# vc_reset_seq

**vc_reset_seq: drive-strength map**

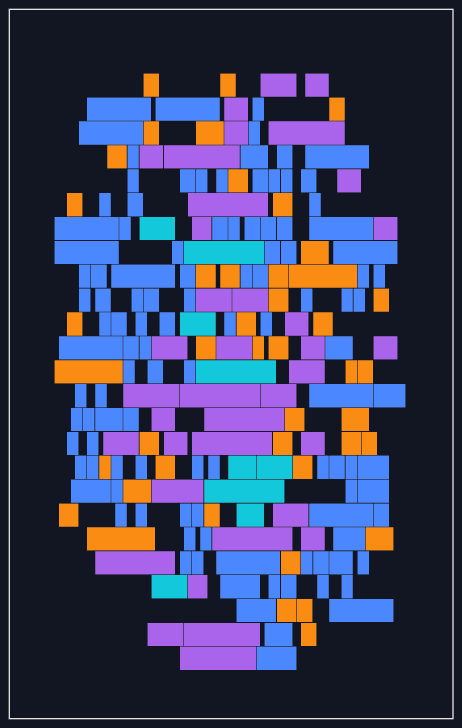
**vc_reset_seq: selected gate families**

The bar under the picture is 20 µm long.
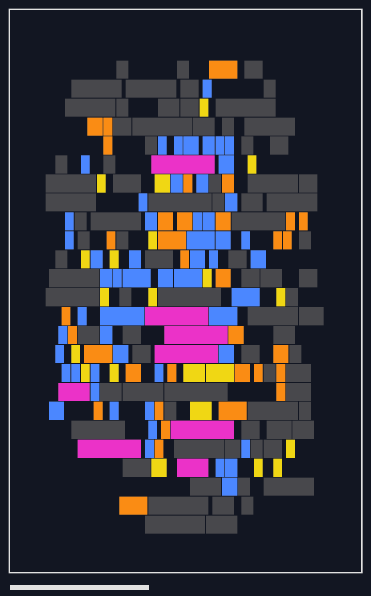
**src/rtl/vc_sys_pkg.sv**
```systemverilog
// Shared types for the vc reset/boot sequencer: sequencer states and
// the reset-cause encoding reported to software.
package vc_sys_pkg;

  typedef enum logic [1:0] {
    HOLD  = 2'd0,
    INVAL = 2'd1,
    STAGE = 2'd2,
    RUN   = 2'd3
  } state_e;

  localparam logic [1:0] CAUSE_EXT  = 2'd0;
  localparam logic [1:0] CAUSE_ENA  = 2'd1;
  localparam logic [1:0] CAUSE_SOFT = 2'd2;
  localparam logic [1:0] CAUSE_WDOG = 2'd3;

  function automatic int imax(input int a, input int b);
    return (a > b) ? a : b;
  endfunction

endpackage

```
**src/rtl/vc_reset_wdog.sv**
```systemverilog
// Watchdog for the reset sequencer (built only with VC_RESET_WDOG_EN):
// counts while the sequencer is in RUN and flags expiry at all-ones.
module vc_reset_wdog #(
  parameter int WDOG_W = 16
) (
  input  logic clk,
  input  logic reset,
  input  logic run_i,
  input  logic kick_i,
  output logic expire_o
);

  logic [WDOG_W-1:0] cnt_q, cnt_d;

  // A kick in the expiry cycle wins: it both clears and masks the pulse.
  always_comb begin
    cnt_d = '0;
    if (run_i && !kick_i) cnt_d = cnt_q + WDOG_W'(1);
  end

  always_ff @(posedge clk) begin
    if (reset) cnt_q <= '0;
    else       cnt_q <= cnt_d;
  end

  assign expire_o = run_i && !kick_i && (&cnt_q);

endmodule

```
**src/rtl/vc_reset_seq.sv**
```systemverilog
// Reset/boot sequencer for the vc core: stretch, invalidate sweep, ordered
// domain release, strap capture. VC_RESET_WDOG_EN adds a RUN-state watchdog.
module vc_reset_seq
  import vc_sys_pkg::*;
#(
  parameter int NDOM      = 3,
  parameter int STRETCH   = 16,
  parameter int STAGE_GAP = 4,
  parameter int NLINES    = 16,
  parameter int STRAP_W   = 4,
  parameter int WDOG_W    = 16
) (
  input  logic                      clk,
  input  logic                      reset,
  input  logic                      ena,
  input  logic [STRAP_W-1:0]        strap_in,
  input  logic                      sw_reset_req,
  input  logic                      wdog_kick,
  input  logic                      inv_ready,
  output logic                      inv_valid,
  output logic [$clog2(NLINES)-1:0] inv_index,
  output logic [NDOM-1:0]           dom_reset,
  output logic [STRAP_W-1:0]        strap_q,
  output logic                      boot_done,
  output logic [1:0]                reset_cause
);

  localparam int IDX_W   = $clog2(NLINES);
  localparam int CNT_MAX = imax(STRETCH - 1, (NDOM - 1) * STAGE_GAP + 1);
  localparam int CNT_W   = $clog2(CNT_MAX + 1);

  state_e               state_q, state_d;
  logic [CNT_W-1:0]     cnt_q, cnt_d;
  logic                 inv_valid_q, inv_valid_d;
  logic [IDX_W-1:0]     inv_index_q, inv_index_d;
  logic [NDOM-1:0]      dom_reset_q, dom_reset_d;
  logic [STRAP_W-1:0]   strap_lat_q, strap_lat_d;
  logic                 boot_done_q, boot_done_d;
  logic [1:0]           cause_q, cause_d;
  logic                 go_hold;
  logic                 wdog_expire;
  logic [NDOM-1:0]      rel_hit;

`ifdef VC_RESET_WDOG_EN
  vc_reset_wdog #(
    .WDOG_W (WDOG_W)
  ) u_wdog (
    .clk      (clk),
    .reset    (reset),
    .run_i    (state_q == RUN),
    .kick_i   (wdog_kick),
    .expire_o (wdog_expire)
  );
`else
  localparam int unused_wdog_w = WDOG_W;
  logic unused_kick;
  assign unused_kick = wdog_kick;
  assign wdog_expire = 1'b0;
`endif

  // Domain i is released on the STAGE count i*STAGE_GAP; since the count only
  // climbs, lower-indexed domains always drop first.
  for (genvar i = 0; i < NDOM; i++) begin : g_rel
    assign rel_hit[i] = (cnt_q == CNT_W'(i * STAGE_GAP));
  end

  always_comb begin
    state_d     = state_q;
    cnt_d       = cnt_q;
    inv_valid_d = inv_valid_q;
    inv_index_d = inv_index_q;
    dom_reset_d = dom_reset_q;
    strap_lat_d = strap_lat_q;
    boot_done_d = boot_done_q;
    cause_d     = cause_q;
    go_hold     = 1'b0;

    if (!ena) begin
      go_hold = 1'b1;
      // Only log on entry so a long-held-low ena keeps the first cause.
      if (state_q != HOLD) cause_d = CAUSE_ENA;
    end else if (wdog_expire) begin
      go_hold = 1'b1;
      cause_d = CAUSE_WDOG;
    end else if (state_q == RUN && sw_reset_req) begin
      go_hold = 1'b1;
      cause_d = CAUSE_SOFT;
    end

    if (go_hold) begin
      state_d     = HOLD;
      cnt_d       = '0;
      dom_reset_d = '1;
      inv_valid_d = 1'b0;
      inv_index_d = '0;
      boot_done_d = 1'b0;
    end else begin
      unique case (state_q)
        HOLD: begin
          if (cnt_q == CNT_W'(STRETCH - 1)) begin
            state_d     = INVAL;
            cnt_d       = '0;
            strap_lat_d = strap_in;
            inv_valid_d = 1'b1;
            inv_index_d = '0;
          end else begin
            cnt_d = cnt_q + CNT_W'(1);
          end
        end
        INVAL: begin
          if (inv_valid_q && inv_ready) begin
            if (inv_index_q == IDX_W'(NLINES - 1)) begin
              state_d     = STAGE;
              cnt_d       = '0;
              inv_valid_d = 1'b0;
              inv_index_d = '0;
            end else begin
              inv_index_d = inv_index_q + IDX_W'(1);
            end
          end
        end
        STAGE: begin
          cnt_d       = cnt_q + CNT_W'(1);
          dom_reset_d = dom_reset_q & ~rel_hit;
          if (!dom_reset_q[NDOM-1]) begin
            state_d     = RUN;
            boot_done_d = 1'b1;
          end
        end
        RUN: ;
        default: state_d = HOLD;
      endcase
    end
  end

  always_ff @(posedge clk) begin
    if (reset) begin
      state_q     <= HOLD;
      cnt_q       <= '0;
      inv_valid_q <= 1'b0;
      inv_index_q <= '0;
      dom_reset_q <= '1;
      strap_lat_q <= '0;
      boot_done_q <= 1'b0;
      cause_q     <= CAUSE_EXT;
    end else begin
      state_q     <= state_d;
      cnt_q       <= cnt_d;
      inv_valid_q <= inv_valid_d;
      inv_index_q <= inv_index_d;
      dom_reset_q <= dom_reset_d;
      strap_lat_q <= strap_lat_d;
      boot_done_q <= boot_done_d;
      cause_q     <= cause_d;
    end
  end

  assign inv_valid   = inv_valid_q;
  assign inv_index   = inv_index_q;
  assign dom_reset   = dom_reset_q;
  assign strap_q     = strap_lat_q;
  assign boot_done   = boot_done_q;
  assign reset_cause = cause_q;

endmodule

```
**config.mk**
```make
export PLATFORM = sky130hd
export DESIGN_NAME = vc_reset_seq
export DESIGN_NICKNAME = d
export VERILOG_FILES = /design/src/rtl/vc_sys_pkg.sv /design/src/rtl/vc_reset_wdog.sv /design/src/rtl/vc_reset_seq.sv
export SDC_FILE = /design/constraint.sdc
export NUM_CORES = 1
export LEC_CHECK = 0
export ABC_AREA = 1
export CORE_ASPECT_RATIO = 1.75
export CORE_MARGIN = 5
export CORE_UTILIZATION = 40
export CTS_BUF_LIST = sky130_fd_sc_hd__clkbuf_16
export DETAILED_ROUTE_END_ITERATION = 8
export PLACE_DENSITY = 0.7
export SETUP_SLACK_MARGIN = 0.2
export SYNTH_ARGS = -nofsm -noshare
export SYNTH_HDL_FRONTEND = slang
export SYNTH_SLANG_ARGS = --single-unit
```
**constraint.sdc**
```tcl
create_clock -name clk -period 1.6 [get_ports clk]
set_clock_uncertainty 0.2 [all_clocks]
set_input_delay 0.4 -clock clk [delete_from_list [all_inputs] [get_ports clk]]
set_output_delay 0.4 -clock clk [all_outputs]
set_load 0.02 [all_outputs]
```
==> notes.md <==
run metrics: status complete, no violations, CP endpoint inv_index[2], fp util 41.9%, largest class logic gates, # nets final 219, All-Layer GR Usage 15.8%, Non-CTS buffers 35, top-area cell type share of the netlist area 36.8%, post-layout period usage 93.1%, Synth area leader dfxtp_1, internal power 0.888 mW, AO/OA Area Share 9.32%, Psw 0.233 mW, r2r endpoint inv_index[2], Pwr Total 1.12 mW, vias in the first global route 1,185, total die area 0.00406 mm², final hold slack 262 ps, sequential power 0.523 mW, critical-path maximum fanout 5, Avg WL per Cell 12.9 µm, Antenna Cells 0, Final non-clock buffer share 15.5%, Metal-1 WL 1.06 mm, power per cell area 645 mW/mm², Final Setup Violations 0, Post-Route Utilization 63.8%
About 'drive-strength map' of vc_reset_seq:
_6 and larger: drawn in cyan, cells 9, share 4.5%. _0 and _1 cells: drawn in blue, cells 111, share 56%. _3 and _4 cells: drawn in purple, cells 37, share 19%. _2 cells: drawn in orange, cells 43, share 22%.

About 'selected gate families' of vc_reset_seq:
NOR gates: drawn in orange, cells 34. NAND gates: drawn in blue, cells 54. inverters: drawn in yellow, cells 21. adder and majority cells: drawn in magenta, cells 8.
fin cells: 227
Commonest Layout Cell: nand2_1

==> cells in the mapped netlist, drive strengths merged <==
cell type / instances
o21ai: 10
dfxtp: 21
a21oi: 9
or2: 1
inv: 21
nor3: 1
ha: 8
nand2: 42
nor2: 33
nand3: 12
xor2: 2
o211ai: 1
==> stage by stage <==
| step | TNS (ps) | instance area (µm²) | setup slack (ps) | instances |
|---|---|---|---|---|
| 2_1_floorplan | 0 | 1240 | 186 | 161 |
| 3_3_place_gp | -2600 | 1560 | -199 | 219 |
| 3_5_place_dp | -2950 | 1560 | -283 | 219 |
| 4_1_cts | 0 | 1620 | 84.2 | 223 |
| 5_1_grt | -7.85 | 1740 | -7.85 | 227 |
| 6_report | 0 | 1740 | 110 | 227 |
==> flip-flops by register name (all words and copies together) (netlist names) <==
| register | cells |
|---|---|
| state_q | 2 |
| inv_index | 4 |
| reset_cause | 2 |
| cnt_q | 4 |
| inv_valid | 1 |
| strap_q | 4 |
| boot_done | 1 |
| dom_reset | 3 |
==> what timing repair did <==
item                                    4_1_cts  5_1_grt
endpoints found under the setup margin       34       24
buffers inserted                              0        4
gates resized                                85       32
pin swaps                                     8        9

# clk_gen_multi

## config.mk

```make
export PLATFORM = sky130hd
export DESIGN_NAME = clk_gen_multi
export DESIGN_NICKNAME = d
export VERILOG_FILES = /design/src/rtl/clk_gen_pkg.sv /design/src/rtl/clk_gen_channel.sv /design/src/rtl/clk_gen_multi.sv
export SDC_FILE = /design/constraint.sdc
export NUM_CORES = 1
export LEC_CHECK = 0
export CAP_MARGIN = 5
export CORE_MARGIN = 2
export CORE_UTILIZATION = 62
export CTS_CLUSTER_SIZE = 14
export DETAILED_ROUTE_END_ITERATION = 10
export GPL_TIMING_DRIVEN = 0
export PLACE_DENSITY = 0.91
export SETUP_SLACK_MARGIN = 0.5
export SYNTH_ARGS = -nofsm -noshare
export SYNTH_HDL_FRONTEND = slang
export SYNTH_SLANG_ARGS = --single-unit
```

## constraint.sdc

```tcl
create_clock -name clk -period 15.3 [get_ports clk]
set_clock_uncertainty 0.1 [all_clocks]
set_input_delay 3.06 -clock clk [delete_from_list [all_inputs] [get_ports clk]]
set_output_delay 3.06 -clock clk [all_outputs]
set_load 0.03 [all_outputs]
```

## src/rtl/clk_gen_pkg.sv

```systemverilog
// rtl/clk_gen_pkg.sv - shared types and limits for the multi-channel clock generator
package clk_gen_pkg;

    localparam int DIV_W_MAX = 32;

    typedef enum logic {
        CH_IDLE = 1'b0,
        CH_RUN  = 1'b1
    } ch_state_e;

endpackage

```

## src/rtl/clk_gen_channel.sv

```systemverilog
// rtl/clk_gen_channel.sv - one programmable square-wave channel with rise/fall strobes
module clk_gen_channel
    import clk_gen_pkg::*;
#(
    parameter int DIV_W   = 16,
    parameter int DIV_RST = 200
) (
    input  logic             clk,
    input  logic             rst,
    input  logic             enable,
    input  logic [DIV_W-1:0] div,
    input  logic             sync,
    output logic             out_clk,
    output logic             rise,
    output logic             fall,
    output logic             busy
);

    ch_state_e        state_q, state_d;
    logic [DIV_W-1:0] cnt_q, cnt_d;
    logic [DIV_W-1:0] div_act_q, div_act_d;
    logic             out_q, out_d;
    logic             rise_q, rise_d;
    logic             fall_q, fall_d;
    logic             busy_q, busy_d;

    always_ff @(posedge clk or posedge rst) begin
        if (rst) begin
            state_q   <= CH_IDLE;
            cnt_q     <= '0;
            div_act_q <= DIV_W'(DIV_RST);
            out_q     <= 1'b0;
            rise_q    <= 1'b0;
            fall_q    <= 1'b0;
            busy_q    <= 1'b0;
        end else begin
            state_q   <= state_d;
            cnt_q     <= cnt_d;
            div_act_q <= div_act_d;
            out_q     <= out_d;
            rise_q    <= rise_d;
            fall_q    <= fall_d;
            busy_q    <= busy_d;
        end
    end

    always_comb begin
        state_d   = state_q;
        cnt_d     = cnt_q;
        div_act_d = div_act_q;
        out_d     = out_q;
        rise_d    = 1'b0;
        fall_d    = 1'b0;
        if (!enable) begin
            // Disable wins over sync and terminal count; a high output closes with a fall.
            state_d = CH_IDLE;
            cnt_d   = '0;
            out_d   = 1'b0;
            fall_d  = out_q;
        end else begin
            case (state_q)
                CH_IDLE: begin
                    state_d   = CH_RUN;
                    div_act_d = div;
                    cnt_d     = '0;
                    out_d     = 1'b0;
                end
                CH_RUN: begin
                    // Sync restarts the phase; a zero divisor parks the channel and keeps re-sampling.
                    if (sync || div_act_q == '0) begin
                        cnt_d     = '0;
                        out_d     = 1'b0;
                        div_act_d = div;
                        fall_d    = out_q;
                    end else if (cnt_q == div_act_q - DIV_W'(1)) begin
                        cnt_d  = '0;
                        out_d  = ~out_q;
                        rise_d = ~out_q;
                        fall_d = out_q;
                        if (out_q) begin
                            div_act_d = div;
                        end
                    end else begin
                        cnt_d = cnt_q + DIV_W'(1);
                    end
                end
                default: state_d = CH_IDLE;
            endcase
        end
        busy_d = enable && (div_act_d != '0);
    end

    assign out_clk = out_q;
    assign rise    = rise_q;
    assign fall    = fall_q;
    assign busy    = busy_q;

endmodule

```

## src/rtl/clk_gen_multi.sv

```systemverilog
// rtl/clk_gen_multi.sv - NCH independent programmable clock/tick channels with common sync
module clk_gen_multi
    import clk_gen_pkg::*;
#(
    parameter int NCH     = 4,
    parameter int DIV_W   = 16,
    parameter int DIV_RST = 200
) (
    input  logic                 clk,
    input  logic                 rst,
    input  logic [NCH-1:0]       enable,
    input  logic [NCH*DIV_W-1:0] div,
    input  logic                 sync,
    output logic [NCH-1:0]       out_clk,
    output logic [NCH-1:0]       rise,
    output logic [NCH-1:0]       fall,
    output logic [NCH-1:0]       busy
);

    for (genvar n = 0; n < NCH; n++) begin : g_ch
        clk_gen_channel #(
            .DIV_W   (DIV_W),
            .DIV_RST (DIV_RST)
        ) u_ch (
            .clk     (clk),
            .rst     (rst),
            .enable  (enable[n]),
            .div     (div[n*DIV_W +: DIV_W]),
            .sync    (sync),
            .out_clk (out_clk[n]),
            .rise    (rise[n]),
            .fall    (fall[n]),
            .busy    (busy[n])
        );
    end

endmodule
```

==> notes.md <==
run metrics: routed vias 7,875, sequential power 0.453 mW, # rows 44, ys async rst share 100%, input/output buffers 86, clock tree sinks 148, r2r endpoint g_ch[1].u_ch.cnt_q[12], crit-path max cell delay 650 ps, Comb. pwr 0.181 mW, postcts setup bufs 0, CP top delay family buffers and inverters, Layout Area Growth over Synthesis 19.1%, Synth flops 148, Worst Hold Depth 1, Largest regs g_ch.u_ch.cnt_q: 64 flops, g_ch.u_ch.div_act_q: 64 flops, status complete, no violations, largest net degree at the start of global routing 87, CP max-delay cell clkdlybuf4s50_1, AO/OA Area Share 11.1%, Hold Vio Cnt, Final 0, Worst Setup SP sync, share of layout cells above drive strength 1 8.71%, tool warnings 26, mean post-synth cell area 9.63 µm², Post-Synthesis Cells 949, placed cells 1,220, Cell Type Count 79, CP Launch Type input pin, antenna violations before repair 0, fp util 63.1%, CP cell instances clkdlybuf4s50_1, a41oi_1, nand2_1, o21ai_1, buf_2, mux2_1, Post-Syn Area 0.00914 mm², power share of the clock group 41.0%, internal power 0.764 mW, Gate power share 16.8%
cells by family after synthesis:
family | after synthesis
simple gates | 397
flops | 148
xor+xnor | 129
buf+inv | 83
fa+ha+maj | 8
compound gates | 129
mux | 55
per-stage QoR:
step / worst slack (ps) / area [µm²] / hold slack, ps
floorplan: 8180 / 9140 / 355
global placement: 6290 / 10200 / 380
detailed placement: 9650 / 10300 / 400
CTS: 10100 / 10900 / 413
global route: 9940 / 10900 / 437
finish: 10060 / 10900 / 406
layout make-up:
class	count	area, µm²
timing repair buffer	87	888
buffer	57	328
clock buffer	17	425
fill	973	3590
inverter	26	103
clock inverter	15	195
sequential	148	3720
tap	184	230
multi-input combinational	718	5000
cells in the mapped netlist, drive strengths merged, types with 18 or more instances:
cell type / n / area share (%)
nor3: 24 / 1.3
nand3: 50 / 2.8
clkbuf: 27 / 1.1
and3: 18 / 1.2
inv: 26 / 1.1
dfrtp: 136 / 37
o21ai: 19 / 1.0
mux2: 48 / 5.9
xnor2: 69 / 6.6
buf: 30 / 2.5
nor2: 96 / 3.9
xor2: 60 / 5.7
nand2: 59 / 2.5
nor4: 53 / 3.8
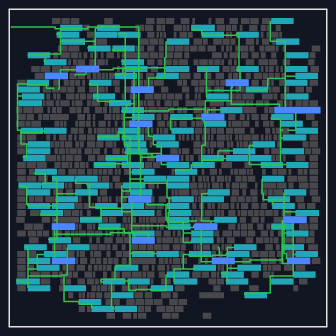
**Above:** clk_gen_multi (clock network drawn from the DEF).
flip-flops: drawn in cyan, count 148. clock wires: drawn in green, length 1,830 µm. clock drivers: drawn in blue, count 17.
There are 18 routed clock nets. Position of the flops: spread over the die.

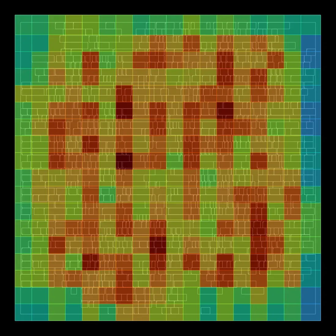
**Above:** clk_gen_multi (track usage over the die).
Post-Route Utilization: 75.2%
Avg WL per Cell: 17.4 µm
met3 GRT Util: 6.03%
All-Layer GR Usage: 28.7%
GRT met1 Usage: 37.3%


# addsub_stream_seq

**addsub_stream_seq: drive-strength map**

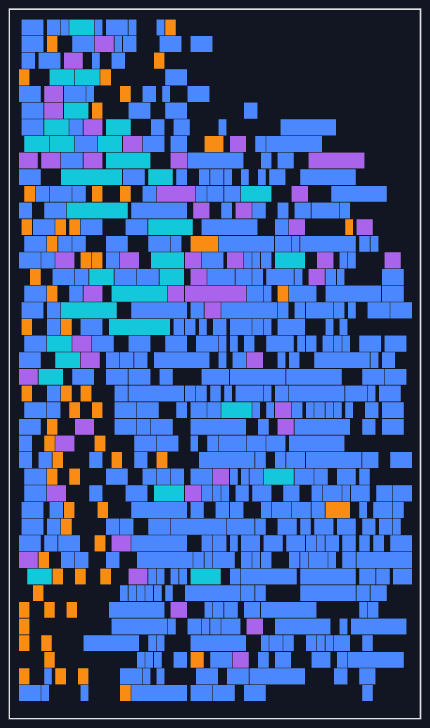
**addsub_stream_seq: selected gate families**

The bar under the picture is 20 µm long.
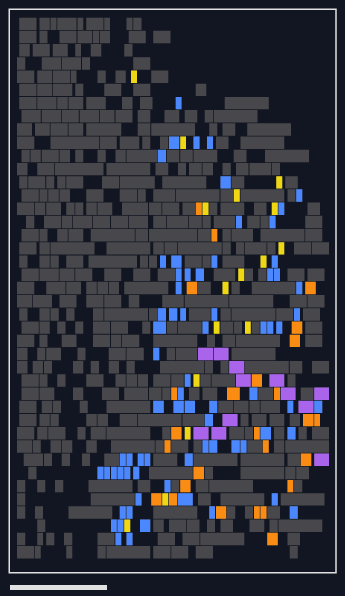
$ cat config.mk
export PLATFORM = sky130hd
export DESIGN_NAME = addsub_stream_seq
export DESIGN_NICKNAME = d
export VERILOG_FILES = /design/src/rtl/addsub_stream_seq.sv
export SDC_FILE = /design/constraint.sdc
export NUM_CORES = 1
export LEC_CHECK = 0
export ABC_CLOCK_PERIOD_IN_PS = 3100
export CORE_ASPECT_RATIO = 1.75
export CORE_UTILIZATION = 41
export CTS_BUF_LIST = sky130_fd_sc_hd__clkbuf_8
export CTS_CLUSTER_SIZE = 12
export DETAILED_ROUTE_END_ITERATION = 8
export PLACE_DENSITY = 0.83
export SLEW_MARGIN = 20
export SYNTH_ARGS = -nofsm -noshare
export SYNTH_HDL_FRONTEND = slang
export SYNTH_SLANG_ARGS = --single-unit
$ cat constraint.sdc
create_clock -name clk -period 3.1 [get_ports clk]
set_input_delay 0.62 -clock clk [delete_from_list [all_inputs] [get_ports clk]]
set_output_delay 0.62 -clock clk [all_outputs]
set_load 0.01 [all_outputs]
$ cat src/rtl/addsub_stream_seq.sv
// Operand sequencer feeding adder_subtractor; tracks the fpadd pipeline so out_valid/out_idx line up with result.
// Latency: ADD_LAT ce-enabled cycles from fire to out_valid. Backpressure: out_ready low with a valid head freezes add_ce and in_ready.
// Optional ADDSUB_SEQ_IDX_EN builds the index shift register; otherwise out_idx is tied to 0.
module addsub_stream_seq #(
    parameter int ADD_LAT = 7,
    parameter int IDX_W   = 10
) (
    input  logic             clk,
    input  logic             rst_n,
    input  logic             start,
    input  logic [IDX_W:0]   vec_len,
    input  logic             in_valid,
    output logic             in_ready,
    input  logic [31:0]      in_a,
    input  logic [31:0]      in_b,
    input  logic             in_op,
    output logic [31:0]      add_a,
    output logic [31:0]      add_b,
    output logic             add_op,
    output logic             add_ce,
    input  logic             out_ready,
    output logic             out_valid,
    output logic [IDX_W-1:0] out_idx,
    output logic             busy,
    output logic             done
);

    typedef enum logic [1:0] {S_IDLE, S_RUN, S_DONE} state_t;

    state_t             state;
    logic [IDX_W:0]     len;
    logic [IDX_W:0]     issued;
    logic [IDX_W:0]     retired;
    logic [IDX_W:0]     retired_nxt;
    logic [ADD_LAT-1:0] vpipe;
    logic               fire;
    logic               retire;

    // Freeze only when the head holds a result the consumer refuses; bubbles keep moving.
    assign add_ce      = !(vpipe[ADD_LAT-1] && !out_ready);
    assign in_ready    = (state == S_RUN) && add_ce && (issued < len);
    assign fire        = in_valid && in_ready;
    assign retire      = vpipe[ADD_LAT-1] && out_ready;
    assign retired_nxt = retired + {{IDX_W{1'b0}}, 1'b1};

    assign add_a     = fire ? in_a : 32'd0;
    assign add_b     = fire ? in_b : 32'd0;
    assign add_op    = fire ? in_op : 1'b0;
    assign out_valid = vpipe[ADD_LAT-1];
    assign busy      = (state != S_IDLE);
    assign done      = (state == S_DONE);

    always_ff @(posedge clk or negedge rst_n) begin
        if (!rst_n) begin
            state   <= S_IDLE;
            len     <= '0;
            issued  <= '0;
            retired <= '0;
        end else begin
            case (state)
                S_IDLE: begin
                    if (start) begin
                        len     <= vec_len;
                        issued  <= '0;
                        retired <= '0;
                        state   <= (vec_len == '0) ? S_DONE : S_RUN;
                    end
                end
                S_RUN: begin
                    if (fire) begin
                        issued <= issued + {{IDX_W{1'b0}}, 1'b1};
                    end
                    // Leave on the final retire edge so done follows it by one cycle.
                    if (retire) begin
                        retired <= retired_nxt;
                        if (retired_nxt == len) begin
                            state <= S_DONE;
                        end
                    end
                end
                S_DONE: begin
                    state <= S_IDLE;
                end
                default: begin
                    state <= S_IDLE;
                end
            endcase
        end
    end

    always_ff @(posedge clk or negedge rst_n) begin
        if (!rst_n) begin
            vpipe <= '0;
        end else if (add_ce) begin
            vpipe[0] <= fire;
            for (int i = 1; i < ADD_LAT; i++) begin
                vpipe[i] <= vpipe[i-1];
            end
        end
    end

`ifdef ADDSUB_SEQ_IDX_EN
    logic [IDX_W-1:0] ipipe [ADD_LAT];

    always_ff @(posedge clk or negedge rst_n) begin
        if (!rst_n) begin
            for (int i = 0; i < ADD_LAT; i++) begin
                ipipe[i] <= '0;
            end
        end else if (add_ce) begin
            ipipe[0] <= issued[IDX_W-1:0];
            for (int i = 1; i < ADD_LAT; i++) begin
                ipipe[i] <= ipipe[i-1];
            end
        end
    end

    assign out_idx = ipipe[ADD_LAT-1];
`else
    assign out_idx = '0;
`endif

endmodule

==> notes.md <==
run metrics: reg2reg start len[8], routed wl met2 6.07 mm, Largest logic family simple AND/OR/NAND/NOR gates, Gate power share 46.4%, RD Place Congestion 0.965, failing checks setup timing, Synth area leader dfrtp_1, die height 116 µm, Post-Route Utilization 66.8%, total die area 0.00775 mm², Post-synth EDFFs 0, Post-Synth Simple-Gate Area 32.0%, Worst Setup SP len[8], CP endpoint kind primary output, Post-synth top flop dfrtp_1, # rows 41, leakage 2.28 nW, Worst-Margin Slew 953 ps, Pre-Repair DR Iteration Count 5, status finished with violations, DP HPWL 8.97 mm, critical-path maximum fanout 6, Final Setup Violations 65, ys async rst share 100%, vias per cell 5.53, Flop pwr share 35.5%, CTS Buffer Depth 2, CTS root buf clkbuf_8, setup ws final -109 ps, CTS tree yes, vias in the first global route 3,412, Synth Seq Share 34.7%
Notes on 'drive-strength map' of addsub_stream_seq above:
_0 and _1 cells: drawn in blue, cells 403, share 75%. _2 cells: drawn in orange, cells 59, share 11%. _6 and larger: drawn in cyan, cells 30, share 5.6%. _3 and _4 cells: drawn in purple, cells 47, share 8.7%.
post-route design area: 0.00480 mm²
Layout Area Growth over Synthesis: 58.4%
setup ws final: -109 ps

Notes on 'selected gate families' of addsub_stream_seq above:
NAND gates: drawn in blue, cells 72. inverters: drawn in yellow, cells 16. XOR/XNOR gates: drawn in purple, cells 12. NOR gates: drawn in orange, cells 26.
Commonest Layout Cell: clkdlybuf4s50_1
fin cells: 627
Comb/total area: 38.6%

[sequential cells by signal, indices dropped and copies added, names as in the netlist]
register,cells
issued,11
len,11
retired,11
vpipe,7
state,2
[power by group through the flow]
stage | Combinational, mW | Clock [mW] | Sequential (mW)
after CTS | 0.909 | 0.382 | 0.751
after global routing | 1.07 | 0.413 | 0.771
after floorplan | 0.482 | 0 | 0.731
after detailed placement | 0.897 | 0 | 0.763
after global placement | 0.875 | 0 | 0.757
final | 0.990 | 0.388 | 0.757
[final cells by class]
cell class	count	area [µm²]
Tap cell	86	108
Sequential cell	42	1050
Fill cell	595	2380
Clock buffer	6	82.6
Antenna cell	2	5.00
Inverter	16	60.1
Timing Repair Buffer	182	1630
Multi-Input combinational cell	291	1850
Clock inverter	2	12.5
[critical path, delay by kind of cell, from the launching register on]
| family | cells | cell delay [ps] |
|---|---|---|
| AOI/OAI and AO/OA | 4 | 1030 |
| buffers and inverters | 5 | 520 |
| DFF | 1 | 400 |
| adders and majority gates | 1 | 200 |
| and+or+nand+nor | 1 | 130 |
[what timing repair did]
action                                 CTS  global route
setup endpoints to repair               66            66
gates cloned                             3             2
endpoints found under the hold margin    0             0
pin swaps                                3            11
gates resized                          275            34
setup buffers                            6             0

# stream_fifo_flat

<file path="config.mk">
export PLATFORM = sky130hd
export DESIGN_NAME = stream_fifo_flat
export DESIGN_NICKNAME = d
export VERILOG_FILES = /design/src/rtl/stream_fifo_if.sv /design/src/rtl/stream_fifo.sv /design/src/flat_wrapper.sv
export SDC_FILE = /design/constraint.sdc
export NUM_CORES = 1
export LEC_CHECK = 0
export ABC_AREA = 1
export CAP_MARGIN = 20
export CORE_AREA = 2 2 348 178
export DETAILED_ROUTE_END_ITERATION = 8
export DIE_AREA = 0 0 350 180
export PLACE_DENSITY = 0.66
export REMOVE_ABC_BUFFERS = 1
export SETUP_SLACK_MARGIN = 0.5
export SLEW_MARGIN = 20
export SYNTH_ARGS = -nofsm -noshare
export SYNTH_HDL_FRONTEND = slang
export SYNTH_SLANG_ARGS = --single-unit
</file>
<file path="constraint.sdc">
create_clock -name clk -period 13.6 [get_ports clk]
set_clock_uncertainty 0.05 [all_clocks]
set_input_delay 1.36 -clock clk [delete_from_list [all_inputs] [get_ports clk]]
set_output_delay 1.36 -clock clk [all_outputs]
set_load 0.02 [all_outputs]
</file>
<file path="src/rtl/stream_fifo_if.sv">
// Handshake and status bundle for stream_fifo: write side, read side and occupancy flags.
// The FIFO connects through the slave modport; the producer/consumer side uses master.
interface stream_fifo_if #(
    parameter int unsigned WIDTH = 2,
    parameter int unsigned DEPTH = 256
);
    localparam int unsigned CW = $clog2(DEPTH) + 1;

    logic [WIDTH-1:0] in_data;
    logic             in_valid;
    logic             in_ready;
    logic [WIDTH-1:0] out_data;
    logic             out_valid;
    logic             out_ready;
    logic [CW-1:0]    count;
    logic             full;
    logic             empty;
    logic             almost_full;
    logic             almost_empty;

    modport master (
        output in_data, in_valid, out_ready,
        input  in_ready, out_data, out_valid, count, full, empty, almost_full, almost_empty
    );

    modport slave (
        input  in_data, in_valid, out_ready,
        output in_ready, out_data, out_valid, count, full, empty, almost_full, almost_empty
    );
endinterface

</file>
<file path="src/rtl/stream_fifo.sv">
// Synchronous first-word fall-through FIFO with valid/ready on both sides, occupancy flags
// and a loop mode that recirculates popped words so stored contents replay indefinitely.
module stream_fifo #(
    parameter int unsigned WIDTH      = 2,
    parameter int unsigned DEPTH      = 256,
    parameter int unsigned AFULL_LVL  = DEPTH - 4,
    parameter int unsigned AEMPTY_LVL = 4
) (
    input  logic          clk,
    input  logic          rst,
    input  logic          en,
    input  logic          flush,
    input  logic          loop,
    stream_fifo_if.slave  bus
);
    localparam int unsigned AW = $clog2(DEPTH);
    localparam int unsigned CW = AW + 1;

    logic [WIDTH-1:0] mem [DEPTH];

    logic [AW-1:0] rd_ptr_q, rd_ptr_d;
    logic [AW-1:0] wr_ptr_q, wr_ptr_d;
    logic [CW-1:0] count_q, count_d;

    logic full, empty;
    logic in_ready, out_valid;
    logic push, pop;
    logic mem_we;
    logic [WIDTH-1:0] mem_wdata;

    assign full      = (count_q == CW'(DEPTH));
    assign empty     = (count_q == '0);
    assign in_ready  = en & ~loop & ~full;
    assign out_valid = en & ~empty;
    assign push      = bus.in_valid & in_ready;
    assign pop       = out_valid & bus.out_ready;

    assign bus.in_ready     = in_ready;
    assign bus.out_valid    = out_valid;
    assign bus.out_data     = out_valid ? mem[rd_ptr_q] : '0;
    assign bus.count        = count_q;
    assign bus.full         = full;
    assign bus.empty        = empty;
    assign bus.almost_full  = (count_q >= CW'(AFULL_LVL));
    assign bus.almost_empty = (count_q <= CW'(AEMPTY_LVL));

    // push and loop-pop are mutually exclusive because in_ready is low in loop mode
    assign mem_we    = ~rst & ~flush & (push | (loop & pop));
    assign mem_wdata = push ? bus.in_data : mem[rd_ptr_q];

    always_comb begin
        rd_ptr_d = rd_ptr_q;
        wr_ptr_d = wr_ptr_q;
        count_d  = count_q;
        if (loop) begin
            if (pop) begin
                rd_ptr_d = rd_ptr_q + AW'(1);
                wr_ptr_d = wr_ptr_q + AW'(1);
            end
        end else begin
            if (push) begin
                wr_ptr_d = wr_ptr_q + AW'(1);
            end
            if (pop) begin
                rd_ptr_d = rd_ptr_q + AW'(1);
            end
            if (push && !pop) begin
                count_d = count_q + CW'(1);
            end else if (pop && !push) begin
                count_d = count_q - CW'(1);
            end
        end
    end

    always_ff @(posedge clk) begin
        if (rst || flush) begin
            rd_ptr_q <= '0;
            wr_ptr_q <= '0;
            count_q  <= '0;
        end else begin
            rd_ptr_q <= rd_ptr_d;
            wr_ptr_q <= wr_ptr_d;
            count_q  <= count_d;
        end
    end

    // Storage is deliberately not reset; flush and rst only clear the bookkeeping.
    always_ff @(posedge clk) begin
        if (mem_we) begin
            mem[wr_ptr_q] <= mem_wdata;
        end
    end
endmodule

</file>
<file path="src/flat_wrapper.sv">
// flat-port wrapper written by rule: the top's interface ports become plain ports
module stream_fifo_flat 
#(
    parameter int unsigned WIDTH      = 2,
    parameter int unsigned DEPTH      = 256,
    parameter int unsigned AFULL_LVL  = DEPTH - 4,
    parameter int unsigned AEMPTY_LVL = 4
)
  (clk, rst, en, flush, loop, bus_in_data, bus_in_valid, bus_out_ready, bus_in_ready, bus_out_data, bus_out_valid, bus_count, bus_full, bus_empty, bus_almost_full, bus_almost_empty);
  stream_fifo_if #(.WIDTH(WIDTH), .DEPTH(DEPTH)) bus_i ();
  input  logic clk;
  input  logic rst;
  input  logic en;
  input  logic flush;
  input  logic loop;
  input wire logic [$bits(bus_i.in_data)-1:0] bus_in_data;
  input wire logic [$bits(bus_i.in_valid)-1:0] bus_in_valid;
  input wire logic [$bits(bus_i.out_ready)-1:0] bus_out_ready;
  output wire logic [$bits(bus_i.in_ready)-1:0] bus_in_ready;
  output wire logic [$bits(bus_i.out_data)-1:0] bus_out_data;
  output wire logic [$bits(bus_i.out_valid)-1:0] bus_out_valid;
  output wire logic [$bits(bus_i.count)-1:0] bus_count;
  output wire logic [$bits(bus_i.full)-1:0] bus_full;
  output wire logic [$bits(bus_i.empty)-1:0] bus_empty;
  output wire logic [$bits(bus_i.almost_full)-1:0] bus_almost_full;
  output wire logic [$bits(bus_i.almost_empty)-1:0] bus_almost_empty;
  assign bus_i.in_data = bus_in_data;
  assign bus_i.in_valid = bus_in_valid;
  assign bus_i.out_ready = bus_out_ready;
  assign bus_in_ready = bus_i.in_ready;
  assign bus_out_data = bus_i.out_data;
  assign bus_out_valid = bus_i.out_valid;
  assign bus_count = bus_i.count;
  assign bus_full = bus_i.full;
  assign bus_empty = bus_i.empty;
  assign bus_almost_full = bus_i.almost_full;
  assign bus_almost_empty = bus_i.almost_empty;
  stream_fifo #(.WIDTH(WIDTH), .DEPTH(DEPTH), .AFULL_LVL(AFULL_LVL), .AEMPTY_LVL(AEMPTY_LVL)) u_core (.clk(clk), .rst(rst), .en(en), .flush(flush), .loop(loop), .bus(bus_i));
endmodule
</file>
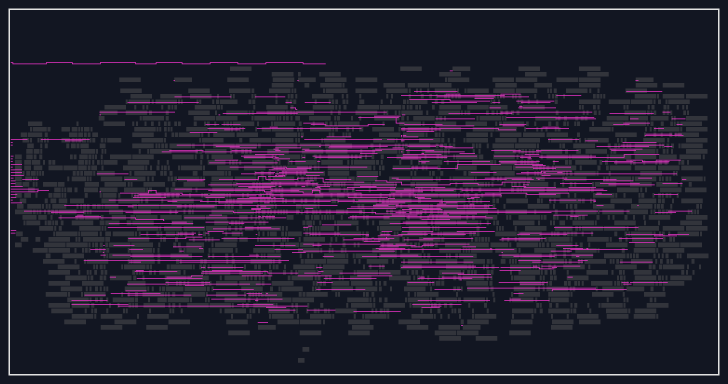
**Above:** stream_fifo_flat (signal wires on met3).
The layer holds 15% of the routed length. The wires run mostly horizontal.

==> notes.md <==
run metrics: pre-CTS setup slack 7590 ps, proportion of synthesized area in mux cells 0%, htree depth 2, die height 180 µm, leakage 8.75 nW, vias in the first global route 16,104, Synth Seq Share 67.6%, top cells, area edfxtp_1, nand3_1, nand2_1, fin cells 3,100, top-area cell type share of the netlist area 64.8%, Comb/total area 26.1%, Largest logic family simple AND/OR/NAND/NOR gates, XOR Share, Synth 0.332%, Post-synth top flop edfxtp_1, Reg clk slew, reported paths 70 ps, All-Layer GR Usage 20.9%, Detailed Route WL 66.3 mm, clock network contribution to total cell area 5.77%, Synth warnings 0, clock tree sinks 545, CP Launch Type flop, input/output buffers 25, Slew Viols, Final 0, power per cell area 127 mW/mm², AO/OA Area Share 1.18%, unrepaired setup endpoints after global routing no, DIE WIDTH 350 µm, cts repair resizes 0, largest reg by FF count u_core.mem, f_max 0.160 GHz, Pre-Repair DR Iteration Count 6, slew margin rel. 25.2%, CTS tree yes, status complete, no violations, ANT nets after route 0
## worst paths after layout
kind,depth (start not counted),to,start
worst max register to register,16,u_core.mem[60][0],flop
worst max-delay path,13,bus_out_data[1],flop
worst min-delay path,2,flop,u_core.rd_ptr_q[1]
worst min register to register,2,flop,u_core.rd_ptr_q[1]
## critical path, stage by stage, from the launching register on
cell and delay [ps]:
dfxtp_4 370, buf_4 670, buf_12 640, nand2_1 110
nand3_1 160, nand3_1 220, nand3_1 260, nand3_1 110
nand2_1 80, nand2_1 60, nand3_1 110, nand3_1 130
a21oi_1 390, clkdlybuf4s50_1 710
## layer usage
layer,global-route usage (%),vias to the layer above
li1,-,7752
met1,34.2,8384
met2,26.5,1025
met3,6.77,82
met4,3.03,0
met5,0,-
## report_power, final
| group | switching (mW) | internal [mW] | total [mW] |
|---|---|---|---|
| clock | 0.625 | 0.735 | 1.36 |
| sequential | 0.00153 | 1.84 | 1.84 |
| combinational | 0.0831 | 0.0237 | 0.107 |
## placed cells by master (no fill, tap or decap), drive strengths merged, types with 25 or more instances in the layout
master and n:
edfxtp 512, clkbuf 63, nor2 309, nand3 517
nand2 603, clkinv 26, a21oi 28, clkdlybuf4s50 25
inv 75, dfxtp 33

# change_dispenser

## config.mk

```make
export PLATFORM = sky130hd
export DESIGN_NAME = change_dispenser
export DESIGN_NICKNAME = d
export VERILOG_FILES = /design/src/rtl/change_dispenser.sv
export SDC_FILE = /design/constraint.sdc
export NUM_CORES = 1
export LEC_CHECK = 0
export CORE_UTILIZATION = 49
export CTS_BUF_LIST = sky130_fd_sc_hd__clkbuf_8
export CTS_CLUSTER_SIZE = 20
export DETAILED_ROUTE_END_ITERATION = 8
export MAX_ROUTING_LAYER = met4
export PLACE_DENSITY = 0.71
export SYNTH_ARGS = -nofsm -noshare
export SYNTH_HDL_FRONTEND = slang
export SYNTH_SLANG_ARGS = --single-unit
```

## constraint.sdc

```tcl
create_clock -name clock -period 6.2 [get_ports clock]
set_input_delay 1.24 -clock clock [delete_from_list [all_inputs] [get_ports clock]]
set_output_delay 1.24 -clock clock [all_outputs]
set_load 0.05 [all_outputs]
```

## src/rtl/change_dispenser.sv

```systemverilog
// Payout sequencer: splits a latched change amount greedily into 5000/2000/1000
// dispense pulses, separated by PULSE_GAP idle cycles, and reports the counts.
module change_dispenser #(
  parameter int unsigned PULSE_GAP = 3
) (
  input  logic        clock,
  input  logic        reset,
  input  logic        start,
  input  logic [18:0] amount,
  output logic        pulse5000,
  output logic        pulse2000,
  output logic        pulse1000,
  output logic        busy,
  output logic        done,
  output logic [6:0]  c_5000,
  output logic [7:0]  c_2000,
  output logic [8:0]  c_1000,
  output logic [9:0]  change_left
);

  typedef enum logic {IDLE, DISP} state_t;

  localparam logic [3:0]  GAP_LD = 4'(PULSE_GAP);
  localparam logic [18:0] D5000  = 19'd5000;
  localparam logic [18:0] D2000  = 19'd2000;
  localparam logic [18:0] D1000  = 19'd1000;

  state_t      state_q, state_d;
  logic [18:0] rem_q, rem_d;
  logic [3:0]  gap_q, gap_d;
  logic        p5_q, p5_d, p2_q, p2_d, p1_q, p1_d;
  logic        busy_q, busy_d, done_q, done_d;
  logic [6:0]  c5_q, c5_d;
  logic [7:0]  c2_q, c2_d;
  logic [8:0]  c1_q, c1_d;
  logic [9:0]  cl_q, cl_d;

  always_ff @(posedge clock) begin
    if (reset) begin
      state_q <= IDLE;
      rem_q   <= '0;
      gap_q   <= '0;
      p5_q    <= 1'b0;
      p2_q    <= 1'b0;
      p1_q    <= 1'b0;
      busy_q  <= 1'b0;
      done_q  <= 1'b0;
      c5_q    <= '0;
      c2_q    <= '0;
      c1_q    <= '0;
      cl_q    <= '0;
    end else begin
      state_q <= state_d;
      rem_q   <= rem_d;
      gap_q   <= gap_d;
      p5_q    <= p5_d;
      p2_q    <= p2_d;
      p1_q    <= p1_d;
      busy_q  <= busy_d;
      done_q  <= done_d;
      c5_q    <= c5_d;
      c2_q    <= c2_d;
      c1_q    <= c1_d;
      cl_q    <= cl_d;
    end
  end

  // Pulses and done are strobes: they default low every cycle.
  always_comb begin
    state_d = state_q;
    rem_d   = rem_q;
    gap_d   = gap_q;
    p5_d    = 1'b0;
    p2_d    = 1'b0;
    p1_d    = 1'b0;
    busy_d  = busy_q;
    done_d  = 1'b0;
    c5_d    = c5_q;
    c2_d    = c2_q;
    c1_d    = c1_q;
    cl_d    = cl_q;
    case (state_q)
      IDLE: begin
        if (start) begin
          rem_d   = amount;
          gap_d   = '0;
          c5_d    = '0;
          c2_d    = '0;
          c1_d    = '0;
          cl_d    = '0;
          busy_d  = 1'b1;
          state_d = DISP;
        end
      end
      DISP: begin
        if (gap_q != 4'd0) begin
          gap_d = gap_q - 4'd1;
        end else if (rem_q >= D5000) begin
          p5_d  = 1'b1;
          rem_d = rem_q - D5000;
          c5_d  = c5_q + 7'd1;
          gap_d = GAP_LD;
        end else if (rem_q >= D2000) begin
          p2_d  = 1'b1;
          rem_d = rem_q - D2000;
          c2_d  = c2_q + 8'd1;
          gap_d = GAP_LD;
        end else if (rem_q >= D1000) begin
          p1_d  = 1'b1;
          rem_d = rem_q - D1000;
          c1_d  = c1_q + 9'd1;
          gap_d = GAP_LD;
        end else begin
          cl_d    = rem_q[9:0];
          done_d  = 1'b1;
          busy_d  = 1'b0;
          state_d = IDLE;
        end
      end
      default: state_d = IDLE;
    endcase
  end

  assign pulse5000   = p5_q;
  assign pulse2000   = p2_q;
  assign pulse1000   = p1_q;
  assign busy        = busy_q;
  assign done        = done_q;
  assign c_5000      = c5_q;
  assign c_2000      = c2_q;
  assign c_1000      = c1_q;
  assign change_left = cl_q;

endmodule

```

==> notes.md <==
run metrics: power per cell area 354 mW/mm², Cell Type Count 72, postcts setup bufs 0, fin cells 622, most numerous cell in the Yosys netlist dfxtp_1, CP Launch Type input pin, total die area 0.00806 mm², reg2reg start rem_q[4], IO Pins 61, CP cell instances clkdlybuf4s50_1, buf_4, inv_1, nand2_1, nor2_1, nand4_1, nand2_1, # rows 31, CP required 6410 ps, first-pass GRT wire length 17.7 mm, DRT iter0 DRCs 314, status complete, no violations, tool warnings 33, Final Setup Violations 0, WHS Endpoint change_left[4], Hold Crit Start change_left[4], clk latency late pin 340 ps, cts repair resizes 0, placed cells 606, leakage 1.59 nW, top power group combinational cells, top cells, area dfxtp_1, a21oi_1, nand2_1, antenna violations before repair 0, die height 89.8 µm
==> layout by cell type, fill, tap and decap left out, types with 3 or more instances in the layout <==
master and instances:
nand3_1 24, buf_4 4, nand3b_1 4, o21ai_0 17
a21oi_1 53, nand2_1 48, o211ai_1 8, nand4_1 8
a311oi_1 3, nor2_1 32, and3_1 11, o31ai_1 10
and2_1 5, or3_1 6, dfxtp_1 63, o221ai_1 3
a31oi_1 10, xor2_1 3, or4_1 12, nor4_1 6
o2111ai_1 3, a31o_2 3, a211oi_1 8, clkbuf_8 10
or2_2 4, ha_1 13, a21oi_2 3, clkdlybuf4s50_1 60
nor3_1 13, inv_1 15, nor2b_1 4, a221o_1 4
==> logic make-up after synthesis <==
kind of cell	Yosys count	share of synthesized area, %
multiplexers	3	0.894
flip-flops	63	33.4
adder cells (fa/ha/maj)	13	4.31
buffers and inverters	44	5.17
XOR/XNOR	3	0.696
AND/OR/NAND/NOR	193	27.7
AND-OR/OR-AND	154	27.9
==> final cells by class <==
cell class	count	area [µm²]
fill	676	2760
clock buffer	10	138
sequential	63	1260
tap	99	124
clock inverter	6	85.1
timing repair buffer	64	631
multi-input combinational	366	2320
inverter	14	52.6
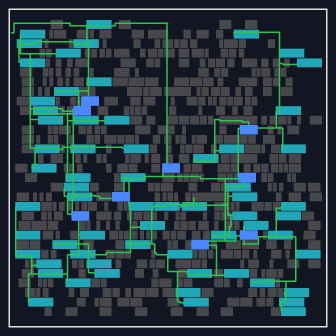
**Above:** change_dispenser (clock network drawn from the DEF).
clock drivers: drawn in blue, count 9. clock wires: drawn in green, length 891 µm. flip-flops: drawn in cyan, count 63.
There are 10 routed clock nets. Position of the flops: spread over the die.

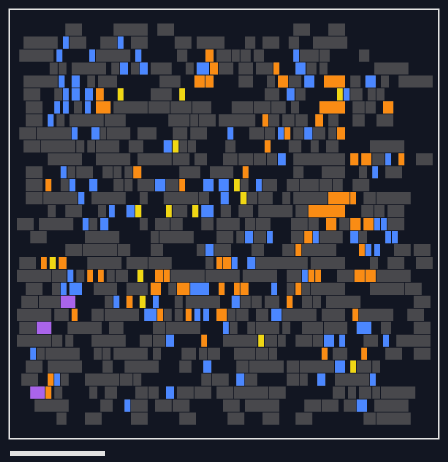
**Above:** change_dispenser (selected gate families).
The bar under the picture is 20 µm long.
inverters: drawn in yellow, cells 14. XOR/XNOR gates: drawn in purple, cells 3. NAND gates: drawn in blue, cells 88, where spread over the die. NOR gates: drawn in orange, cells 62.


# fifo_stream_bridge_flat

**fifo_stream_bridge_flat: selected gate families**

The bar under the picture is 20 µm long.
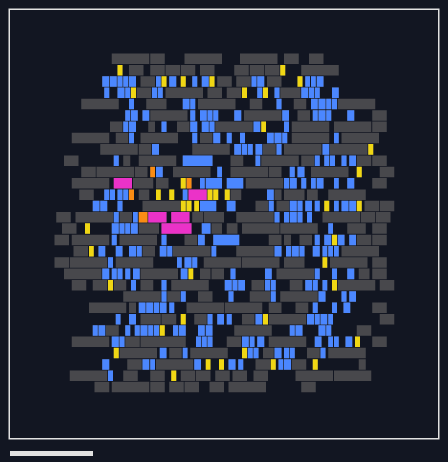
**fifo_stream_bridge_flat: drive-strength map**

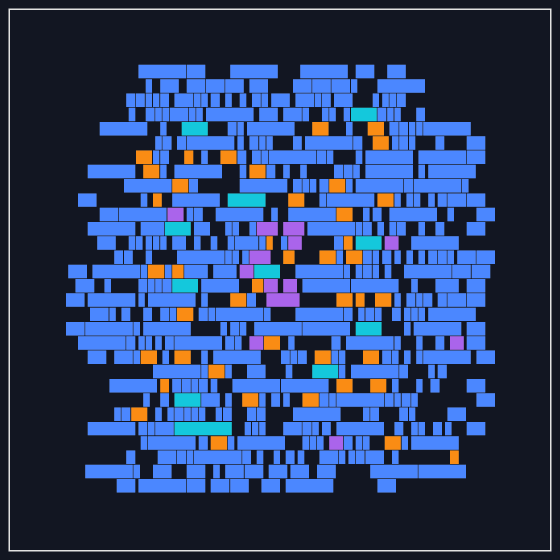
File: src/rtl/soc_stream_pkg.sv
// Shared definitions for the SoC valid/ready stream blocks.
// Buffer depth and beat layout live here so downstream stream stages agree on them.
package soc_stream_pkg;

  localparam int STREAM_BUF_DEPTH = 2;
  localparam int STREAM_DATA_W    = 32;
  localparam int STREAM_CNT_W     = $clog2(STREAM_BUF_DEPTH + 1);

  typedef struct packed {
    logic [STREAM_DATA_W-1:0] data;
    logic                     last;
  } stream_beat_t;

endpackage

File: src/rtl/fifo_stream_bridge_if.sv
// Handshake bundle between the FIFO read port, the bridge and the stream consumer.
// master is the bridge side; slave is the FIFO/consumer environment.
interface fifo_stream_bridge_if #(
  parameter int DATA_WIDTH = 32
);

  logic                  i_enable;
  logic                  i_fifo_empty;
  logic [DATA_WIDTH-1:0] i_fifo_rd_data;
  logic                  o_fifo_rd_en;
  logic                  o_m_valid;
  logic [DATA_WIDTH-1:0] o_m_data;
  logic                  o_m_last;
  logic                  i_m_ready;

  modport master (
    input  i_enable, i_fifo_empty, i_fifo_rd_data, i_m_ready,
    output o_fifo_rd_en, o_m_valid, o_m_data, o_m_last
  );

  modport slave (
    output i_enable, i_fifo_empty, i_fifo_rd_data, i_m_ready,
    input  o_fifo_rd_en, o_m_valid, o_m_data, o_m_last
  );

endinterface

File: src/rtl/stream_skid_buf.sv
// Two-entry in-order register buffer; slot0 is always the head word.
module stream_skid_buf
  import soc_stream_pkg::*;
#(
  parameter int DATA_WIDTH = 32
) (
  input  logic                    i_clk,
  input  logic                    i_rstn,
  input  logic                    i_push,
  input  logic [DATA_WIDTH-1:0]   i_push_data,
  input  logic                    i_pop,
  output logic [DATA_WIDTH-1:0]   o_head,
  output logic [STREAM_CNT_W-1:0] o_count
);

  logic [DATA_WIDTH-1:0]   slot0;
  logic [DATA_WIDTH-1:0]   slot1;
  logic [STREAM_CNT_W-1:0] count;
  logic [STREAM_CNT_W-1:0] wr_idx;
  logic                    pop_ok;

  assign pop_ok = i_pop && (count != '0);
  // A simultaneous pop shifts the head first, so the new word lands one slot lower.
  assign wr_idx = count - STREAM_CNT_W'(pop_ok);

  always_ff @(posedge i_clk or negedge i_rstn) begin
    if (!i_rstn) begin
      slot0 <= '0;
      slot1 <= '0;
      count <= '0;
    end else begin
      if (pop_ok) slot0 <= slot1;
      if (i_push && (wr_idx == STREAM_CNT_W'(0))) slot0 <= i_push_data;
      if (i_push && (wr_idx == STREAM_CNT_W'(1))) slot1 <= i_push_data;
      count <= count + STREAM_CNT_W'(i_push) - STREAM_CNT_W'(pop_ok);
    end
  end

  assign o_head  = slot0;
  assign o_count = count;

endmodule

File: src/rtl/fifo_stream_bridge.sv
// Read-side adapter from a registered-read Sync_FIFO to a valid/ready stream,
// framing the words into fixed-length bursts with a last marker.
module fifo_stream_bridge
  import soc_stream_pkg::*;
#(
  parameter int DATA_WIDTH = 32,
  parameter int BURST_LEN  = 4
) (
  input  logic                 i_clk,
  input  logic                 i_rstn,
  fifo_stream_bridge_if.master bus
);

  localparam int              BEAT_W    = (BURST_LEN > 1) ? $clog2(BURST_LEN) : 1;
  localparam logic [BEAT_W-1:0] LAST_BEAT = BEAT_W'(BURST_LEN - 1);
  localparam int              OCC_W     = STREAM_CNT_W + 1;

  logic [STREAM_CNT_W-1:0] count;
  logic [DATA_WIDTH-1:0]   head;
  logic [OCC_W-1:0]        occupancy;
  logic [BEAT_W-1:0]       beat_cnt;
  logic                    inflight;
  logic                    valid;
  logic                    pop;
  logic                    rd_en;

  assign valid = (count != '0);
  assign pop   = valid && bus.i_m_ready;

  // Counting the same-cycle pop lets a read issue the moment ready returns.
  assign occupancy = OCC_W'(count) + OCC_W'(inflight) - OCC_W'(pop);
  assign rd_en     = i_rstn && bus.i_enable && !bus.i_fifo_empty
                     && (occupancy < OCC_W'(STREAM_BUF_DEPTH));

  stream_skid_buf #(
    .DATA_WIDTH (DATA_WIDTH)
  ) u_skid (
    .i_clk       (i_clk),
    .i_rstn      (i_rstn),
    .i_push      (inflight),
    .i_push_data (bus.i_fifo_rd_data),
    .i_pop       (pop),
    .o_head      (head),
    .o_count     (count)
  );

  always_ff @(posedge i_clk or negedge i_rstn) begin
    if (!i_rstn) begin
      inflight <= 1'b0;
      beat_cnt <= '0;
    end else begin
      inflight <= rd_en;
      if (pop) beat_cnt <= (beat_cnt == LAST_BEAT) ? '0 : beat_cnt + BEAT_W'(1);
    end
  end

  assign bus.o_fifo_rd_en = rd_en;
  assign bus.o_m_valid    = valid;
  assign bus.o_m_data     = head;
  assign bus.o_m_last     = valid && (beat_cnt == LAST_BEAT);

endmodule

File: src/flat_wrapper.sv
// flat-port wrapper written by rule: the top's interface ports become plain ports
module fifo_stream_bridge_flat import soc_stream_pkg::*;
#(
  parameter int DATA_WIDTH = 32,
  parameter int BURST_LEN  = 4
)
  (i_clk, i_rstn, bus_i_enable, bus_i_fifo_empty, bus_i_fifo_rd_data, bus_i_m_ready, bus_o_fifo_rd_en, bus_o_m_valid, bus_o_m_data, bus_o_m_last);
  fifo_stream_bridge_if #(.DATA_WIDTH(DATA_WIDTH)) bus_i ();
  input  logic i_clk;
  input  logic i_rstn;
  input wire logic [$bits(bus_i.i_enable)-1:0] bus_i_enable;
  input wire logic [$bits(bus_i.i_fifo_empty)-1:0] bus_i_fifo_empty;
  input wire logic [$bits(bus_i.i_fifo_rd_data)-1:0] bus_i_fifo_rd_data;
  input wire logic [$bits(bus_i.i_m_ready)-1:0] bus_i_m_ready;
  output wire logic [$bits(bus_i.o_fifo_rd_en)-1:0] bus_o_fifo_rd_en;
  output wire logic [$bits(bus_i.o_m_valid)-1:0] bus_o_m_valid;
  output wire logic [$bits(bus_i.o_m_data)-1:0] bus_o_m_data;
  output wire logic [$bits(bus_i.o_m_last)-1:0] bus_o_m_last;
  assign bus_i.i_enable = bus_i_enable;
  assign bus_i.i_fifo_empty = bus_i_fifo_empty;
  assign bus_i.i_fifo_rd_data = bus_i_fifo_rd_data;
  assign bus_i.i_m_ready = bus_i_m_ready;
  assign bus_o_fifo_rd_en = bus_i.o_fifo_rd_en;
  assign bus_o_m_valid = bus_i.o_m_valid;
  assign bus_o_m_data = bus_i.o_m_data;
  assign bus_o_m_last = bus_i.o_m_last;
  fifo_stream_bridge #(.DATA_WIDTH(DATA_WIDTH), .BURST_LEN(BURST_LEN)) u_core (.i_clk(i_clk), .i_rstn(i_rstn), .bus(bus_i));
endmodule
File: config.mk
export PLATFORM = sky130hd
export DESIGN_NAME = fifo_stream_bridge_flat
export DESIGN_NICKNAME = d
export VERILOG_FILES = /design/src/rtl/soc_stream_pkg.sv /design/src/rtl/fifo_stream_bridge_if.sv /design/src/rtl/stream_skid_buf.sv /design/src/rtl/fifo_stream_bridge.sv /design/src/flat_wrapper.sv
export SDC_FILE = /design/constraint.sdc
export NUM_CORES = 1
export LEC_CHECK = 0
export ABC_AREA = 1
export CORE_MARGIN = 10
export CORE_UTILIZATION = 52
export CTS_CLUSTER_SIZE = 25
export DETAILED_ROUTE_END_ITERATION = 10
export PLACE_DENSITY = 0.81
export SYNTH_ARGS = -nofsm -noshare
export SYNTH_HDL_FRONTEND = slang
export SYNTH_SLANG_ARGS = --single-unit
File: constraint.sdc
create_clock -name i_clk -period 3.6 [get_ports i_clk]
set_input_delay 0.72 -clock i_clk [delete_from_list [all_inputs] [get_ports i_clk]]
set_output_delay 0.72 -clock i_clk [all_outputs]
set_load 0.01 [all_outputs]
==> notes.md <==
run metrics: M2 GR Usage 26.9%, drc violations 0, routed vias 2,944, RD Place Congestion 0.801, status complete, no violations, slew margin rel. 52.9%, CP required 2880 ps, Bufs and invs on worst path 6, CP endpoint kind primary output, placed cells 552, Worst path most repeated cell inv_1, # rows 30, yosys-reported design area after synthesis 0.00357 mm², Hold Vio Cnt, Final 0, Post-Route Utilization 65.4%
## Picture notes: 'selected gate families' of fifo_stream_bridge_flat
inverters: drawn in yellow, cells 41. adder and majority cells: drawn in magenta, cells 5, where middle. NOR gates: drawn in orange, cells 4. NAND gates: drawn in blue, cells 241.
Comb/total area: 33.4%
fin cells: 568
Commonest Layout Cell: nand2_1

## Picture notes: 'drive-strength map' of fifo_stream_bridge_flat
_2 cells: drawn in orange, cells 42, share 8.6%. _6 and larger: drawn in cyan, cells 11, share 2.3%. _0 and _1 cells: drawn in blue, cells 422, share 86%. _3 and _4 cells: drawn in purple, cells 13, share 2.7%.
post-route design area: 0.00439 mm²
setup ws final: 247 ps
Layout Area Growth over Synthesis: 23.1%
Non-CTS buffers: 78

final timing paths:
path	startpoint	end	slack, ps	cells past startpoint
setup / recovery	u_core.u_skid.o_count[1]	bus_o_fifo_rd_en	250	14
hold reg to reg	u_core.u_skid.slot1[9]	u_core.u_skid.slot1[9]	490	2
setup reg to reg	u_core.u_skid.o_count[1]	u_core.u_skid.slot1[31]	1130	12
min in group asynchronous	i_rstn	u_core.u_skid.slot1[7]	500	2
max in group asynchronous	i_rstn	u_core.beat_cnt[1]	2290	3
hold / removal	u_core.u_skid.slot1[9]	u_core.u_skid.slot1[9]	490	2
cells by family (layout without fill, tap and decap cells):
family	count (synthesis)	in the layout	synth area share, %
AOI/OAI and AO/OA	33	33	8.06
adders and majority gates	5	5	1.96
buffers and inverters	69	135	10.6
and+or+nand+nor	245	245	30.8
xor gates and xnor gates	1	1	0.245
DFF	69	69	48.4
layout make-up:
type | count | area, µm²
clock buffers | 9 | 124
fillers | 564 | 2320
repair buffers | 78 | 756
clock inverters | 7 | 66.3
flip-flops and latches | 69 | 1730
well taps | 80 | 100
inverters | 41 | 154
multi-input cells | 284 | 1470

# md_bus_resolver

**md_bus_resolver: signal wires on met3**

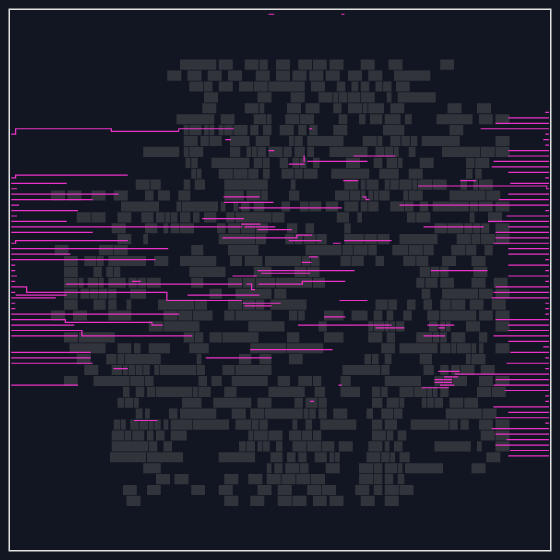
**md_bus_resolver: selected gate families**

The bar under the picture is 50 µm long.
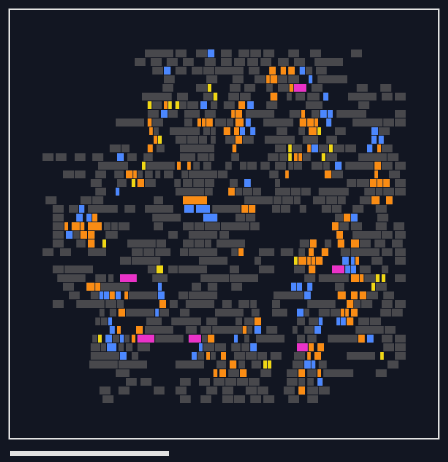
## config.mk

```make
export PLATFORM = sky130hd
export DESIGN_NAME = md_bus_resolver
export DESIGN_NICKNAME = d
export VERILOG_FILES = /design/src/rtl/md_bus_resolver.sv
export SDC_FILE = /design/constraint.sdc
export NUM_CORES = 1
export LEC_CHECK = 0
export CORE_MARGIN = 10
export CORE_UTILIZATION = 30
export CTS_BUF_LIST = sky130_fd_sc_hd__clkbuf_2 sky130_fd_sc_hd__clkbuf_4 sky130_fd_sc_hd__clkbuf_8
export CTS_CLUSTER_SIZE = 8
export DETAILED_ROUTE_END_ITERATION = 7
export PLACE_DENSITY = 0.68
export SLEW_MARGIN = 20
export SYNTH_ARGS = -nofsm -noshare
export SYNTH_HDL_FRONTEND = slang
export SYNTH_SLANG_ARGS = --single-unit
```

## constraint.sdc

```tcl
create_clock -name MCLK -period 4.1 [get_ports MCLK]
set_input_delay 0.82 -clock MCLK [delete_from_list [all_inputs] [get_ports MCLK]]
set_output_delay 0.82 -clock MCLK [all_outputs]
set_load 0.005 [all_outputs]
```

## src/rtl/md_bus_resolver.sv

```systemverilog
// Registered resolver for a shared multi-driver board bus with idle keeper/pull handling
// and a contention monitor (per-cycle, sticky, saturating count, first-conflict capture).
module md_bus_resolver #(
  parameter int              WIDTH     = 16,
  parameter int              NDRV      = 4,
  parameter int              IDLE_MODE = 0,
  parameter int              RESOLVE   = 0,
  parameter logic [WIDTH-1:0] RESET_VAL = {WIDTH{1'b1}},
  parameter int              CNT_W     = 8
) (
  input  logic                  MCLK,
  input  logic                  reset,
  input  logic [NDRV*WIDTH-1:0] drv_o,
  input  logic [NDRV*WIDTH-1:0] drv_d,
  input  logic                  clr,
  output logic [WIDTH-1:0]      bus,
  output logic [WIDTH-1:0]      bus_driven,
  output logic                  contention,
  output logic                  contention_sticky,
  output logic [CNT_W-1:0]      contention_count,
  output logic [NDRV-1:0]       first_mask,
  output logic [WIDTH-1:0]      first_bits
);

  if ((NDRV < 2) || (WIDTH < 1) || (CNT_W < 1) || (IDLE_MODE > 2)) begin : g_param_err
    $error("md_bus_resolver: illegal parameters NDRV=%0d WIDTH=%0d CNT_W=%0d IDLE_MODE=%0d",
           NDRV, WIDTH, CNT_W, IDLE_MODE);
  end

  logic [WIDTH-1:0] any_one;
  logic [WIDTH-1:0] any_zero;
  logic [WIDTH-1:0] driven;
  logic [WIDTH-1:0] merged;
  logic [WIDTH-1:0] idle_val;
  logic [WIDTH-1:0] bus_next;
  logic [WIDTH-1:0] conflict_bits;
  logic [NDRV-1:0]  conflict_mask;
  logic             cycle_conflict;

  // A bit conflicts exactly when its active drivers include both a 1 and a 0.
  always_comb begin
    any_one       = '0;
    any_zero      = '0;
    conflict_mask = '0;
    for (int k = 0; k < NDRV; k++) begin
      any_one  = any_one  | ( drv_o[k*WIDTH +: WIDTH] & ~drv_d[k*WIDTH +: WIDTH]);
      any_zero = any_zero | (~drv_o[k*WIDTH +: WIDTH] & ~drv_d[k*WIDTH +: WIDTH]);
    end
    driven         = any_one | any_zero;
    conflict_bits  = any_one & any_zero;
    cycle_conflict = |conflict_bits;
    for (int k = 0; k < NDRV; k++) begin
      conflict_mask[k] = |(conflict_bits & ~drv_d[k*WIDTH +: WIDTH]);
    end
    merged = (RESOLVE == 1) ? ~any_zero : any_one;
    if (IDLE_MODE == 1)      idle_val = '1;
    else if (IDLE_MODE == 2) idle_val = '0;
    else                     idle_val = bus;
    bus_next = (merged & driven) | (idle_val & ~driven);
  end

  always_ff @(posedge MCLK or posedge reset) begin
    if (reset) begin
      bus        <= RESET_VAL;
      bus_driven <= '0;
      contention <= 1'b0;
    end else begin
      bus        <= bus_next;
      bus_driven <= driven;
      contention <= cycle_conflict;
    end
  end

  // A clear coinciding with a conflict restarts the record from this conflict.
  always_ff @(posedge MCLK or posedge reset) begin
    if (reset) begin
      contention_sticky <= 1'b0;
      contention_count  <= '0;
      first_mask        <= '0;
      first_bits        <= '0;
    end else if (cycle_conflict) begin
      contention_sticky <= 1'b1;
      if (clr) begin
        contention_count <= CNT_W'(1);
      end else if (contention_count != {CNT_W{1'b1}}) begin
        contention_count <= contention_count + 1'b1;
      end
      if (clr || !contention_sticky) begin
        first_mask <= conflict_mask;
        first_bits <= conflict_bits;
      end
    end else if (clr) begin
      contention_sticky <= 1'b0;
      contention_count  <= '0;
      first_mask        <= '0;
      first_bits        <= '0;
    end
  end

endmodule

```

==> notes.md <==
run metrics: Period minus WS final 3270 ps, GRT met1 Usage 22.6%, clock tree sinks 62, WP depth 10, Post-Synth Simple-Gate Area 28.0%, CTS tree yes, power per cell area 297 mW/mm², CP Launch Type input pin, FF-to-FF setup slack 2110 ps, ys async rst share 100%, largest net degree at the start of global routing 39, # rows 41, XOR Share, Synth 0.444%, reg2reg start contention_count[0], leakage 2.37 nW, cts repair resizes 0, status complete, no violations, Reg clk slew, reported paths 80 ps, DIE WIDTH 135 µm, crit path kind input pin to flop, mean post-synth cell area 9.28 µm², Avg WL per Cell 21.4 µm, Post-synth top flop dfrtp_1, Bufs and invs on worst path 4, DP HPWL 14.1 mm, # nets final 766, multi-input gate count 336, Post-CTS Hold Buffers 0, vias in the first global route 4,678, Worst Hold Depth 2, top routing layer used met4, slew margin rel. 42.9%, switching portion of total power 30.1%, RD Place Congestion 0.870, Hold Vio Cnt, Final 0, CP cell instances clkdlybuf4s50_1, inv_1, a222oi_1, a211o_1, nand4b_1, nor4_4, inv_4, o21ai_2, buf_4, o2bb2ai_1, Pre-Repair DR Iteration Count 5, top-area cell type share of the netlist area 29.2%
## Picture notes: 'signal wires on met3' of md_bus_resolver
The layer holds 10% of the routed length. 138 nets have wire on it.
met3 GRT Util: 5.86%
Detailed Route WL: 17.3 mm
routed vias: 4,494

## Picture notes: 'selected gate families' of md_bus_resolver
multiplexers: drawn in magenta, cells 6. NOR gates: drawn in orange, cells 109. NAND gates: drawn in blue, cells 65. inverters: drawn in yellow, cells 23.
Comb/total area: 35.7%
Commonest Layout Cell: clkdlybuf4s50_1
fin cells: 811

==> worst reg2reg max path, stage by stage (launching register included) <==
cell and delay [ps]:
dfrtp_1 430, ha_1 230, and3_1 200, and3_1 210, nand3_1 230, nand4_1 140, or3_1 320, a21oi_1 150
==> power by group through the flow <==
| stage | clock, mW | sequential (mW) | combinational [mW] |
|---|---|---|---|
| 6_report | 0.592 | 0.704 | 0.590 |
| 5_1_grt | 0.625 | 0.709 | 0.639 |
| 4_1_cts | 0.603 | 0.704 | 0.591 |
| 3_5_place_dp | 0 | 0.713 | 0.588 |
| 3_3_place_gp | 0 | 0.715 | 0.579 |
| 2_1_floorplan | 0 | 0.711 | 0.223 |
==> cells in the final DEF, fill, tap and decap left out, types with 5 or more instances in the layout <==
cell type,count
clkdlybuf4s50_1,192
dfrtp_1,46
nor2b_1,41
nor2_1,37
o22ai_1,27
nand3_1,23
inv_1,20
o2bb2ai_1,18
dfstp_2,16
nand2b_1,14
o221ai_1,14
nand2_1,13
o21ai_0,12
nor3_1,11
nand4_1,11
clkbuf_8,11
buf_4,10
nor4_1,9
nor3b_1,9
o32ai_1,9
o22a_1,6
a21oi_1,5
or4_1,5

# lsu_arbiter

**lsu_arbiter: signal wires on met3**

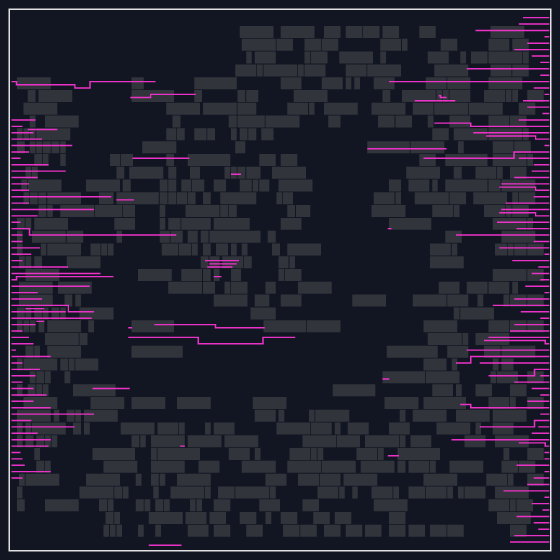
===== config.mk =====
export PLATFORM = sky130hd
export DESIGN_NAME = lsu_arbiter
export DESIGN_NICKNAME = d
export VERILOG_FILES = /design/src/rtl/lsu_arbiter.sv
export SDC_FILE = /design/constraint.sdc
export NUM_CORES = 1
export LEC_CHECK = 0
export CAP_MARGIN = 20
export CORE_UTILIZATION = 40
export CTS_CLUSTER_DIAMETER = 30
export CTS_CLUSTER_SIZE = 40
export DETAILED_ROUTE_END_ITERATION = 8
export DONT_BUFFER_PORTS = 1
export PLACE_DENSITY = 0.6
export SYNTH_ARGS = -nofsm -noshare
export SYNTH_HDL_FRONTEND = slang
export SYNTH_SLANG_ARGS = --single-unit

===== constraint.sdc =====
create_clock -name clk -period 1.9 [get_ports clk]
set_clock_uncertainty 0.1 [all_clocks]
set_input_delay 0.19 -clock clk [delete_from_list [all_inputs] [get_ports clk]]
set_output_delay 0.19 -clock clk [all_outputs]
set_load 0.02 [all_outputs]

===== src/rtl/lsu_arbiter.sv =====
// Round-robin arbiter sharing one load/store unit between N_REQ requesters.
// One transaction in flight; per-transaction timeout with error pulse back to the requester.
module lsu_arbiter #(
    parameter int N_REQ   = 2,
    parameter int TIMEOUT = 255
) (
    input  logic                   clk,
    input  logic                   rst_i,
    input  logic [N_REQ-1:0]       req_read_i,
    input  logic [N_REQ-1:0]       req_write_i,
    input  logic [N_REQ-1:0][31:0] req_addr_i,
    input  logic [N_REQ-1:0][31:0] req_data_i,
    output logic [31:0]            req_data_o,
    output logic [N_REQ-1:0]       req_valid_o,
    output logic [N_REQ-1:0]       req_err_o,
    output logic                   lsu_read_o,
    output logic                   lsu_write_o,
    output logic [31:0]            lsu_addr_o,
    output logic [31:0]            lsu_data_o,
    input  logic [31:0]            lsu_data_i,
    input  logic                   lsu_valid_i
);

    localparam int PW = (N_REQ > 1) ? $clog2(N_REQ) : 1;
    // Counter only needs to hold 0..TIMEOUT-1: the timeout fires on the edge it would reach TIMEOUT.
    localparam int CW = (TIMEOUT > 1) ? $clog2(TIMEOUT) : 1;
    localparam bit TO_EN = (TIMEOUT > 0);
    localparam logic [CW-1:0] CNT_LAST = CW'((TIMEOUT > 0) ? TIMEOUT - 1 : 0);
    localparam logic [PW-1:0] LAST_IDX = PW'(N_REQ - 1);

    typedef enum logic [1:0] {
        S_IDLE = 2'd0,
        S_BUSY = 2'd1,
        S_DONE = 2'd2
    } state_t;

    state_t            state_reg, state_next;
    logic [PW-1:0]     ptr_reg, ptr_next;
    logic [PW-1:0]     grant_reg, grant_next;
    logic [CW-1:0]     cnt_reg, cnt_next;
    logic              rd_reg, rd_next;
    logic              wr_reg, wr_next;
    logic [31:0]       addr_reg, addr_next;
    logic [31:0]       wdata_reg, wdata_next;
    logic [31:0]       rdata_reg, rdata_next;
    logic [N_REQ-1:0]  valid_reg, valid_next;
    logic [N_REQ-1:0]  err_reg, err_next;

    logic [N_REQ-1:0]  req_any;
    logic              pick_found;
    logic [PW-1:0]     pick_idx;
    logic [PW-1:0]     grant_inc;

    genvar gi;
    generate
        for (gi = 0; gi < N_REQ; gi++) begin : g_any
            assign req_any[gi] = req_read_i[gi] | req_write_i[gi];
        end
    endgenerate

    // Scan from the farthest offset down so the requester closest to ptr wins.
    always_comb begin
        pick_found = 1'b0;
        pick_idx   = '0;
        for (int i = N_REQ - 1; i >= 0; i--) begin
            int            sum;
            logic [PW-1:0] cand;
            sum = int'(ptr_reg) + i;
            if (sum >= N_REQ) sum = sum - N_REQ;
            cand = PW'(sum);
            if (req_any[cand]) begin
                pick_found = 1'b1;
                pick_idx   = cand;
            end
        end
    end

    assign grant_inc = (grant_reg == LAST_IDX) ? '0 : grant_reg + 1'b1;

    always_comb begin
        state_next = state_reg;
        ptr_next   = ptr_reg;
        grant_next = grant_reg;
        cnt_next   = cnt_reg;
        rd_next    = rd_reg;
        wr_next    = wr_reg;
        addr_next  = addr_reg;
        wdata_next = wdata_reg;
        rdata_next = rdata_reg;
        valid_next = '0;
        err_next   = '0;
        unique case (state_reg)
            S_IDLE: begin
                if (pick_found) begin
                    grant_next = pick_idx;
                    addr_next  = req_addr_i[pick_idx];
                    wdata_next = req_data_i[pick_idx];
                    // A write needs both strobes; any other request is a read.
                    wr_next    = req_read_i[pick_idx] & req_write_i[pick_idx];
                    rd_next    = ~(req_read_i[pick_idx] & req_write_i[pick_idx]);
                    cnt_next   = '0;
                    state_next = S_BUSY;
                end
            end
            S_BUSY: begin
                if (lsu_valid_i) begin
                    rd_next               = 1'b0;
                    wr_next               = 1'b0;
                    if (rd_reg) rdata_next = lsu_data_i;
                    valid_next[grant_reg] = 1'b1;
                    ptr_next              = grant_inc;
                    state_next            = S_DONE;
                end else if (TO_EN && (cnt_reg == CNT_LAST)) begin
                    rd_next             = 1'b0;
                    wr_next             = 1'b0;
                    err_next[grant_reg] = 1'b1;
                    ptr_next            = grant_inc;
                    state_next          = S_DONE;
                end else if (TO_EN) begin
                    cnt_next = cnt_reg + 1'b1;
                end
            end
            S_DONE: begin
                state_next = S_IDLE;
            end
            default: begin
                state_next = S_IDLE;
            end
        endcase
    end

    always_ff @(posedge clk) begin
        if (rst_i) begin
            state_reg <= S_IDLE;
            ptr_reg   <= '0;
            grant_reg <= '0;
            cnt_reg   <= '0;
            rd_reg    <= 1'b0;
            wr_reg    <= 1'b0;
            addr_reg  <= '0;
            wdata_reg <= '0;
            rdata_reg <= '0;
            valid_reg <= '0;
            err_reg   <= '0;
        end else begin
            state_reg <= state_next;
            ptr_reg   <= ptr_next;
            grant_reg <= grant_next;
            cnt_reg   <= cnt_next;
            rd_reg    <= rd_next;
            wr_reg    <= wr_next;
            addr_reg  <= addr_next;
            wdata_reg <= wdata_next;
            rdata_reg <= rdata_next;
            valid_reg <= valid_next;
            err_reg   <= err_next;
        end
    end

    assign lsu_read_o  = rd_reg;
    assign lsu_write_o = wr_reg;
    assign lsu_addr_o  = addr_reg;
    assign lsu_data_o  = wdata_reg;
    assign req_data_o  = rdata_reg;
    assign req_valid_o = valid_reg;
    assign req_err_o   = err_reg;

endmodule


==> notes.md <==
run metrics: DIE WIDTH 115 µm, largest net degree at the start of global routing 107, Non-clk invs 2, routed wl met3 1.25 mm, Post-Synth Simple-Gate Area 14.2%, power share of the clock group 46.1%, Core Area 0.0122 mm², antenna violations before repair 0, status finished with violations, vias per cell 5.34, failing checks hold timing, largest class logic gates, Hold Vio Cnt, Final 104, final hold slack -244 ps, input/output buffers 0
## Picture notes: 'signal wires on met3' of lsu_arbiter
The layer holds 11% of the routed length. The wires run mostly horizontal. 151 nets have wire on it.

==> repair_timing <==
| item | in CTS | in global routing |
|---|---|---|
| endpoints found under the hold margin | 108 | 104 |
| setup endpoints to repair | 1 | 6 |
| resized | 1 | 8 |
==> final timing paths <==
kind	start	to	slack [ps]
worst max-delay path	cnt_reg[0]	cnt_reg[5]	90
worst min-delay path	rst_i	lsu_data_o[5]	-240
worst min register to register	cnt_reg[5]	cnt_reg[5]	370
worst max register to register	cnt_reg[0]	cnt_reg[5]	90
==> Yosys cell counts (all sizes together) <==
cell type,instances,share of area [%]
and4,1,0.17
nor4bb,1,0.20
and2,1,0.17
a21o,1,0.15
nand3,8,0.79
nor2,68,5.0
o21ai,7,0.69
nand2,75,5.5
nor4b,1,0.17
buf,21,3.0
or4,1,0.22
nand2b,8,0.98
or2,1,0.12
nor2b,1,0.12
a211o,1,0.17
or3,1,0.12
o21bai,2,0.29
a21oi,44,4.3
a21boi,1,0.15
a2111oi,1,0.29
o2111ai,1,0.17
nor3,1,0.098
clkbuf,24,1.8
ha,2,0.49
dfxtp,114,45
inv,2,0.15
mux2i,69,14
a211oi,67,16
nand4,1,0.12
and3,3,0.37

# player_bullet

**player_bullet: signal wires on met3**

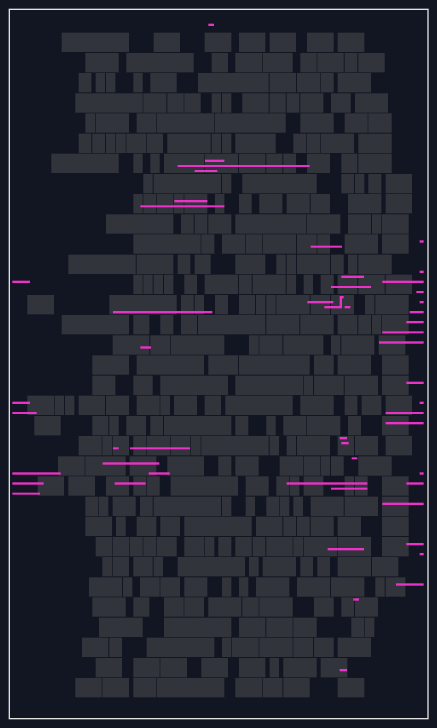
**player_bullet: clock network drawn from the DEF**

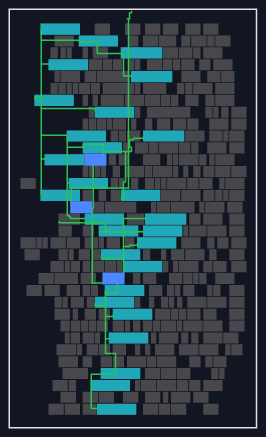
**player_bullet: selected gate families**

The bar under the picture is 20 µm long.
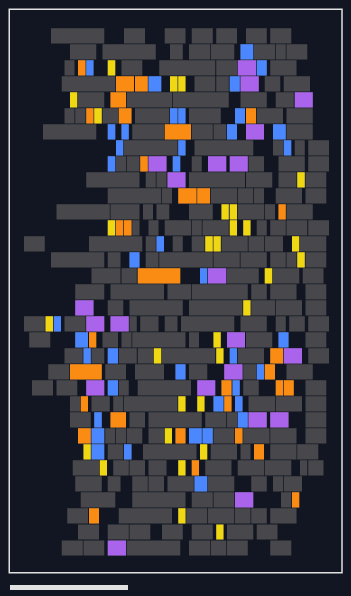
`src/rtl/player_bullet.sv`:
```
// Player shot: latches a fire press, launches from the cannon on a frame tick,
// climbs SPEED px per frame, retires on hit or screen top, then cools down.
module player_bullet #(
  parameter int unsigned BULLET_W        = 2,
  parameter int unsigned BULLET_H        = 8,
  parameter int unsigned SPAWN_OFFSET    = 7,
  parameter int unsigned SPAWN_Y         = 432,
  parameter int unsigned SPEED           = 6,
  parameter int unsigned COOLDOWN_FRAMES = 8
) (
  input  logic       clk,
  input  logic       rst_n,
  input  logic       v_sync,
  input  logic [9:0] pix_x,
  input  logic [9:0] pix_y,
  input  logic       fire,
  input  logic [9:0] ship_x_pos,
  input  logic       hit,
  output logic       bullet_active,
  output logic [9:0] bullet_x,
  output logic [9:0] bullet_y,
  output logic       bullet_on
);

  localparam int unsigned CD_W = (COOLDOWN_FRAMES > 1) ? $clog2(COOLDOWN_FRAMES) : 1;
  localparam logic [10:0] X_MAX = 11'(640 - BULLET_W);

  typedef enum logic [1:0] {
    IDLE,
    FLYING,
    COOLDOWN
  } state_t;

  state_t          state;
  logic            vs_prev;
  logic            fire_prev;
  logic            fire_req;
  logic [CD_W-1:0] cd_cnt;

  logic            frame_tick;
  logic            fire_rise;
  logic [10:0]     spawn_sum;
  logic [10:0]     spawn_x;

  assign frame_tick = v_sync & ~vs_prev;
  assign fire_rise  = fire & ~fire_prev;

  // Spawn x computed in 11 bits so a ship near the right edge cannot wrap.
  assign spawn_sum  = {1'b0, ship_x_pos} + 11'(SPAWN_OFFSET);
  assign spawn_x    = (spawn_sum > X_MAX) ? X_MAX : spawn_sum;

  always_ff @(posedge clk or negedge rst_n) begin
    if (!rst_n) begin
      state         <= IDLE;
      vs_prev       <= 1'b0;
      fire_prev     <= 1'b0;
      fire_req      <= 1'b0;
      cd_cnt        <= '0;
      bullet_active <= 1'b0;
      bullet_x      <= '0;
      bullet_y      <= 10'(SPAWN_Y);
    end else begin
      vs_prev   <= v_sync;
      fire_prev <= fire;
      unique case (state)
        IDLE: begin
          if (frame_tick && fire_req) begin
            state         <= FLYING;
            bullet_active <= 1'b1;
            bullet_x      <= spawn_x[9:0];
            bullet_y      <= 10'(SPAWN_Y);
            fire_req      <= 1'b0;
          end else if (fire_rise) begin
            fire_req <= 1'b1;
          end
        end
        FLYING: begin
          if (hit) begin
            state         <= COOLDOWN;
            bullet_active <= 1'b0;
            cd_cnt        <= CD_W'(COOLDOWN_FRAMES - 1);
          end else if (frame_tick) begin
            if ({1'b0, bullet_y} < 11'(SPEED)) begin
              state         <= COOLDOWN;
              bullet_active <= 1'b0;
              cd_cnt        <= CD_W'(COOLDOWN_FRAMES - 1);
            end else begin
              bullet_y <= bullet_y - 10'(SPEED);
            end
          end
        end
        COOLDOWN: begin
          if (frame_tick) begin
            if (cd_cnt == '0) begin
              state <= IDLE;
            end else begin
              cd_cnt <= cd_cnt - CD_W'(1);
            end
          end
        end
        default: state <= IDLE;
      endcase
    end
  end

  logic [10:0] px, py, bx, by;

  always_comb begin
    px        = {1'b0, pix_x};
    py        = {1'b0, pix_y};
    bx        = {1'b0, bullet_x};
    by        = {1'b0, bullet_y};
    bullet_on = bullet_active
              && (px >= bx) && (px < bx + 11'(BULLET_W))
              && (py >= by) && (py < by + 11'(BULLET_H));
  end

endmodule

```
`config.mk`:
```
export PLATFORM = sky130hd
export DESIGN_NAME = player_bullet
export DESIGN_NICKNAME = d
export VERILOG_FILES = /design/src/rtl/player_bullet.sv
export SDC_FILE = /design/constraint.sdc
export NUM_CORES = 1
export LEC_CHECK = 0
export CAP_MARGIN = 10
export CORE_ASPECT_RATIO = 1.75
export CORE_MARGIN = 2
export CORE_UTILIZATION = 55
export CTS_CLUSTER_DIAMETER = 150
export DETAILED_ROUTE_END_ITERATION = 6
export GPL_ROUTABILITY_DRIVEN = 1
export GPL_TIMING_DRIVEN = 0
export HOLD_SLACK_MARGIN = 0.08
export PLACE_DENSITY = 0.95
export SYNTH_ARGS = -nofsm -noshare
export SYNTH_HDL_FRONTEND = slang
export SYNTH_SLANG_ARGS = --single-unit
```
`constraint.sdc`:
```
create_clock -name clk -period 4.65 [get_ports clk]
set_input_delay 0.6975 -clock clk [delete_from_list [all_inputs] [get_ports clk]]
set_output_delay 0.6975 -clock clk [all_outputs]
set_load 0.005 [all_outputs]
```
==> notes.md <==
run metrics: clock buf count 4, crit path kind flop to primary output, total die area 0.00538 mm², CP endpoint kind primary output, CTS root buf clkbuf_8, top routing layer used met4, max-cap violations 0, yosys-reported design area after synthesis 0.00263 mm², Seq/total area 21.3%, HP Class flop to flop, fa+ha+maj area frac 20.4%, CTS Buffer Depth 2, Post-Synthesis Cells 291, CP Launch Type flop, Cell Type Count 57, status complete, no violations, Hold Vio Cnt, Final 0, DP HPWL 5.15 mm, Layout Area Growth over Synthesis 26.2%, yosys cell count 291, Post-synth EDFFs 0, first-pass GRT wire length 10.2 mm, unrepaired setup endpoints after global routing no, Worst-Margin Slew 650 ps, f_max 0.263 GHz, largest net degree at the start of global routing 29, mean post-synth cell area 9.04 µm², Most Crowded Layer GR met2, Post-CTS Hold Buffers 0, postcts setup bufs 0, proportion of synthesized area in mux cells 1.38%
Notes on 'signal wires on met3' of player_bullet above:
45 nets have wire on it. The layer holds 2.8% of the routed length. The layer carries 183 µm of wire. The wires run mostly horizontal. The longest straight run is 17.5 µm.
routed vias: 2,435
Detailed Route WL: 6.45 mm
met3 GRT Util: 1.49%

Notes on 'clock network drawn from the DEF' of player_bullet above:
clock wires: drawn in green, length 349 µm. flip-flops: drawn in cyan, count 28. clock drivers: drawn in blue, count 3.
There are 4 routed clock nets.
Power Clock: 0.151 mW
clk latency late pin: 280 ps
power share of the clock group: 10.0%
clk_skew: 4.54 ps

Notes on 'selected gate families' of player_bullet above:
NAND gates: drawn in blue, cells 40. NOR gates: drawn in orange, cells 32. XOR/XNOR gates: drawn in purple, cells 21. inverters: drawn in yellow, cells 30.

## final timing paths
kind	slack (ps)	startpoint	cells after the start	to
setup reg to reg	2640	vs_prev	6	bullet_x[1]
hold reg to reg	540	cd_cnt[2]	2	cd_cnt[2]
hold / removal	540	cd_cnt[2]	2	cd_cnt[2]
setup / recovery	850	bullet_y[4]	10	bullet_on
max in group asynchronous	3400	rst_n	2	bullet_y[4]
min in group asynchronous	720	rst_n	1	vs_prev
## stage by stage
stage / utilization [%] / setup slack (ps) / cells
finish: 71.1 / 849 / 402
global route: 71.1 / 753 / 402
CTS: 70.6 / 862 / 401
detailed placement: 69.4 / 976 / 397
global placement: 69.4 / 1050 / 397
floorplan: - / 1970 / 291
## critical path, cell delays in order (launching register included)
cell	delay, ps
dfstp_2	600
ha_1	210
and3_1	200
nand3_1	100
xnor2_1	140
ha_1	290
a21boi_0	130
o32ai_1	180
o211ai_1	180
nor4_1	240
clkdlybuf4s50_1	560
## power breakdown
part	switching, mW	internal (mW)	total [mW]
registers	0.115	0.337	0.453
logic	0.438	0.466	0.904
clock network	0.0753	0.0759	0.151
total	0.629	0.879	1.51

# vga_demo_sequencer

**vga_demo_sequencer: clock network drawn from the DEF**

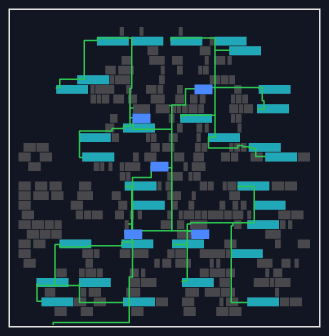
File: config.mk
export PLATFORM = sky130hd
export DESIGN_NAME = vga_demo_sequencer
export DESIGN_NICKNAME = d
export VERILOG_FILES = /design/src/rtl/vga_demo_sequencer.sv
export SDC_FILE = /design/constraint.sdc
export NUM_CORES = 1
export LEC_CHECK = 0
export CAP_MARGIN = 20
export CORE_AREA = 2 2 85 87
export DETAILED_ROUTE_END_ITERATION = 16
export DIE_AREA = 0 0 87 89
export GPL_TIMING_DRIVEN = 1
export PLACE_DENSITY_LB_ADDON = 0.1
export SLEW_MARGIN = 15
export SYNTH_ARGS = -nofsm -noshare
export SYNTH_HDL_FRONTEND = slang
export SYNTH_SLANG_ARGS = --single-unit
File: constraint.sdc
create_clock -name clk -period 3.4 [get_ports clk]
set_clock_uncertainty 0.2 [all_clocks]
set_input_delay 0.68 -clock clk [delete_from_list [all_inputs] [get_ports clk]]
set_output_delay 0.68 -clock clk [all_outputs]
set_load 0.02 [all_outputs]
File: src/rtl/vga_demo_sequencer.sv
// vga_demo_sequencer: per-frame animation phase and pattern-mode sequencer for a VGA demo.
// All updates land on the first vblank pixel; run/step/manual select how the frame advances.
module vga_demo_sequencer #(
    parameter int V_ACTIVE  = 480,
    parameter int DWELL     = 256,
    parameter int NUM_MODES = 4
) (
    input  logic       clk,
    input  logic       rst_n,
    input  logic [9:0] hpos,
    input  logic [9:0] vpos,
    input  logic       run,
    input  logic       step,
    input  logic       manual,
    input  logic [1:0] mode_sel,
    input  logic [1:0] speed,
    output logic [8:0] frame_no,
    output logic [1:0] mode,
    output logic       frame_tick,
    output logic       mode_changed
);
    typedef enum logic [1:0] {PAUSED, RUNNING, STEP_PEND} state_t;
    localparam logic [1:0]  MAX_MODE   = 2'(NUM_MODES - 1);
    localparam logic [15:0] DWELL_LAST = 16'(DWELL - 1);

    state_t      state, state_nx;
    logic        tick, adv, wrap;
    logic [8:0]  inc;
    logic [15:0] dwell, dwell_nx;
    logic [1:0]  mode_nx;

    assign tick = (hpos == 10'd0) && (vpos == 10'(V_ACTIVE));

    always_ff @(posedge clk or negedge rst_n) begin
        if (!rst_n) state <= PAUSED;
        else        state <= state_nx;
    end

    // A step seen while paused is latched immediately but only consumed at the next tick
    always_comb begin
        state_nx = state;
        case (state)
            PAUSED:    state_nx = step ? STEP_PEND : (tick && run) ? RUNNING : PAUSED;
            RUNNING:   state_nx = (tick && !run) ? PAUSED : RUNNING;
            STEP_PEND: state_nx = !tick ? STEP_PEND : run ? RUNNING : PAUSED;
            default:   state_nx = PAUSED;
        endcase
    end

    always_comb begin
        adv = tick && (state == RUNNING || state == STEP_PEND);
        inc = (state == STEP_PEND) ? 9'd1 : 9'd1 << speed;
    end

    always_comb begin
        wrap     = dwell == DWELL_LAST;
        mode_nx  = manual ? ((mode_sel > MAX_MODE) ? MAX_MODE : mode_sel)
                 : (adv && wrap) ? ((mode == MAX_MODE) ? 2'd0 : mode + 2'd1) : mode;
        dwell_nx = manual ? 16'd0 : adv ? (wrap ? 16'd0 : dwell + 16'd1) : dwell;
    end

    always_ff @(posedge clk or negedge rst_n) begin
        if (!rst_n) begin
            frame_no     <= '0;
            mode         <= '0;
            dwell        <= '0;
            frame_tick   <= 1'b0;
            mode_changed <= 1'b0;
        end else begin
            frame_tick   <= tick;
            mode_changed <= tick && (mode_nx != mode);
            if (tick) begin
                frame_no <= adv ? frame_no + inc : frame_no;
                mode     <= mode_nx;
                dwell    <= dwell_nx;
            end
        end
    end
endmodule

==> notes.md <==
run metrics: post-layout period usage 81.7%, yosys cell count 212, Commonest Layout Cell clkdlybuf4s50_1, Comb/total area 43.4%, # nets final 300, WHS Endpoint frame_no[8], RD Place Congestion 0.746, status complete, no violations, Hold Vio Cnt, Final 0, routed vias 1,703, Seq/total area 29.6%, DIE WIDTH 87 µm, R2R cell count 11, ys async rst share 100%, proportion of synthesized area in mux cells 2.69%, mean post-synth cell area 9.45 µm², ANT nets after route 0, clock buf count 8, CTS tree yes, multi-input gate count 161, CP arrival 2750 ps, # fillers 689, Synth flops 31, r2r endpoint frame_no[8], Max rail drop VDD 0.125 mV, die height 89 µm, clock tree sinks 31, CP required 3370 ps, antenna violations before repair 0, Avg WL per Cell 14.3 µm, clock network contribution to total cell area 3.81%, Slew Viols, Final 0
## Picture notes: 'clock network drawn from the DEF' of vga_demo_sequencer
flip-flops: drawn in cyan, count 31. clock drivers: drawn in blue, count 5. clock wires: drawn in green, length 531 µm.
Position of the flops: spread over the die.

==> critical path, cell delays in order <==
cell and delay [ps]:
clkdlybuf4s50_1 450, o21bai_1 160, ha_1 180, inv_1 50, fa_1 390, nor2b_1 120
o21ai_0 100, a211oi_2 330, nand3_1 140, xnor2_1 140
==> report_power, final <==
group / internal [mW] / total, mW / switching, mW
clock network: 0.185 / 0.330 / 0.146
logic: 0.0434 / 0.0777 / 0.0343
registers: 0.370 / 0.371 / 0.000868
==> sequential cells by signal, summed over array words and instances, names as in the netlist <==
register	count
dwell	16
frame_no	9
frame_tick	1
mode	2
mode_changed	1
state	2
==> metrics by stage <==
| step | hold slack, ps | worst slack [ps] | utilization, % | instances | instance area, µm² |
|---|---|---|---|---|---|
| floorplan | 184 | 936 | - | 212 | 2000 |
| global placement | 275 | 350 | 37.6 | 333 | 2520 |
| detailed placement | 266 | 323 | 37.6 | 333 | 2520 |
| CTS | 280 | 616 | 39.1 | 341 | 2620 |
| global route | 312 | 458 | 39.1 | 341 | 2620 |
| finish | 281 | 624 | 39.1 | 341 | 2620 |

# fpu_f2i_iter

**fpu_f2i_iter: track usage over the die**

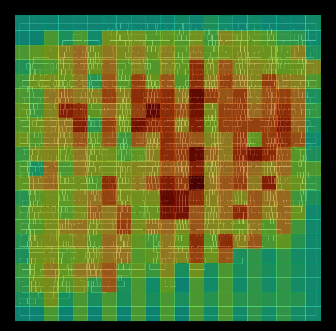
**config.mk**
```make
export PLATFORM = sky130hd
export DESIGN_NAME = fpu_f2i_iter
export DESIGN_NICKNAME = d
export VERILOG_FILES = /design/src/rtl/fpu_f2i_iter.sv
export SDC_FILE = /design/constraint.sdc
export NUM_CORES = 1
export LEC_CHECK = 0
export ABC_AREA = 1
export CORE_MARGIN = 2
export CORE_UTILIZATION = 45
export CTS_BUF_LIST = sky130_fd_sc_hd__clkbuf_4 sky130_fd_sc_hd__clkbuf_8
export DETAILED_ROUTE_END_ITERATION = 12
export PLACE_DENSITY = 0.73
export SLEW_MARGIN = 5
export SYNTH_ARGS = -nofsm -noshare
export SYNTH_HDL_FRONTEND = slang
export SYNTH_SLANG_ARGS = --single-unit
```
**constraint.sdc**
```tcl
create_clock -name clk -period 7.3 [get_ports clk]
set_input_delay 1.46 -clock clk [delete_from_list [all_inputs] [get_ports clk]]
set_output_delay 1.46 -clock clk [all_outputs]
set_load 0.05 [all_outputs]
```
**src/rtl/fpu_f2i_iter.sv**
```systemverilog
// Iterative single-precision float to 32-bit integer converter (FCVT.W.S / FCVT.WU.S).
// Optional macro FPU_F2I_BARREL_EN replaces the bit-serial shift with a one-cycle barrel shift.
module fpu_f2i_iter #(
  parameter int PARAM_Fp_size       = 32,
  parameter int PARAM_Mantissa_size = 23,
  parameter int PARAM_Exponent_size = 8,
  parameter int PARAM_Int_size      = 32
) (
  input  logic                      clk,
  input  logic                      rst_n,
  input  logic                      in_valid,
  output logic                      in_ready,
  input  logic [PARAM_Fp_size-1:0]  A,
  input  logic [2:0]                rm,
  input  logic [2:0]                frm,
  input  logic                      is_unsigned,
  output logic                      out_valid,
  input  logic                      out_ready,
  output logic [PARAM_Int_size-1:0] Out,
  output logic                      flag_nv,
  output logic                      flag_nx
);

  localparam int MS = PARAM_Mantissa_size;
  localparam int ES = PARAM_Exponent_size;
  localparam int IS = PARAM_Int_size;
  localparam int WW = IS + MS;
  localparam int NW = $clog2(IS) + 1;

  localparam logic [ES-1:0] BIAS   = {1'b0, {(ES-1){1'b1}}};
  localparam logic [ES-1:0] E_HALF = BIAS - ES'(1);
  localparam logic [ES-1:0] E_OVF  = BIAS + ES'(IS);
  localparam logic [IS:0]   MAX_POS = {2'b00, {(IS-1){1'b1}}};
  localparam logic [IS:0]   MAX_NEG = {2'b01, {(IS-1){1'b0}}};

  typedef enum logic [2:0] {IDLE, UNPACK, SHIFT, ROUND, DONE} state_t;

  state_t state, state_nxt;

  logic [PARAM_Fp_size-1:0] a_r;
  logic [2:0]               rm_r;
  logic                     uns_r;
  logic [WW-1:0]            w;
  logic                     sticky;
  logic [NW-1:0]            cnt;
  logic                     shr;
  logic [IS-1:0]            out_r;
  logic                     nv_r;
  logic                     nx_r;

  // Operand decode, valid while in UNPACK
  logic          sgn;
  logic [ES-1:0] exp_f;
  logic [MS-1:0] man;
  logic          is_nan, is_big, is_zero, is_tiny, is_half;
  logic [WW-1:0] w_load;
  logic [IS-1:0] sat_pos, sat_neg;

  assign sgn     = a_r[PARAM_Fp_size-1];
  assign exp_f   = a_r[MS+ES-1:MS];
  assign man     = a_r[MS-1:0];
  assign is_nan  = (&exp_f) & (|man);
  assign is_big  = (&exp_f) | (exp_f >= E_OVF);
  assign is_zero = (exp_f == '0) & (man == '0);
  assign is_tiny = (exp_f < E_HALF);
  assign is_half = (exp_f == E_HALF);
  assign w_load  = {{(IS-1){1'b0}}, 1'b1, man};
  assign sat_pos = uns_r ? '1 : {1'b0, {(IS-1){1'b1}}};
  assign sat_neg = uns_r ? '0 : {1'b1, {(IS-1){1'b0}}};

  // Rounding and range check, valid while in ROUND
  logic          rnd_g, rnd_st, rnd_lsb, rnd_inc;
  logic [IS:0]   mag;
  logic [IS-1:0] res;
  logic          res_nv, res_nx;

  always_comb begin
    rnd_g   = w[MS-1];
    rnd_st  = (|w[MS-2:0]) | sticky;
    rnd_lsb = w[MS];
    case (rm_r)
      3'b001:  rnd_inc = 1'b0;
      3'b010:  rnd_inc = (rnd_g | rnd_st) & sgn;
      3'b011:  rnd_inc = (rnd_g | rnd_st) & ~sgn;
      3'b100:  rnd_inc = rnd_g;
      default: rnd_inc = rnd_g & (rnd_st | rnd_lsb);
    endcase
    mag    = {1'b0, w[WW-1:MS]} + {{IS{1'b0}}, rnd_inc};
    res    = '0;
    res_nv = 1'b0;
    if (uns_r) begin
      if (sgn && (mag != '0)) begin
        res_nv = 1'b1;
        res    = '0;
      end else if (!sgn && mag[IS]) begin
        res_nv = 1'b1;
        res    = '1;
      end else begin
        res    = mag[IS-1:0];
      end
    end else begin
      if (!sgn && (mag > MAX_POS)) begin
        res_nv = 1'b1;
        res    = sat_pos;
      end else if (sgn && (mag > MAX_NEG)) begin
        res_nv = 1'b1;
        res    = sat_neg;
      end else begin
        res    = sgn ? -mag[IS-1:0] : mag[IS-1:0];
      end
    end
    res_nx = (rnd_g | rnd_st) & ~res_nv;
  end

  always_ff @(posedge clk) begin
    if (!rst_n) state <= IDLE;
    else        state <= state_nxt;
  end

  always_comb begin
    state_nxt = state;
    case (state)
      IDLE:   if (in_valid) state_nxt = UNPACK;
      UNPACK: begin
        if (is_nan || is_big)        state_nxt = DONE;
        else if (is_zero || is_tiny) state_nxt = ROUND;
`ifdef FPU_F2I_BARREL_EN
        else                         state_nxt = ROUND;
`else
        else if (is_half)            state_nxt = SHIFT;
        else if (exp_f == BIAS)      state_nxt = ROUND;
        else                         state_nxt = SHIFT;
`endif
      end
      SHIFT:  if (cnt == NW'(1)) state_nxt = ROUND;
      ROUND:  state_nxt = DONE;
      DONE:   if (out_ready) state_nxt = IDLE;
      default: state_nxt = IDLE;
    endcase
  end

  always_ff @(posedge clk) begin
    if (!rst_n) begin
      a_r    <= '0;
      rm_r   <= '0;
      uns_r  <= 1'b0;
      w      <= '0;
      sticky <= 1'b0;
      cnt    <= '0;
      shr    <= 1'b0;
      out_r  <= '0;
      nv_r   <= 1'b0;
      nx_r   <= 1'b0;
    end else begin
      case (state)
        IDLE: if (in_valid) begin
          a_r   <= A;
          rm_r  <= (rm == 3'b111) ? frm : rm;
          uns_r <= is_unsigned;
        end
        UNPACK: begin
          w      <= w_load;
          sticky <= 1'b0;
          shr    <= 1'b0;
          if (is_nan) begin
            out_r <= sat_pos;
            nv_r  <= 1'b1;
            nx_r  <= 1'b0;
          end else if (is_big) begin
            out_r <= sgn ? sat_neg : sat_pos;
            nv_r  <= 1'b1;
            nx_r  <= 1'b0;
          end else if (is_zero) begin
            w <= '0;
          end else if (is_tiny) begin
            w      <= '0;
            sticky <= 1'b1;
          end else if (is_half) begin
`ifdef FPU_F2I_BARREL_EN
            w      <= w_load >> 1;
            sticky <= w_load[0];
`else
            shr <= 1'b1;
            cnt <= NW'(1);
`endif
          end else begin
`ifdef FPU_F2I_BARREL_EN
            w <= w_load << (exp_f - BIAS);
`else
            cnt <= NW'(exp_f - BIAS);
`endif
          end
        end
        SHIFT: begin
          cnt <= cnt - NW'(1);
          if (shr) begin
            w      <= w >> 1;
            sticky <= sticky | w[0];
          end else begin
            w <= w << 1;
          end
        end
        ROUND: begin
          out_r <= res;
          nv_r  <= res_nv;
          nx_r  <= res_nx;
        end
        default: ;
      endcase
    end
  end

  assign in_ready  = (state == IDLE);
  assign out_valid = (state == DONE);
  assign Out       = out_r;
  assign flag_nv   = nv_r;
  assign flag_nx   = nx_r;

endmodule
```
==> notes.md <==
run metrics: Reg area 0.00272 mm², HP Class flop to flop, cts repair resizes 0, Metal-1 WL 10.9 mm, # nets final 1,521, Seq/total area 26.6%, clock network contribution to total cell area 4.23%, ys async rst share 0%, clk latency late pin 480 ps, M2 GR Usage 39.9%, postcts setup bufs 0, Post-Syn Area 0.00900 mm², Final non-clock buffer share 8.16%, WHS Endpoint a_r[12], RD Place Congestion 0.951, Synth flops 136, post-synth net total 1,497, CP arrival 4890 ps, CTS tree yes, ANT nets after route 0, DRT iter0 DRCs 745, largest class logic gates, antenna violations before repair 0, first-pass GRT wire length 40.9 mm, post-route design area 0.0102 mm², Reg clk slew, reported paths 110 ps, post-layout period usage 61.9%, Worst-Margin Slew 998 ps, yosys cell count 1,445, Post-CTS Hold Buffers 0, most numerous cell in the Yosys netlist nand2_1, status complete, no violations, tool warnings 30
## Picture notes: 'track usage over the die' of fpu_f2i_iter
Most Crowded Layer GR: met2
Avg WL per Cell: 14.1 µm

## where the power goes
part | leakage (nW) | internal [mW] | switching (mW)
clock network | 0.213 | 0.268 | 0.389
logic | 2.79 | 0.293 | 0.690
registers | 1.11 | 0.859 | 0.0735
## flip-flops by register name, summed over array words and instances, names as in the netlist
signal   count
flag_nx      1
w           55
cnt          6
sticky       1
shr          1
uns_r        1
flag_nv      1
state        3
rm_r         3
a_r         32
Out         32
## logic make-up (layout without fill, tap and decap cells)
kind of cell | Yosys count | in the layout | synth area share, %
xor+xnor | 15 | 15 | 1.46
simple gates | 772 | 772 | 38.6
compound gates | 302 | 302 | 18.9
flops | 136 | 136 | 30.3
buf+inv | 211 | 248 | 9.58
fa+ha+maj | 9 | 9 | 1.25
## stage by stage
stage / setup WS [ps] / cells / hold slack, ps / utilization, %
6_report: 2780 / 1747 / 477 / 52.5
5_1_grt: 2410 / 1747 / 496 / 52.5
4_1_cts: 2850 / 1747 / 482 / 52.4
3_5_place_dp: 2880 / 1715 / 456 / 50.2
3_3_place_gp: 2950 / 1715 / 458 / 50.2
2_1_floorplan: 3660 / 1445 / 444 / -

# audio_clk_gen_flat

<file path="src/rtl/audio_clk_gen_if.sv">
// Control/status bundle for audio_clk_gen: lock and rate requests in, ready and audio clocks out.
interface audio_clk_gen_if #(
  parameter int CHANNELS = 2,
  parameter int FREQ_W   = 20
);
  logic                         I_lock;
  logic [CHANNELS*FREQ_W-1:0]   I_freq;
  logic                         O_ready;
  logic [CHANNELS-1:0]          O_clk_audio;
  logic [CHANNELS-1:0]          O_tick;

  modport master (output I_lock, I_freq, input O_ready, O_clk_audio, O_tick);
  modport slave  (input I_lock, I_freq, output O_ready, O_clk_audio, O_tick);
endinterface

</file>
<file path="src/rtl/audio_clk_gen.sv">
// Lock-qualified multi-channel fractional audio clock generator.
// Each channel is a Bresenham accumulator giving exact long-term rate from the pixel clock.
module audio_clk_chan #(
  parameter int CLK_HZ = 27000000,
  parameter int FREQ_W = 20
) (
  input  logic              clk,
  input  logic              clear,
  input  logic [FREQ_W-1:0] freq,
  output logic              clk_audio,
  output logic              tick
);
  localparam int ACC_W = $clog2(CLK_HZ) + 1;
  localparam int SUM_W = ((FREQ_W > ACC_W) ? FREQ_W : ACC_W) + 2;
  localparam int FMAX  = (CLK_HZ - 1) / 2;

  localparam logic [ACC_W-1:0] CLK_LIM = ACC_W'(CLK_HZ);
  localparam logic [SUM_W-1:0] FMAX_X  = SUM_W'(FMAX);
  localparam logic [ACC_W-1:0] FMAX_Q  = ACC_W'(FMAX);

  logic [ACC_W-1:0] acc, sum, freq_q, freq_c;
  logic [SUM_W-1:0] freq_x;
  logic             wrap, rise;

  always_comb begin
    sum    = acc + {freq_q[ACC_W-2:0], 1'b0};
    wrap   = (sum >= CLK_LIM);
    rise   = wrap && !clk_audio;
    freq_x = SUM_W'(freq);
    freq_c = (freq_x > FMAX_X) ? FMAX_Q : ACC_W'(freq_x);
  end

  // The rate reloads on the edge that raises the clock, so a new rate
  // governs the whole period that starts with the tick.
  always_ff @(posedge clk) begin
    if (clear) begin
      acc       <= '0;
      freq_q    <= '0;
      clk_audio <= 1'b0;
      tick      <= 1'b0;
    end else begin
      acc       <= wrap ? (sum - CLK_LIM) : sum;
      clk_audio <= clk_audio ^ wrap;
      tick      <= rise;
      if (freq_q == '0 || rise)
        freq_q <= freq_c;
    end
  end
endmodule

module audio_clk_gen #(
  parameter int CLK_HZ      = 27000000,
  parameter int CHANNELS    = 2,
  parameter int FREQ_W      = 20,
  parameter int LOCK_CYCLES = 1024
) (
  input  logic            I_clk,
  input  logic            I_reset,
  audio_clk_gen_if.slave  bus
);
  localparam int CNT_W = $clog2(LOCK_CYCLES + 1);

  logic [CNT_W-1:0]    lock_cnt;
  logic                ready, clear;
  logic [CHANNELS-1:0] clk_audio, tick;

  // Ready rises on the edge that samples the LOCK_CYCLES-th consecutive lock.
  always_ff @(posedge I_clk) begin
    if (I_reset || !bus.I_lock) begin
      lock_cnt <= '0;
      ready    <= 1'b0;
    end else begin
      if (lock_cnt != CNT_W'(LOCK_CYCLES))
        lock_cnt <= lock_cnt + CNT_W'(1);
      if (lock_cnt >= CNT_W'(LOCK_CYCLES - 1))
        ready <= 1'b1;
    end
  end

  assign clear = I_reset || !bus.I_lock || !ready;

  for (genvar k = 0; k < CHANNELS; k++) begin : g_chan
    audio_clk_chan #(
      .CLK_HZ (CLK_HZ),
      .FREQ_W (FREQ_W)
    ) u_chan (
      .clk       (I_clk),
      .clear     (clear),
      .freq      (bus.I_freq[k*FREQ_W +: FREQ_W]),
      .clk_audio (clk_audio[k]),
      .tick      (tick[k])
    );
  end

  assign bus.O_ready     = ready;
  assign bus.O_clk_audio = clk_audio;
  assign bus.O_tick      = tick;
endmodule

</file>
<file path="src/flat_wrapper.sv">
// flat-port wrapper written by rule: the top's interface ports become plain ports
module audio_clk_gen_flat 
#(
  parameter int CLK_HZ      = 27000000,
  parameter int CHANNELS    = 2,
  parameter int FREQ_W      = 20,
  parameter int LOCK_CYCLES = 1024
)
  (I_clk, I_reset, bus_I_lock, bus_I_freq, bus_O_ready, bus_O_clk_audio, bus_O_tick);
  audio_clk_gen_if #(.CHANNELS(CHANNELS), .FREQ_W(FREQ_W)) bus_i ();
  input  logic I_clk;
  input  logic I_reset;
  input wire logic [$bits(bus_i.I_lock)-1:0] bus_I_lock;
  input wire logic [$bits(bus_i.I_freq)-1:0] bus_I_freq;
  output wire logic [$bits(bus_i.O_ready)-1:0] bus_O_ready;
  output wire logic [$bits(bus_i.O_clk_audio)-1:0] bus_O_clk_audio;
  output wire logic [$bits(bus_i.O_tick)-1:0] bus_O_tick;
  assign bus_i.I_lock = bus_I_lock;
  assign bus_i.I_freq = bus_I_freq;
  assign bus_O_ready = bus_i.O_ready;
  assign bus_O_clk_audio = bus_i.O_clk_audio;
  assign bus_O_tick = bus_i.O_tick;
  audio_clk_gen #(.CLK_HZ(CLK_HZ), .CHANNELS(CHANNELS), .FREQ_W(FREQ_W), .LOCK_CYCLES(LOCK_CYCLES)) u_core (.I_clk(I_clk), .I_reset(I_reset), .bus(bus_i));
endmodule
</file>
<file path="config.mk">
export PLATFORM = sky130hd
export DESIGN_NAME = audio_clk_gen_flat
export DESIGN_NICKNAME = d
export VERILOG_FILES = /design/src/rtl/audio_clk_gen_if.sv /design/src/rtl/audio_clk_gen.sv /design/src/flat_wrapper.sv
export SDC_FILE = /design/constraint.sdc
export NUM_CORES = 1
export LEC_CHECK = 0
export CORE_AREA = 2 2 116 118
export CTS_CLUSTER_DIAMETER = 150
export DETAILED_ROUTE_END_ITERATION = 7
export DIE_AREA = 0 0 118 120
export PLACE_DENSITY_LB_ADDON = 0.25
export SLEW_MARGIN = 30
export SYNTH_ARGS = -nofsm -noshare
export SYNTH_HDL_FRONTEND = slang
export SYNTH_HIERARCHICAL = 1
export SYNTH_SLANG_ARGS = --single-unit
</file>
<file path="constraint.sdc">
create_clock -name I_clk -period 4.6 [get_ports I_clk]
set_input_delay 0.69 -clock I_clk [delete_from_list [all_inputs] [get_ports I_clk]]
set_output_delay 0.69 -clock I_clk [all_outputs]
set_load 0.02 [all_outputs]
</file>
==> notes.md <==
run metrics: fin cells 1,082, Core Area 0.0130 mm², HP Class flop to flop, Worst path most repeated cell ha_1, Synth flops 106, status complete, no violations, crit path kind flop to flop, DRT iter0 DRCs 399, Worst-Margin Slew 792 ps, Metal-1 WL 8.16 mm, vias in the first global route 6,179, # nets final 993, CTS tree yes, XOR Share, Synth 5.19%, Reg clk slew, reported paths 70 ps, Psw 0.382 mW
## cell type report
type / instances / area, µm² / area share (%)
multi-input cells: 704 / 4850 / 59.6
flip-flops and latches: 106 / 2120 / 26.1
repair buffers: 55 / 556 / 6.82
clock buffers: 10 / 229 / 2.81
well taps: 176 / 220 / 2.70
inverters: 26 / 97.6 / 1.20
clock inverters: 5 / 70.1 / 0.860
## critical path: cells and delay by family, from the launching register on
kind            cells  cell delay, ps
compound gates      6            1650
simple gates        4             880
fa+ha+maj           3             780
flops               1             330
buf+inv             2             310
mux                 1             220
## through the flow
| step | power (mW) | worst slack [ps] | area, µm² |
|---|---|---|---|
| floorplan | 0.955 | 369 | 7260 |
| global placement | 0.993 | 502 | 7850 |
| detailed placement | 0.994 | 368 | 7850 |
| CTS | 1.79 | 349 | 8150 |
| global route | 1.83 | 90.1 | 8150 |
| finish | 1.77 | 314 | 8150 |
## sequential cells by signal, indices dropped and copies added (netlist names)
name                            cells
u_core/g_chan.u_chan/clk_audio      2
u_core/lock_cnt                    11
u_core/g_chan.u_chan/tick           2
u_core/bus.O_ready                  1
u_core/g_chan.u_chan/freq_q        40
u_core/g_chan.u_chan/acc           50
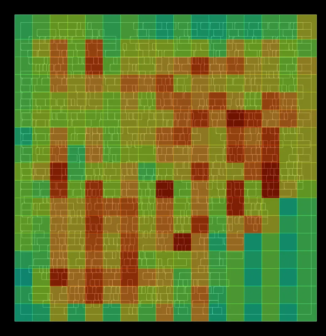
**Above:** audio_clk_gen_flat (track usage over the die).
Most Crowded Layer GR: met2
Avg WL per Cell: 16.3 µm


# fifo2sl_ctrl

--- src/rtl/fifo2sl_ctrl.sv ---
// fifo2sl_ctrl: pops command words, updates cfg/channel or launches a TX, and pushes echoes, status and RX data back.
// Latency: a command is popped 1 cycle after it is seen; cfg/channel apply and echo-push 1 cycle after the pop.
// Backpressure: stops popping while a TX is in flight; rsp_full holds every pending response flag.
//
// Ports: clk/rst (async, active high); cmd_empty/cmd_data/cmd_inc (FWFT command FIFO read side);
//        rsp_full/rsp_data/rsp_inc (response FIFO write side); cfg, channel (applied registers);
//        tx_data/tx_start/tx_busy (SL core TX handshake); rx_data/rx_valid (SL core RX strobe).
// Optional build macro FIFO2SL_TIMEOUT_EN adds a TX watchdog of TX_TIMEOUT cycles (status bit 3).
module fifo2sl_ctrl #(
    parameter int CONFIG_REG_WIDTH  = 16,
    parameter int STATUS_REG_WIDTH  = 16,
    parameter int CHANNEL_REG_WIDTH = 2,
    parameter int TX_TIMEOUT        = 1024
) (
    input  logic                         clk,
    input  logic                         rst,
    input  logic                         cmd_empty,
    input  logic [33:0]                  cmd_data,
    output logic                         cmd_inc,
    input  logic                         rsp_full,
    output logic [33:0]                  rsp_data,
    output logic                         rsp_inc,
    output logic [CONFIG_REG_WIDTH-1:0]  cfg,
    output logic [CHANNEL_REG_WIDTH-1:0] channel,
    output logic [31:0]                  tx_data,
    output logic                         tx_start,
    input  logic                         tx_busy,
    input  logic [31:0]                  rx_data,
    input  logic                         rx_valid
);

    typedef enum logic [3:0] {
        S_IDLE      = 4'b0001,
        S_DECODE    = 4'b0010,
        S_TX_LAUNCH = 4'b0100,
        S_TX_WAIT   = 4'b1000
    } state_t;

    state_t                         state_q, state_d;
    logic [33:0]                    cmd_q, cmd_d;
    logic                           cmd_inc_q, cmd_inc_d;
    logic [CONFIG_REG_WIDTH-1:0]    cfg_q, cfg_d;
    logic [CHANNEL_REG_WIDTH-1:0]   channel_q, channel_d;
    logic [31:0]                    tx_data_q, tx_data_d;
    logic                           tx_start_q, tx_start_d;
    logic                           busy_seen_q, busy_seen_d;
    logic [31:0]                    rx_buf_q, rx_buf_d;
    logic                           pend_rx_q, pend_rx_d;
    logic                           pend_stat_q, pend_stat_d;
    logic                           pend_cfg_q, pend_cfg_d;
    logic                           pend_chn_q, pend_chn_d;
    logic                           rx_ovf_q, rx_ovf_d;
    logic                           tx_to_q, tx_to_d;

    // Event strobes from the FSM into the pending-flag logic
    logic                           fsm_set_cfg, fsm_set_chn, fsm_set_stat, fsm_set_to;

    // Arbiter grants and response mux
    logic                           gnt_rx, gnt_stat, gnt_cfg, gnt_chn;
    logic                           rx_ovf_set;
    logic [STATUS_REG_WIDTH-1:0]    status_word;
    logic [31:0]                    status_ext, cfg_ext, chn_ext;
    logic [33:0]                    rsp_data_c;

`ifdef FIFO2SL_TIMEOUT_EN
    logic [15:0]                    to_cnt_q, to_cnt_d;
`else
    // The watchdog limit has no effect when the watchdog is not built.
    logic                           unused_timeout;
    assign unused_timeout = (TX_TIMEOUT != 0);
`endif

    //------------------------------------------------------------------
    // Command FSM
    //------------------------------------------------------------------
    always_comb begin
        state_d      = state_q;
        cmd_d        = cmd_q;
        cmd_inc_d    = 1'b0;
        cfg_d        = cfg_q;
        channel_d    = channel_q;
        tx_data_d    = tx_data_q;
        tx_start_d   = 1'b0;
        busy_seen_d  = busy_seen_q;
        fsm_set_cfg  = 1'b0;
        fsm_set_chn  = 1'b0;
        fsm_set_stat = 1'b0;
        fsm_set_to   = 1'b0;
`ifdef FIFO2SL_TIMEOUT_EN
        to_cnt_d     = to_cnt_q;
`endif
        unique case (state_q)
            S_IDLE: begin
                // FWFT: the word is valid while not empty; latch it now and
                // pop during DECODE, so the FIFO head only moves once.
                if (!cmd_empty) begin
                    cmd_d     = cmd_data;
                    cmd_inc_d = 1'b1;
                    state_d   = S_DECODE;
                end
            end
            S_DECODE: begin
                state_d = S_IDLE;
                case (cmd_q[33:32])
                    2'd0: begin
                        cfg_d       = cmd_q[CONFIG_REG_WIDTH-1:0];
                        fsm_set_cfg = 1'b1;
                    end
                    2'd1: begin
                        tx_data_d = cmd_q[31:0];
                        state_d   = S_TX_LAUNCH;
                    end
                    2'd2: fsm_set_stat = 1'b1;
                    default: begin
                        channel_d   = cmd_q[CHANNEL_REG_WIDTH-1:0];
                        fsm_set_chn = 1'b1;
                    end
                endcase
            end
            S_TX_LAUNCH: begin
                if (!tx_busy) begin
                    tx_start_d  = 1'b1;
                    busy_seen_d = 1'b0;
                    state_d     = S_TX_WAIT;
`ifdef FIFO2SL_TIMEOUT_EN
                    to_cnt_d    = '0;
`endif
                end
            end
            S_TX_WAIT: begin
                // Completion is the falling edge of tx_busy after it was seen high.
                if (tx_busy) begin
                    busy_seen_d = 1'b1;
                end else if (busy_seen_q) begin
                    fsm_set_stat = 1'b1;
                    state_d      = S_IDLE;
                end
`ifdef FIFO2SL_TIMEOUT_EN
                to_cnt_d = to_cnt_q + 16'd1;
                if ((state_d == S_TX_WAIT) && (to_cnt_q == 16'(TX_TIMEOUT - 1))) begin
                    fsm_set_to   = 1'b1;
                    fsm_set_stat = 1'b1;
                    state_d      = S_IDLE;
                end
`else
                // Without the watchdog a stuck core holds the FSM here.
`endif
            end
            default: state_d = S_IDLE;
        endcase
    end

    //------------------------------------------------------------------
    // Response arbiter and pending flags
    //------------------------------------------------------------------
    always_comb begin
        status_word    = '0;
        status_word[0] = tx_busy;
        status_word[1] = pend_rx_q;
        status_word[2] = rx_ovf_q;
        status_word[3] = tx_to_q;

        status_ext = '0;
        status_ext[STATUS_REG_WIDTH-1:0] = status_word;
        cfg_ext = '0;
        cfg_ext[CONFIG_REG_WIDTH-1:0] = cfg_q;
        chn_ext = '0;
        chn_ext[CHANNEL_REG_WIDTH-1:0] = channel_q;

        gnt_rx   = pend_rx_q & ~rsp_full;
        gnt_stat = pend_stat_q & ~pend_rx_q & ~rsp_full;
        gnt_cfg  = pend_cfg_q & ~pend_stat_q & ~pend_rx_q & ~rsp_full;
        gnt_chn  = pend_chn_q & ~pend_cfg_q & ~pend_stat_q & ~pend_rx_q & ~rsp_full;

        // Mux sources are all registers (tx_busy apart); the push itself is
        // combinational so that rsp_full is honoured in the very cycle it rises.
        rsp_data_c = '0;
        if (gnt_rx)        rsp_data_c = {2'd1, rx_buf_q};
        else if (gnt_stat) rsp_data_c = {2'd2, status_ext};
        else if (gnt_cfg)  rsp_data_c = {2'd0, cfg_ext};
        else if (gnt_chn)  rsp_data_c = {2'd3, chn_ext};

        // An RX word still waiting (not leaving this cycle) is overwritten.
        rx_ovf_set = rx_valid & pend_rx_q & ~gnt_rx;
        rx_buf_d   = rx_valid ? rx_data : rx_buf_q;

        // Set beats clear: a slot refreshed while being pushed goes out again.
        pend_rx_d   = (pend_rx_q   & ~gnt_rx)   | rx_valid;
        pend_stat_d = (pend_stat_q & ~gnt_stat) | fsm_set_stat | rx_ovf_set;
        pend_cfg_d  = (pend_cfg_q  & ~gnt_cfg)  | fsm_set_cfg;
        pend_chn_d  = (pend_chn_q  & ~gnt_chn)  | fsm_set_chn;
        rx_ovf_d    = (rx_ovf_q    & ~gnt_stat) | rx_ovf_set;
        tx_to_d     = (tx_to_q     & ~gnt_stat) | fsm_set_to;
    end

    always_ff @(posedge clk or posedge rst) begin
        if (rst) begin
            state_q     <= S_IDLE;
            cmd_q       <= '0;
            cmd_inc_q   <= 1'b0;
            cfg_q       <= '0;
            channel_q   <= '0;
            tx_data_q   <= '0;
            tx_start_q  <= 1'b0;
            busy_seen_q <= 1'b0;
            rx_buf_q    <= '0;
            pend_rx_q   <= 1'b0;
            pend_stat_q <= 1'b0;
            pend_cfg_q  <= 1'b0;
            pend_chn_q  <= 1'b0;
            rx_ovf_q    <= 1'b0;
            tx_to_q     <= 1'b0;
`ifdef FIFO2SL_TIMEOUT_EN
            to_cnt_q    <= '0;
`endif
        end else begin
            state_q     <= state_d;
            cmd_q       <= cmd_d;
            cmd_inc_q   <= cmd_inc_d;
            cfg_q       <= cfg_d;
            channel_q   <= channel_d;
            tx_data_q   <= tx_data_d;
            tx_start_q  <= tx_start_d;
            busy_seen_q <= busy_seen_d;
            rx_buf_q    <= rx_buf_d;
            pend_rx_q   <= pend_rx_d;
            pend_stat_q <= pend_stat_d;
            pend_cfg_q  <= pend_cfg_d;
            pend_chn_q  <= pend_chn_d;
            rx_ovf_q    <= rx_ovf_d;
            tx_to_q     <= tx_to_d;
`ifdef FIFO2SL_TIMEOUT_EN
            to_cnt_q    <= to_cnt_d;
`endif
        end
    end

    assign cmd_inc  = cmd_inc_q;
    assign rsp_inc  = gnt_rx | gnt_stat | gnt_cfg | gnt_chn;
    assign rsp_data = rsp_data_c;
    assign cfg      = cfg_q;
    assign channel  = channel_q;
    assign tx_data  = tx_data_q;
    assign tx_start = tx_start_q;

endmodule

--- config.mk ---
export PLATFORM = sky130hd
export DESIGN_NAME = fifo2sl_ctrl
export DESIGN_NICKNAME = d
export VERILOG_FILES = /design/src/rtl/fifo2sl_ctrl.sv
export SDC_FILE = /design/constraint.sdc
export NUM_CORES = 1
export LEC_CHECK = 0
export CAP_MARGIN = 5
export CORE_MARGIN = 5
export CORE_UTILIZATION = 51
export CTS_CLUSTER_SIZE = 20
export DETAILED_ROUTE_END_ITERATION = 7
export GPL_TIMING_DRIVEN = 1
export PLACE_DENSITY = 0.85
export SLEW_MARGIN = 15
export SYNTH_ARGS = -nofsm -noshare
export SYNTH_HDL_FRONTEND = slang
export SYNTH_SLANG_ARGS = --single-unit
--- constraint.sdc ---
create_clock -name clk -period 10.4 [get_ports clk]
set_input_delay 1.04 -clock clk [delete_from_list [all_inputs] [get_ports clk]]
set_output_delay 1.04 -clock clk [all_outputs]
set_load 0.01 [all_outputs]
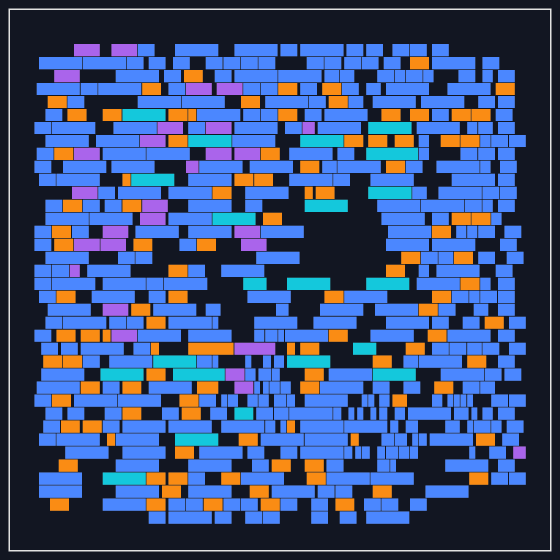
**Above:** fifo2sl_ctrl (drive-strength map).
_6 and larger: drawn in cyan, cells 21, share 3.9%. _2 cells: drawn in orange, cells 107, share 20%. _3 and _4 cells: drawn in purple, cells 28, share 5.2%. _0 and _1 cells: drawn in blue, cells 379, share 71%.

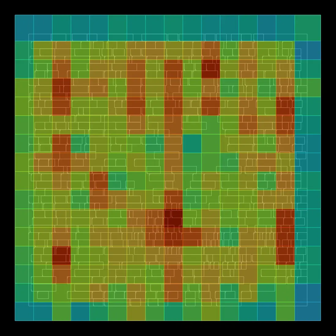
**Above:** fifo2sl_ctrl (track usage over the die).
All-Layer GR Usage: 20.1%
Avg WL per Cell: 18.5 µm
Post-Route Utilization: 73.1%
GRT met1 Usage: 25.8%

==> notes.md <==
run metrics: status complete, no violations, drc violations 0, placed cells 640, setup ws final 5940 ps, input/output buffers 158, Most Crowded Layer GR met2, seq_cells 129, top cells, area dfrtp_1, mux2_2, mux2_4, reg2reg start state_q[3], Final Setup Violations 0, Hold Crit Start rx_buf_q[23], DIE WIDTH 113 µm, # rows 37, Gate power share 30.2%, proportion of synthesized area in mux cells 25.5%, die height 113 µm, vias per cell 5.32, fin cells 671, Synth flops 129, Worst Setup SP rsp_full, CP endpoint rsp_data[3], largest class flip-flops and latches, r2r endpoint cmd_q[2], internal power 1.40 mW, Reg clk slew, reported paths 60 ps, Max rail drop VDD 0.164 mV, Post-Synth Simple-Gate Area 7.20%, routed vias 3,571, post-route design area 0.00758 mm², FF-to-FF setup slack 8110 ps, WHS Endpoint rx_buf_q[23], Pre-Repair DR Iteration Count 5, # fillers 720
registers in the layout (all words and copies together) (netlist names):
| name | cells |
|---|---|
| cmd_q | 34 |
| rx_buf_q | 32 |
| tx_data | 32 |
| cfg | 16 |
| state_q | 4 |
| channel | 2 |
| busy_seen_q | 1 |
| cmd_inc | 1 |
| pend_cfg_q | 1 |
| pend_chn_q | 1 |
| pend_rx_q | 1 |
| pend_stat_q | 1 |
| rx_ovf_q | 1 |
| tx_start | 1 |
| tx_to_q | 1 |
cells in the final DEF, fill, tap and decap left out, drive strengths merged, types with 2 or more instances in the layout:
cell type and instances:
a221oi 2, a21oi 4, clkinvlp 2, and2 17
nand4b 2, nand2b 3, nand2 9, bufinv 2
buf 2, clkinv 9, nor2b 6, inv 5
nand3 2, o21ai 3, nor2 12, a22oi 3
nand4 3, clkdlybuf4s50 158, a21o 2, mux2 116
a22o 12, dfrtp 128, clkbuf 18, nor3 2
cell families (layout without fill, tap and decap cells):
logic type	after synthesis	count (layout)
mux	116	116
buf+inv	28	196
compound gates	31	31
flops	129	129
simple gates	63	63
worst max-delay path, delay by kind of cell:
family	cells	cell delay, ps
AOI/OAI and AO/OA	1	200
and+or+nand+nor	3	1060
buffers and inverters	2	1110


==> gallery <==
Selected gate families.
picture 1
The bar under the picture is 100 µm long.
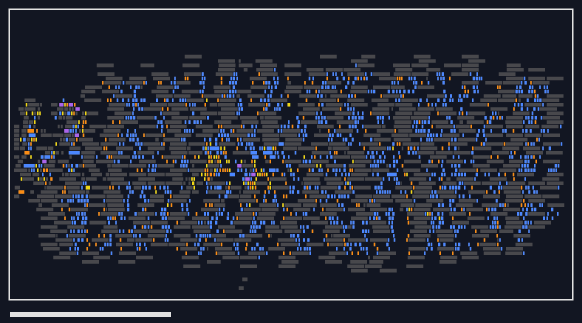
picture 2
The bar under the picture is 50 µm long.
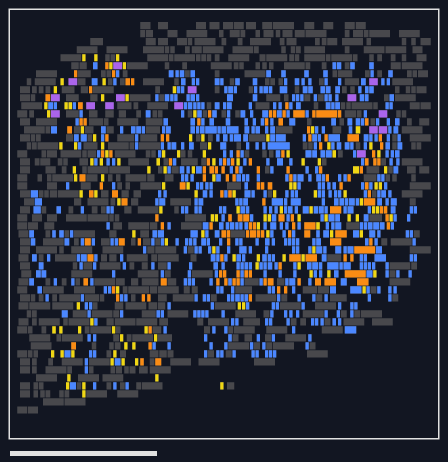
picture 3
The bar under the picture is 20 µm long.
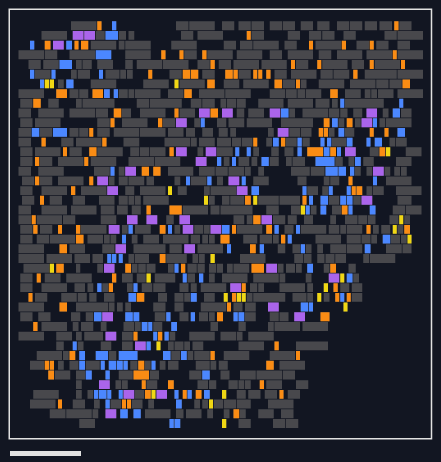
picture 4
The bar under the picture is 20 µm long.
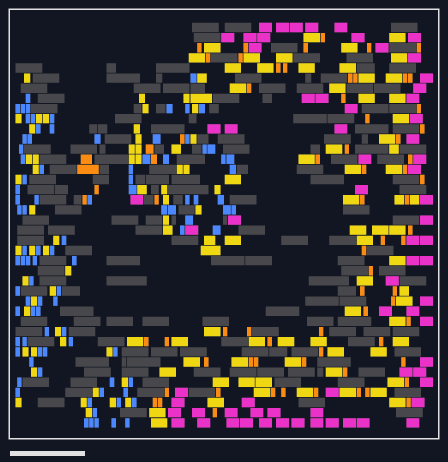
picture 5
The bar under the picture is 20 µm long.
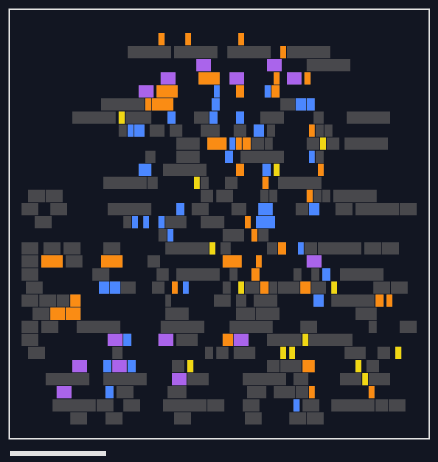
picture 6
The bar under the picture is 50 µm long.
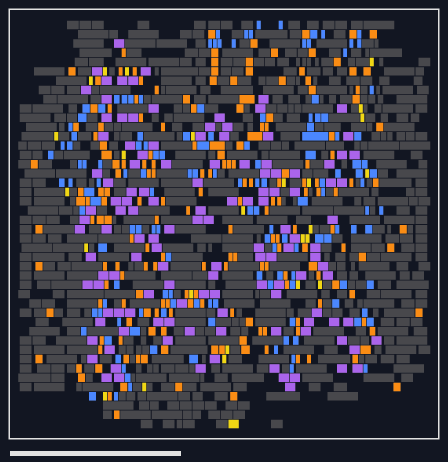
- smallest die: picture 5
- most cells: picture 1
lsu_arbiter is picture 4.
audio_clk_gen_flat is picture 3.
clk_gen_multi is picture 6.
vga_demo_sequencer is picture 5.
stream_fifo_flat is picture 1.
fpu_f2i_iter is picture 2.


==> gallery <==
Signal wires on met3.
panel A
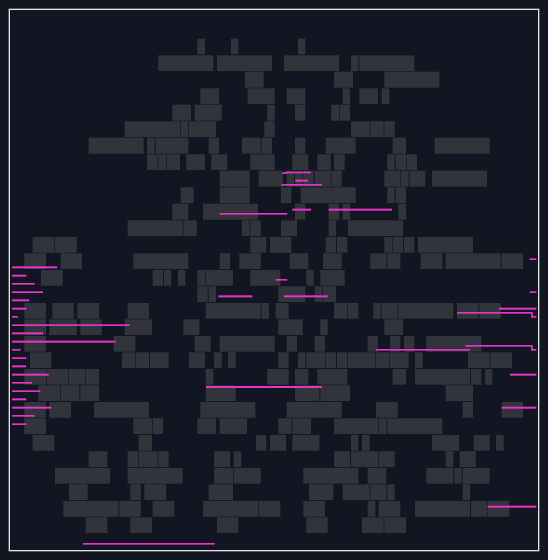
panel B
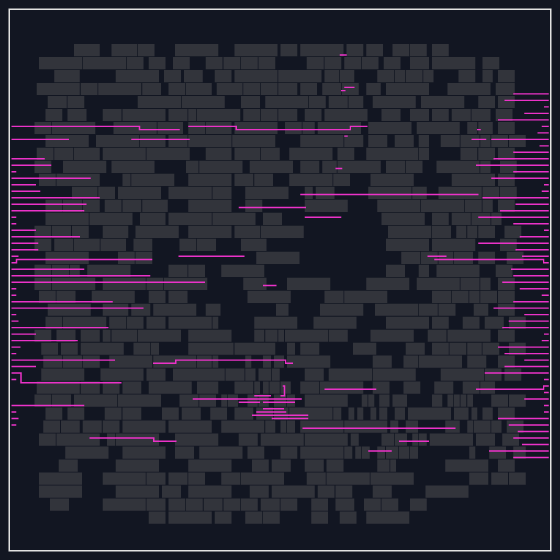
panel C
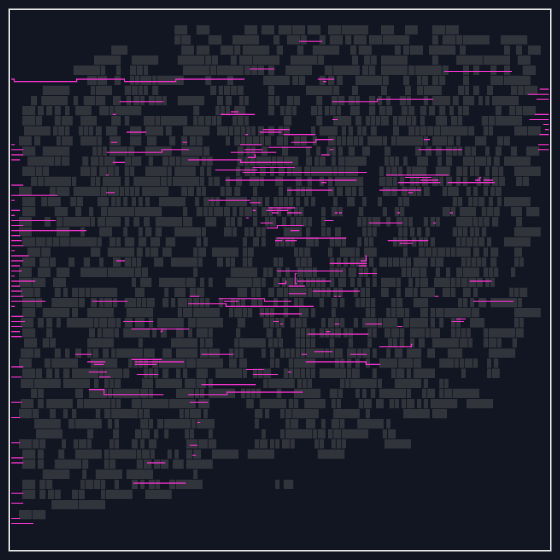
panel D
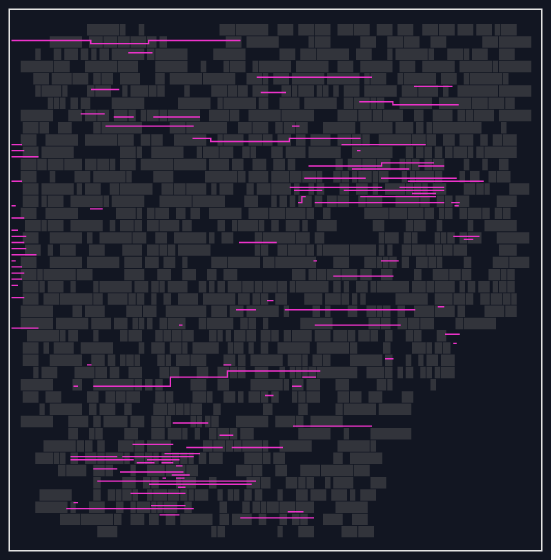
panel E
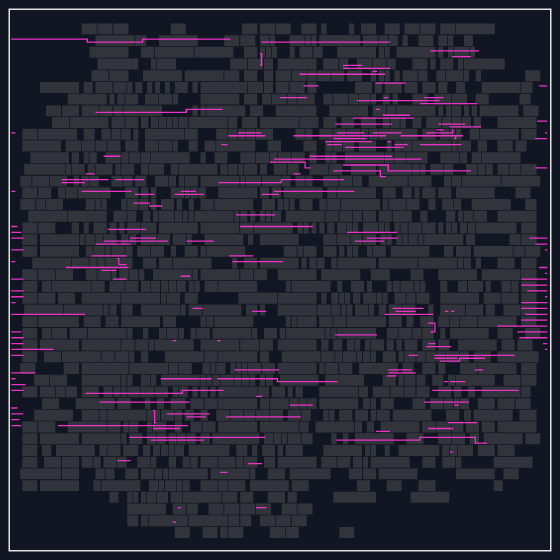
panel F
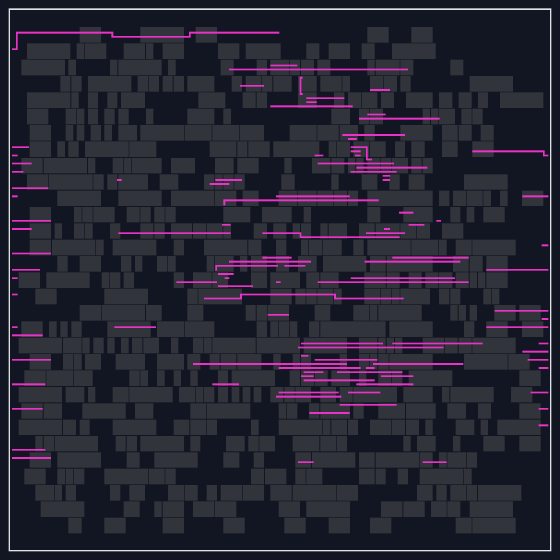
| picture | from |
|---|---|
| panel B | fifo2sl_ctrl |
| panel E | clk_gen_multi |
| panel D | audio_clk_gen_flat |
| panel A | vga_demo_sequencer |
| panel F | change_dispenser |
| panel C | fpu_f2i_iter |

Key to panel A:
36 nets have wire on it. The longest straight run is 21.4 µm. The layer holds 5.1% of the routed length. The wires run mostly horizontal. The layer carries 251 µm of wire.

No activity file was given, so power comes from the tool's default toggle rates.
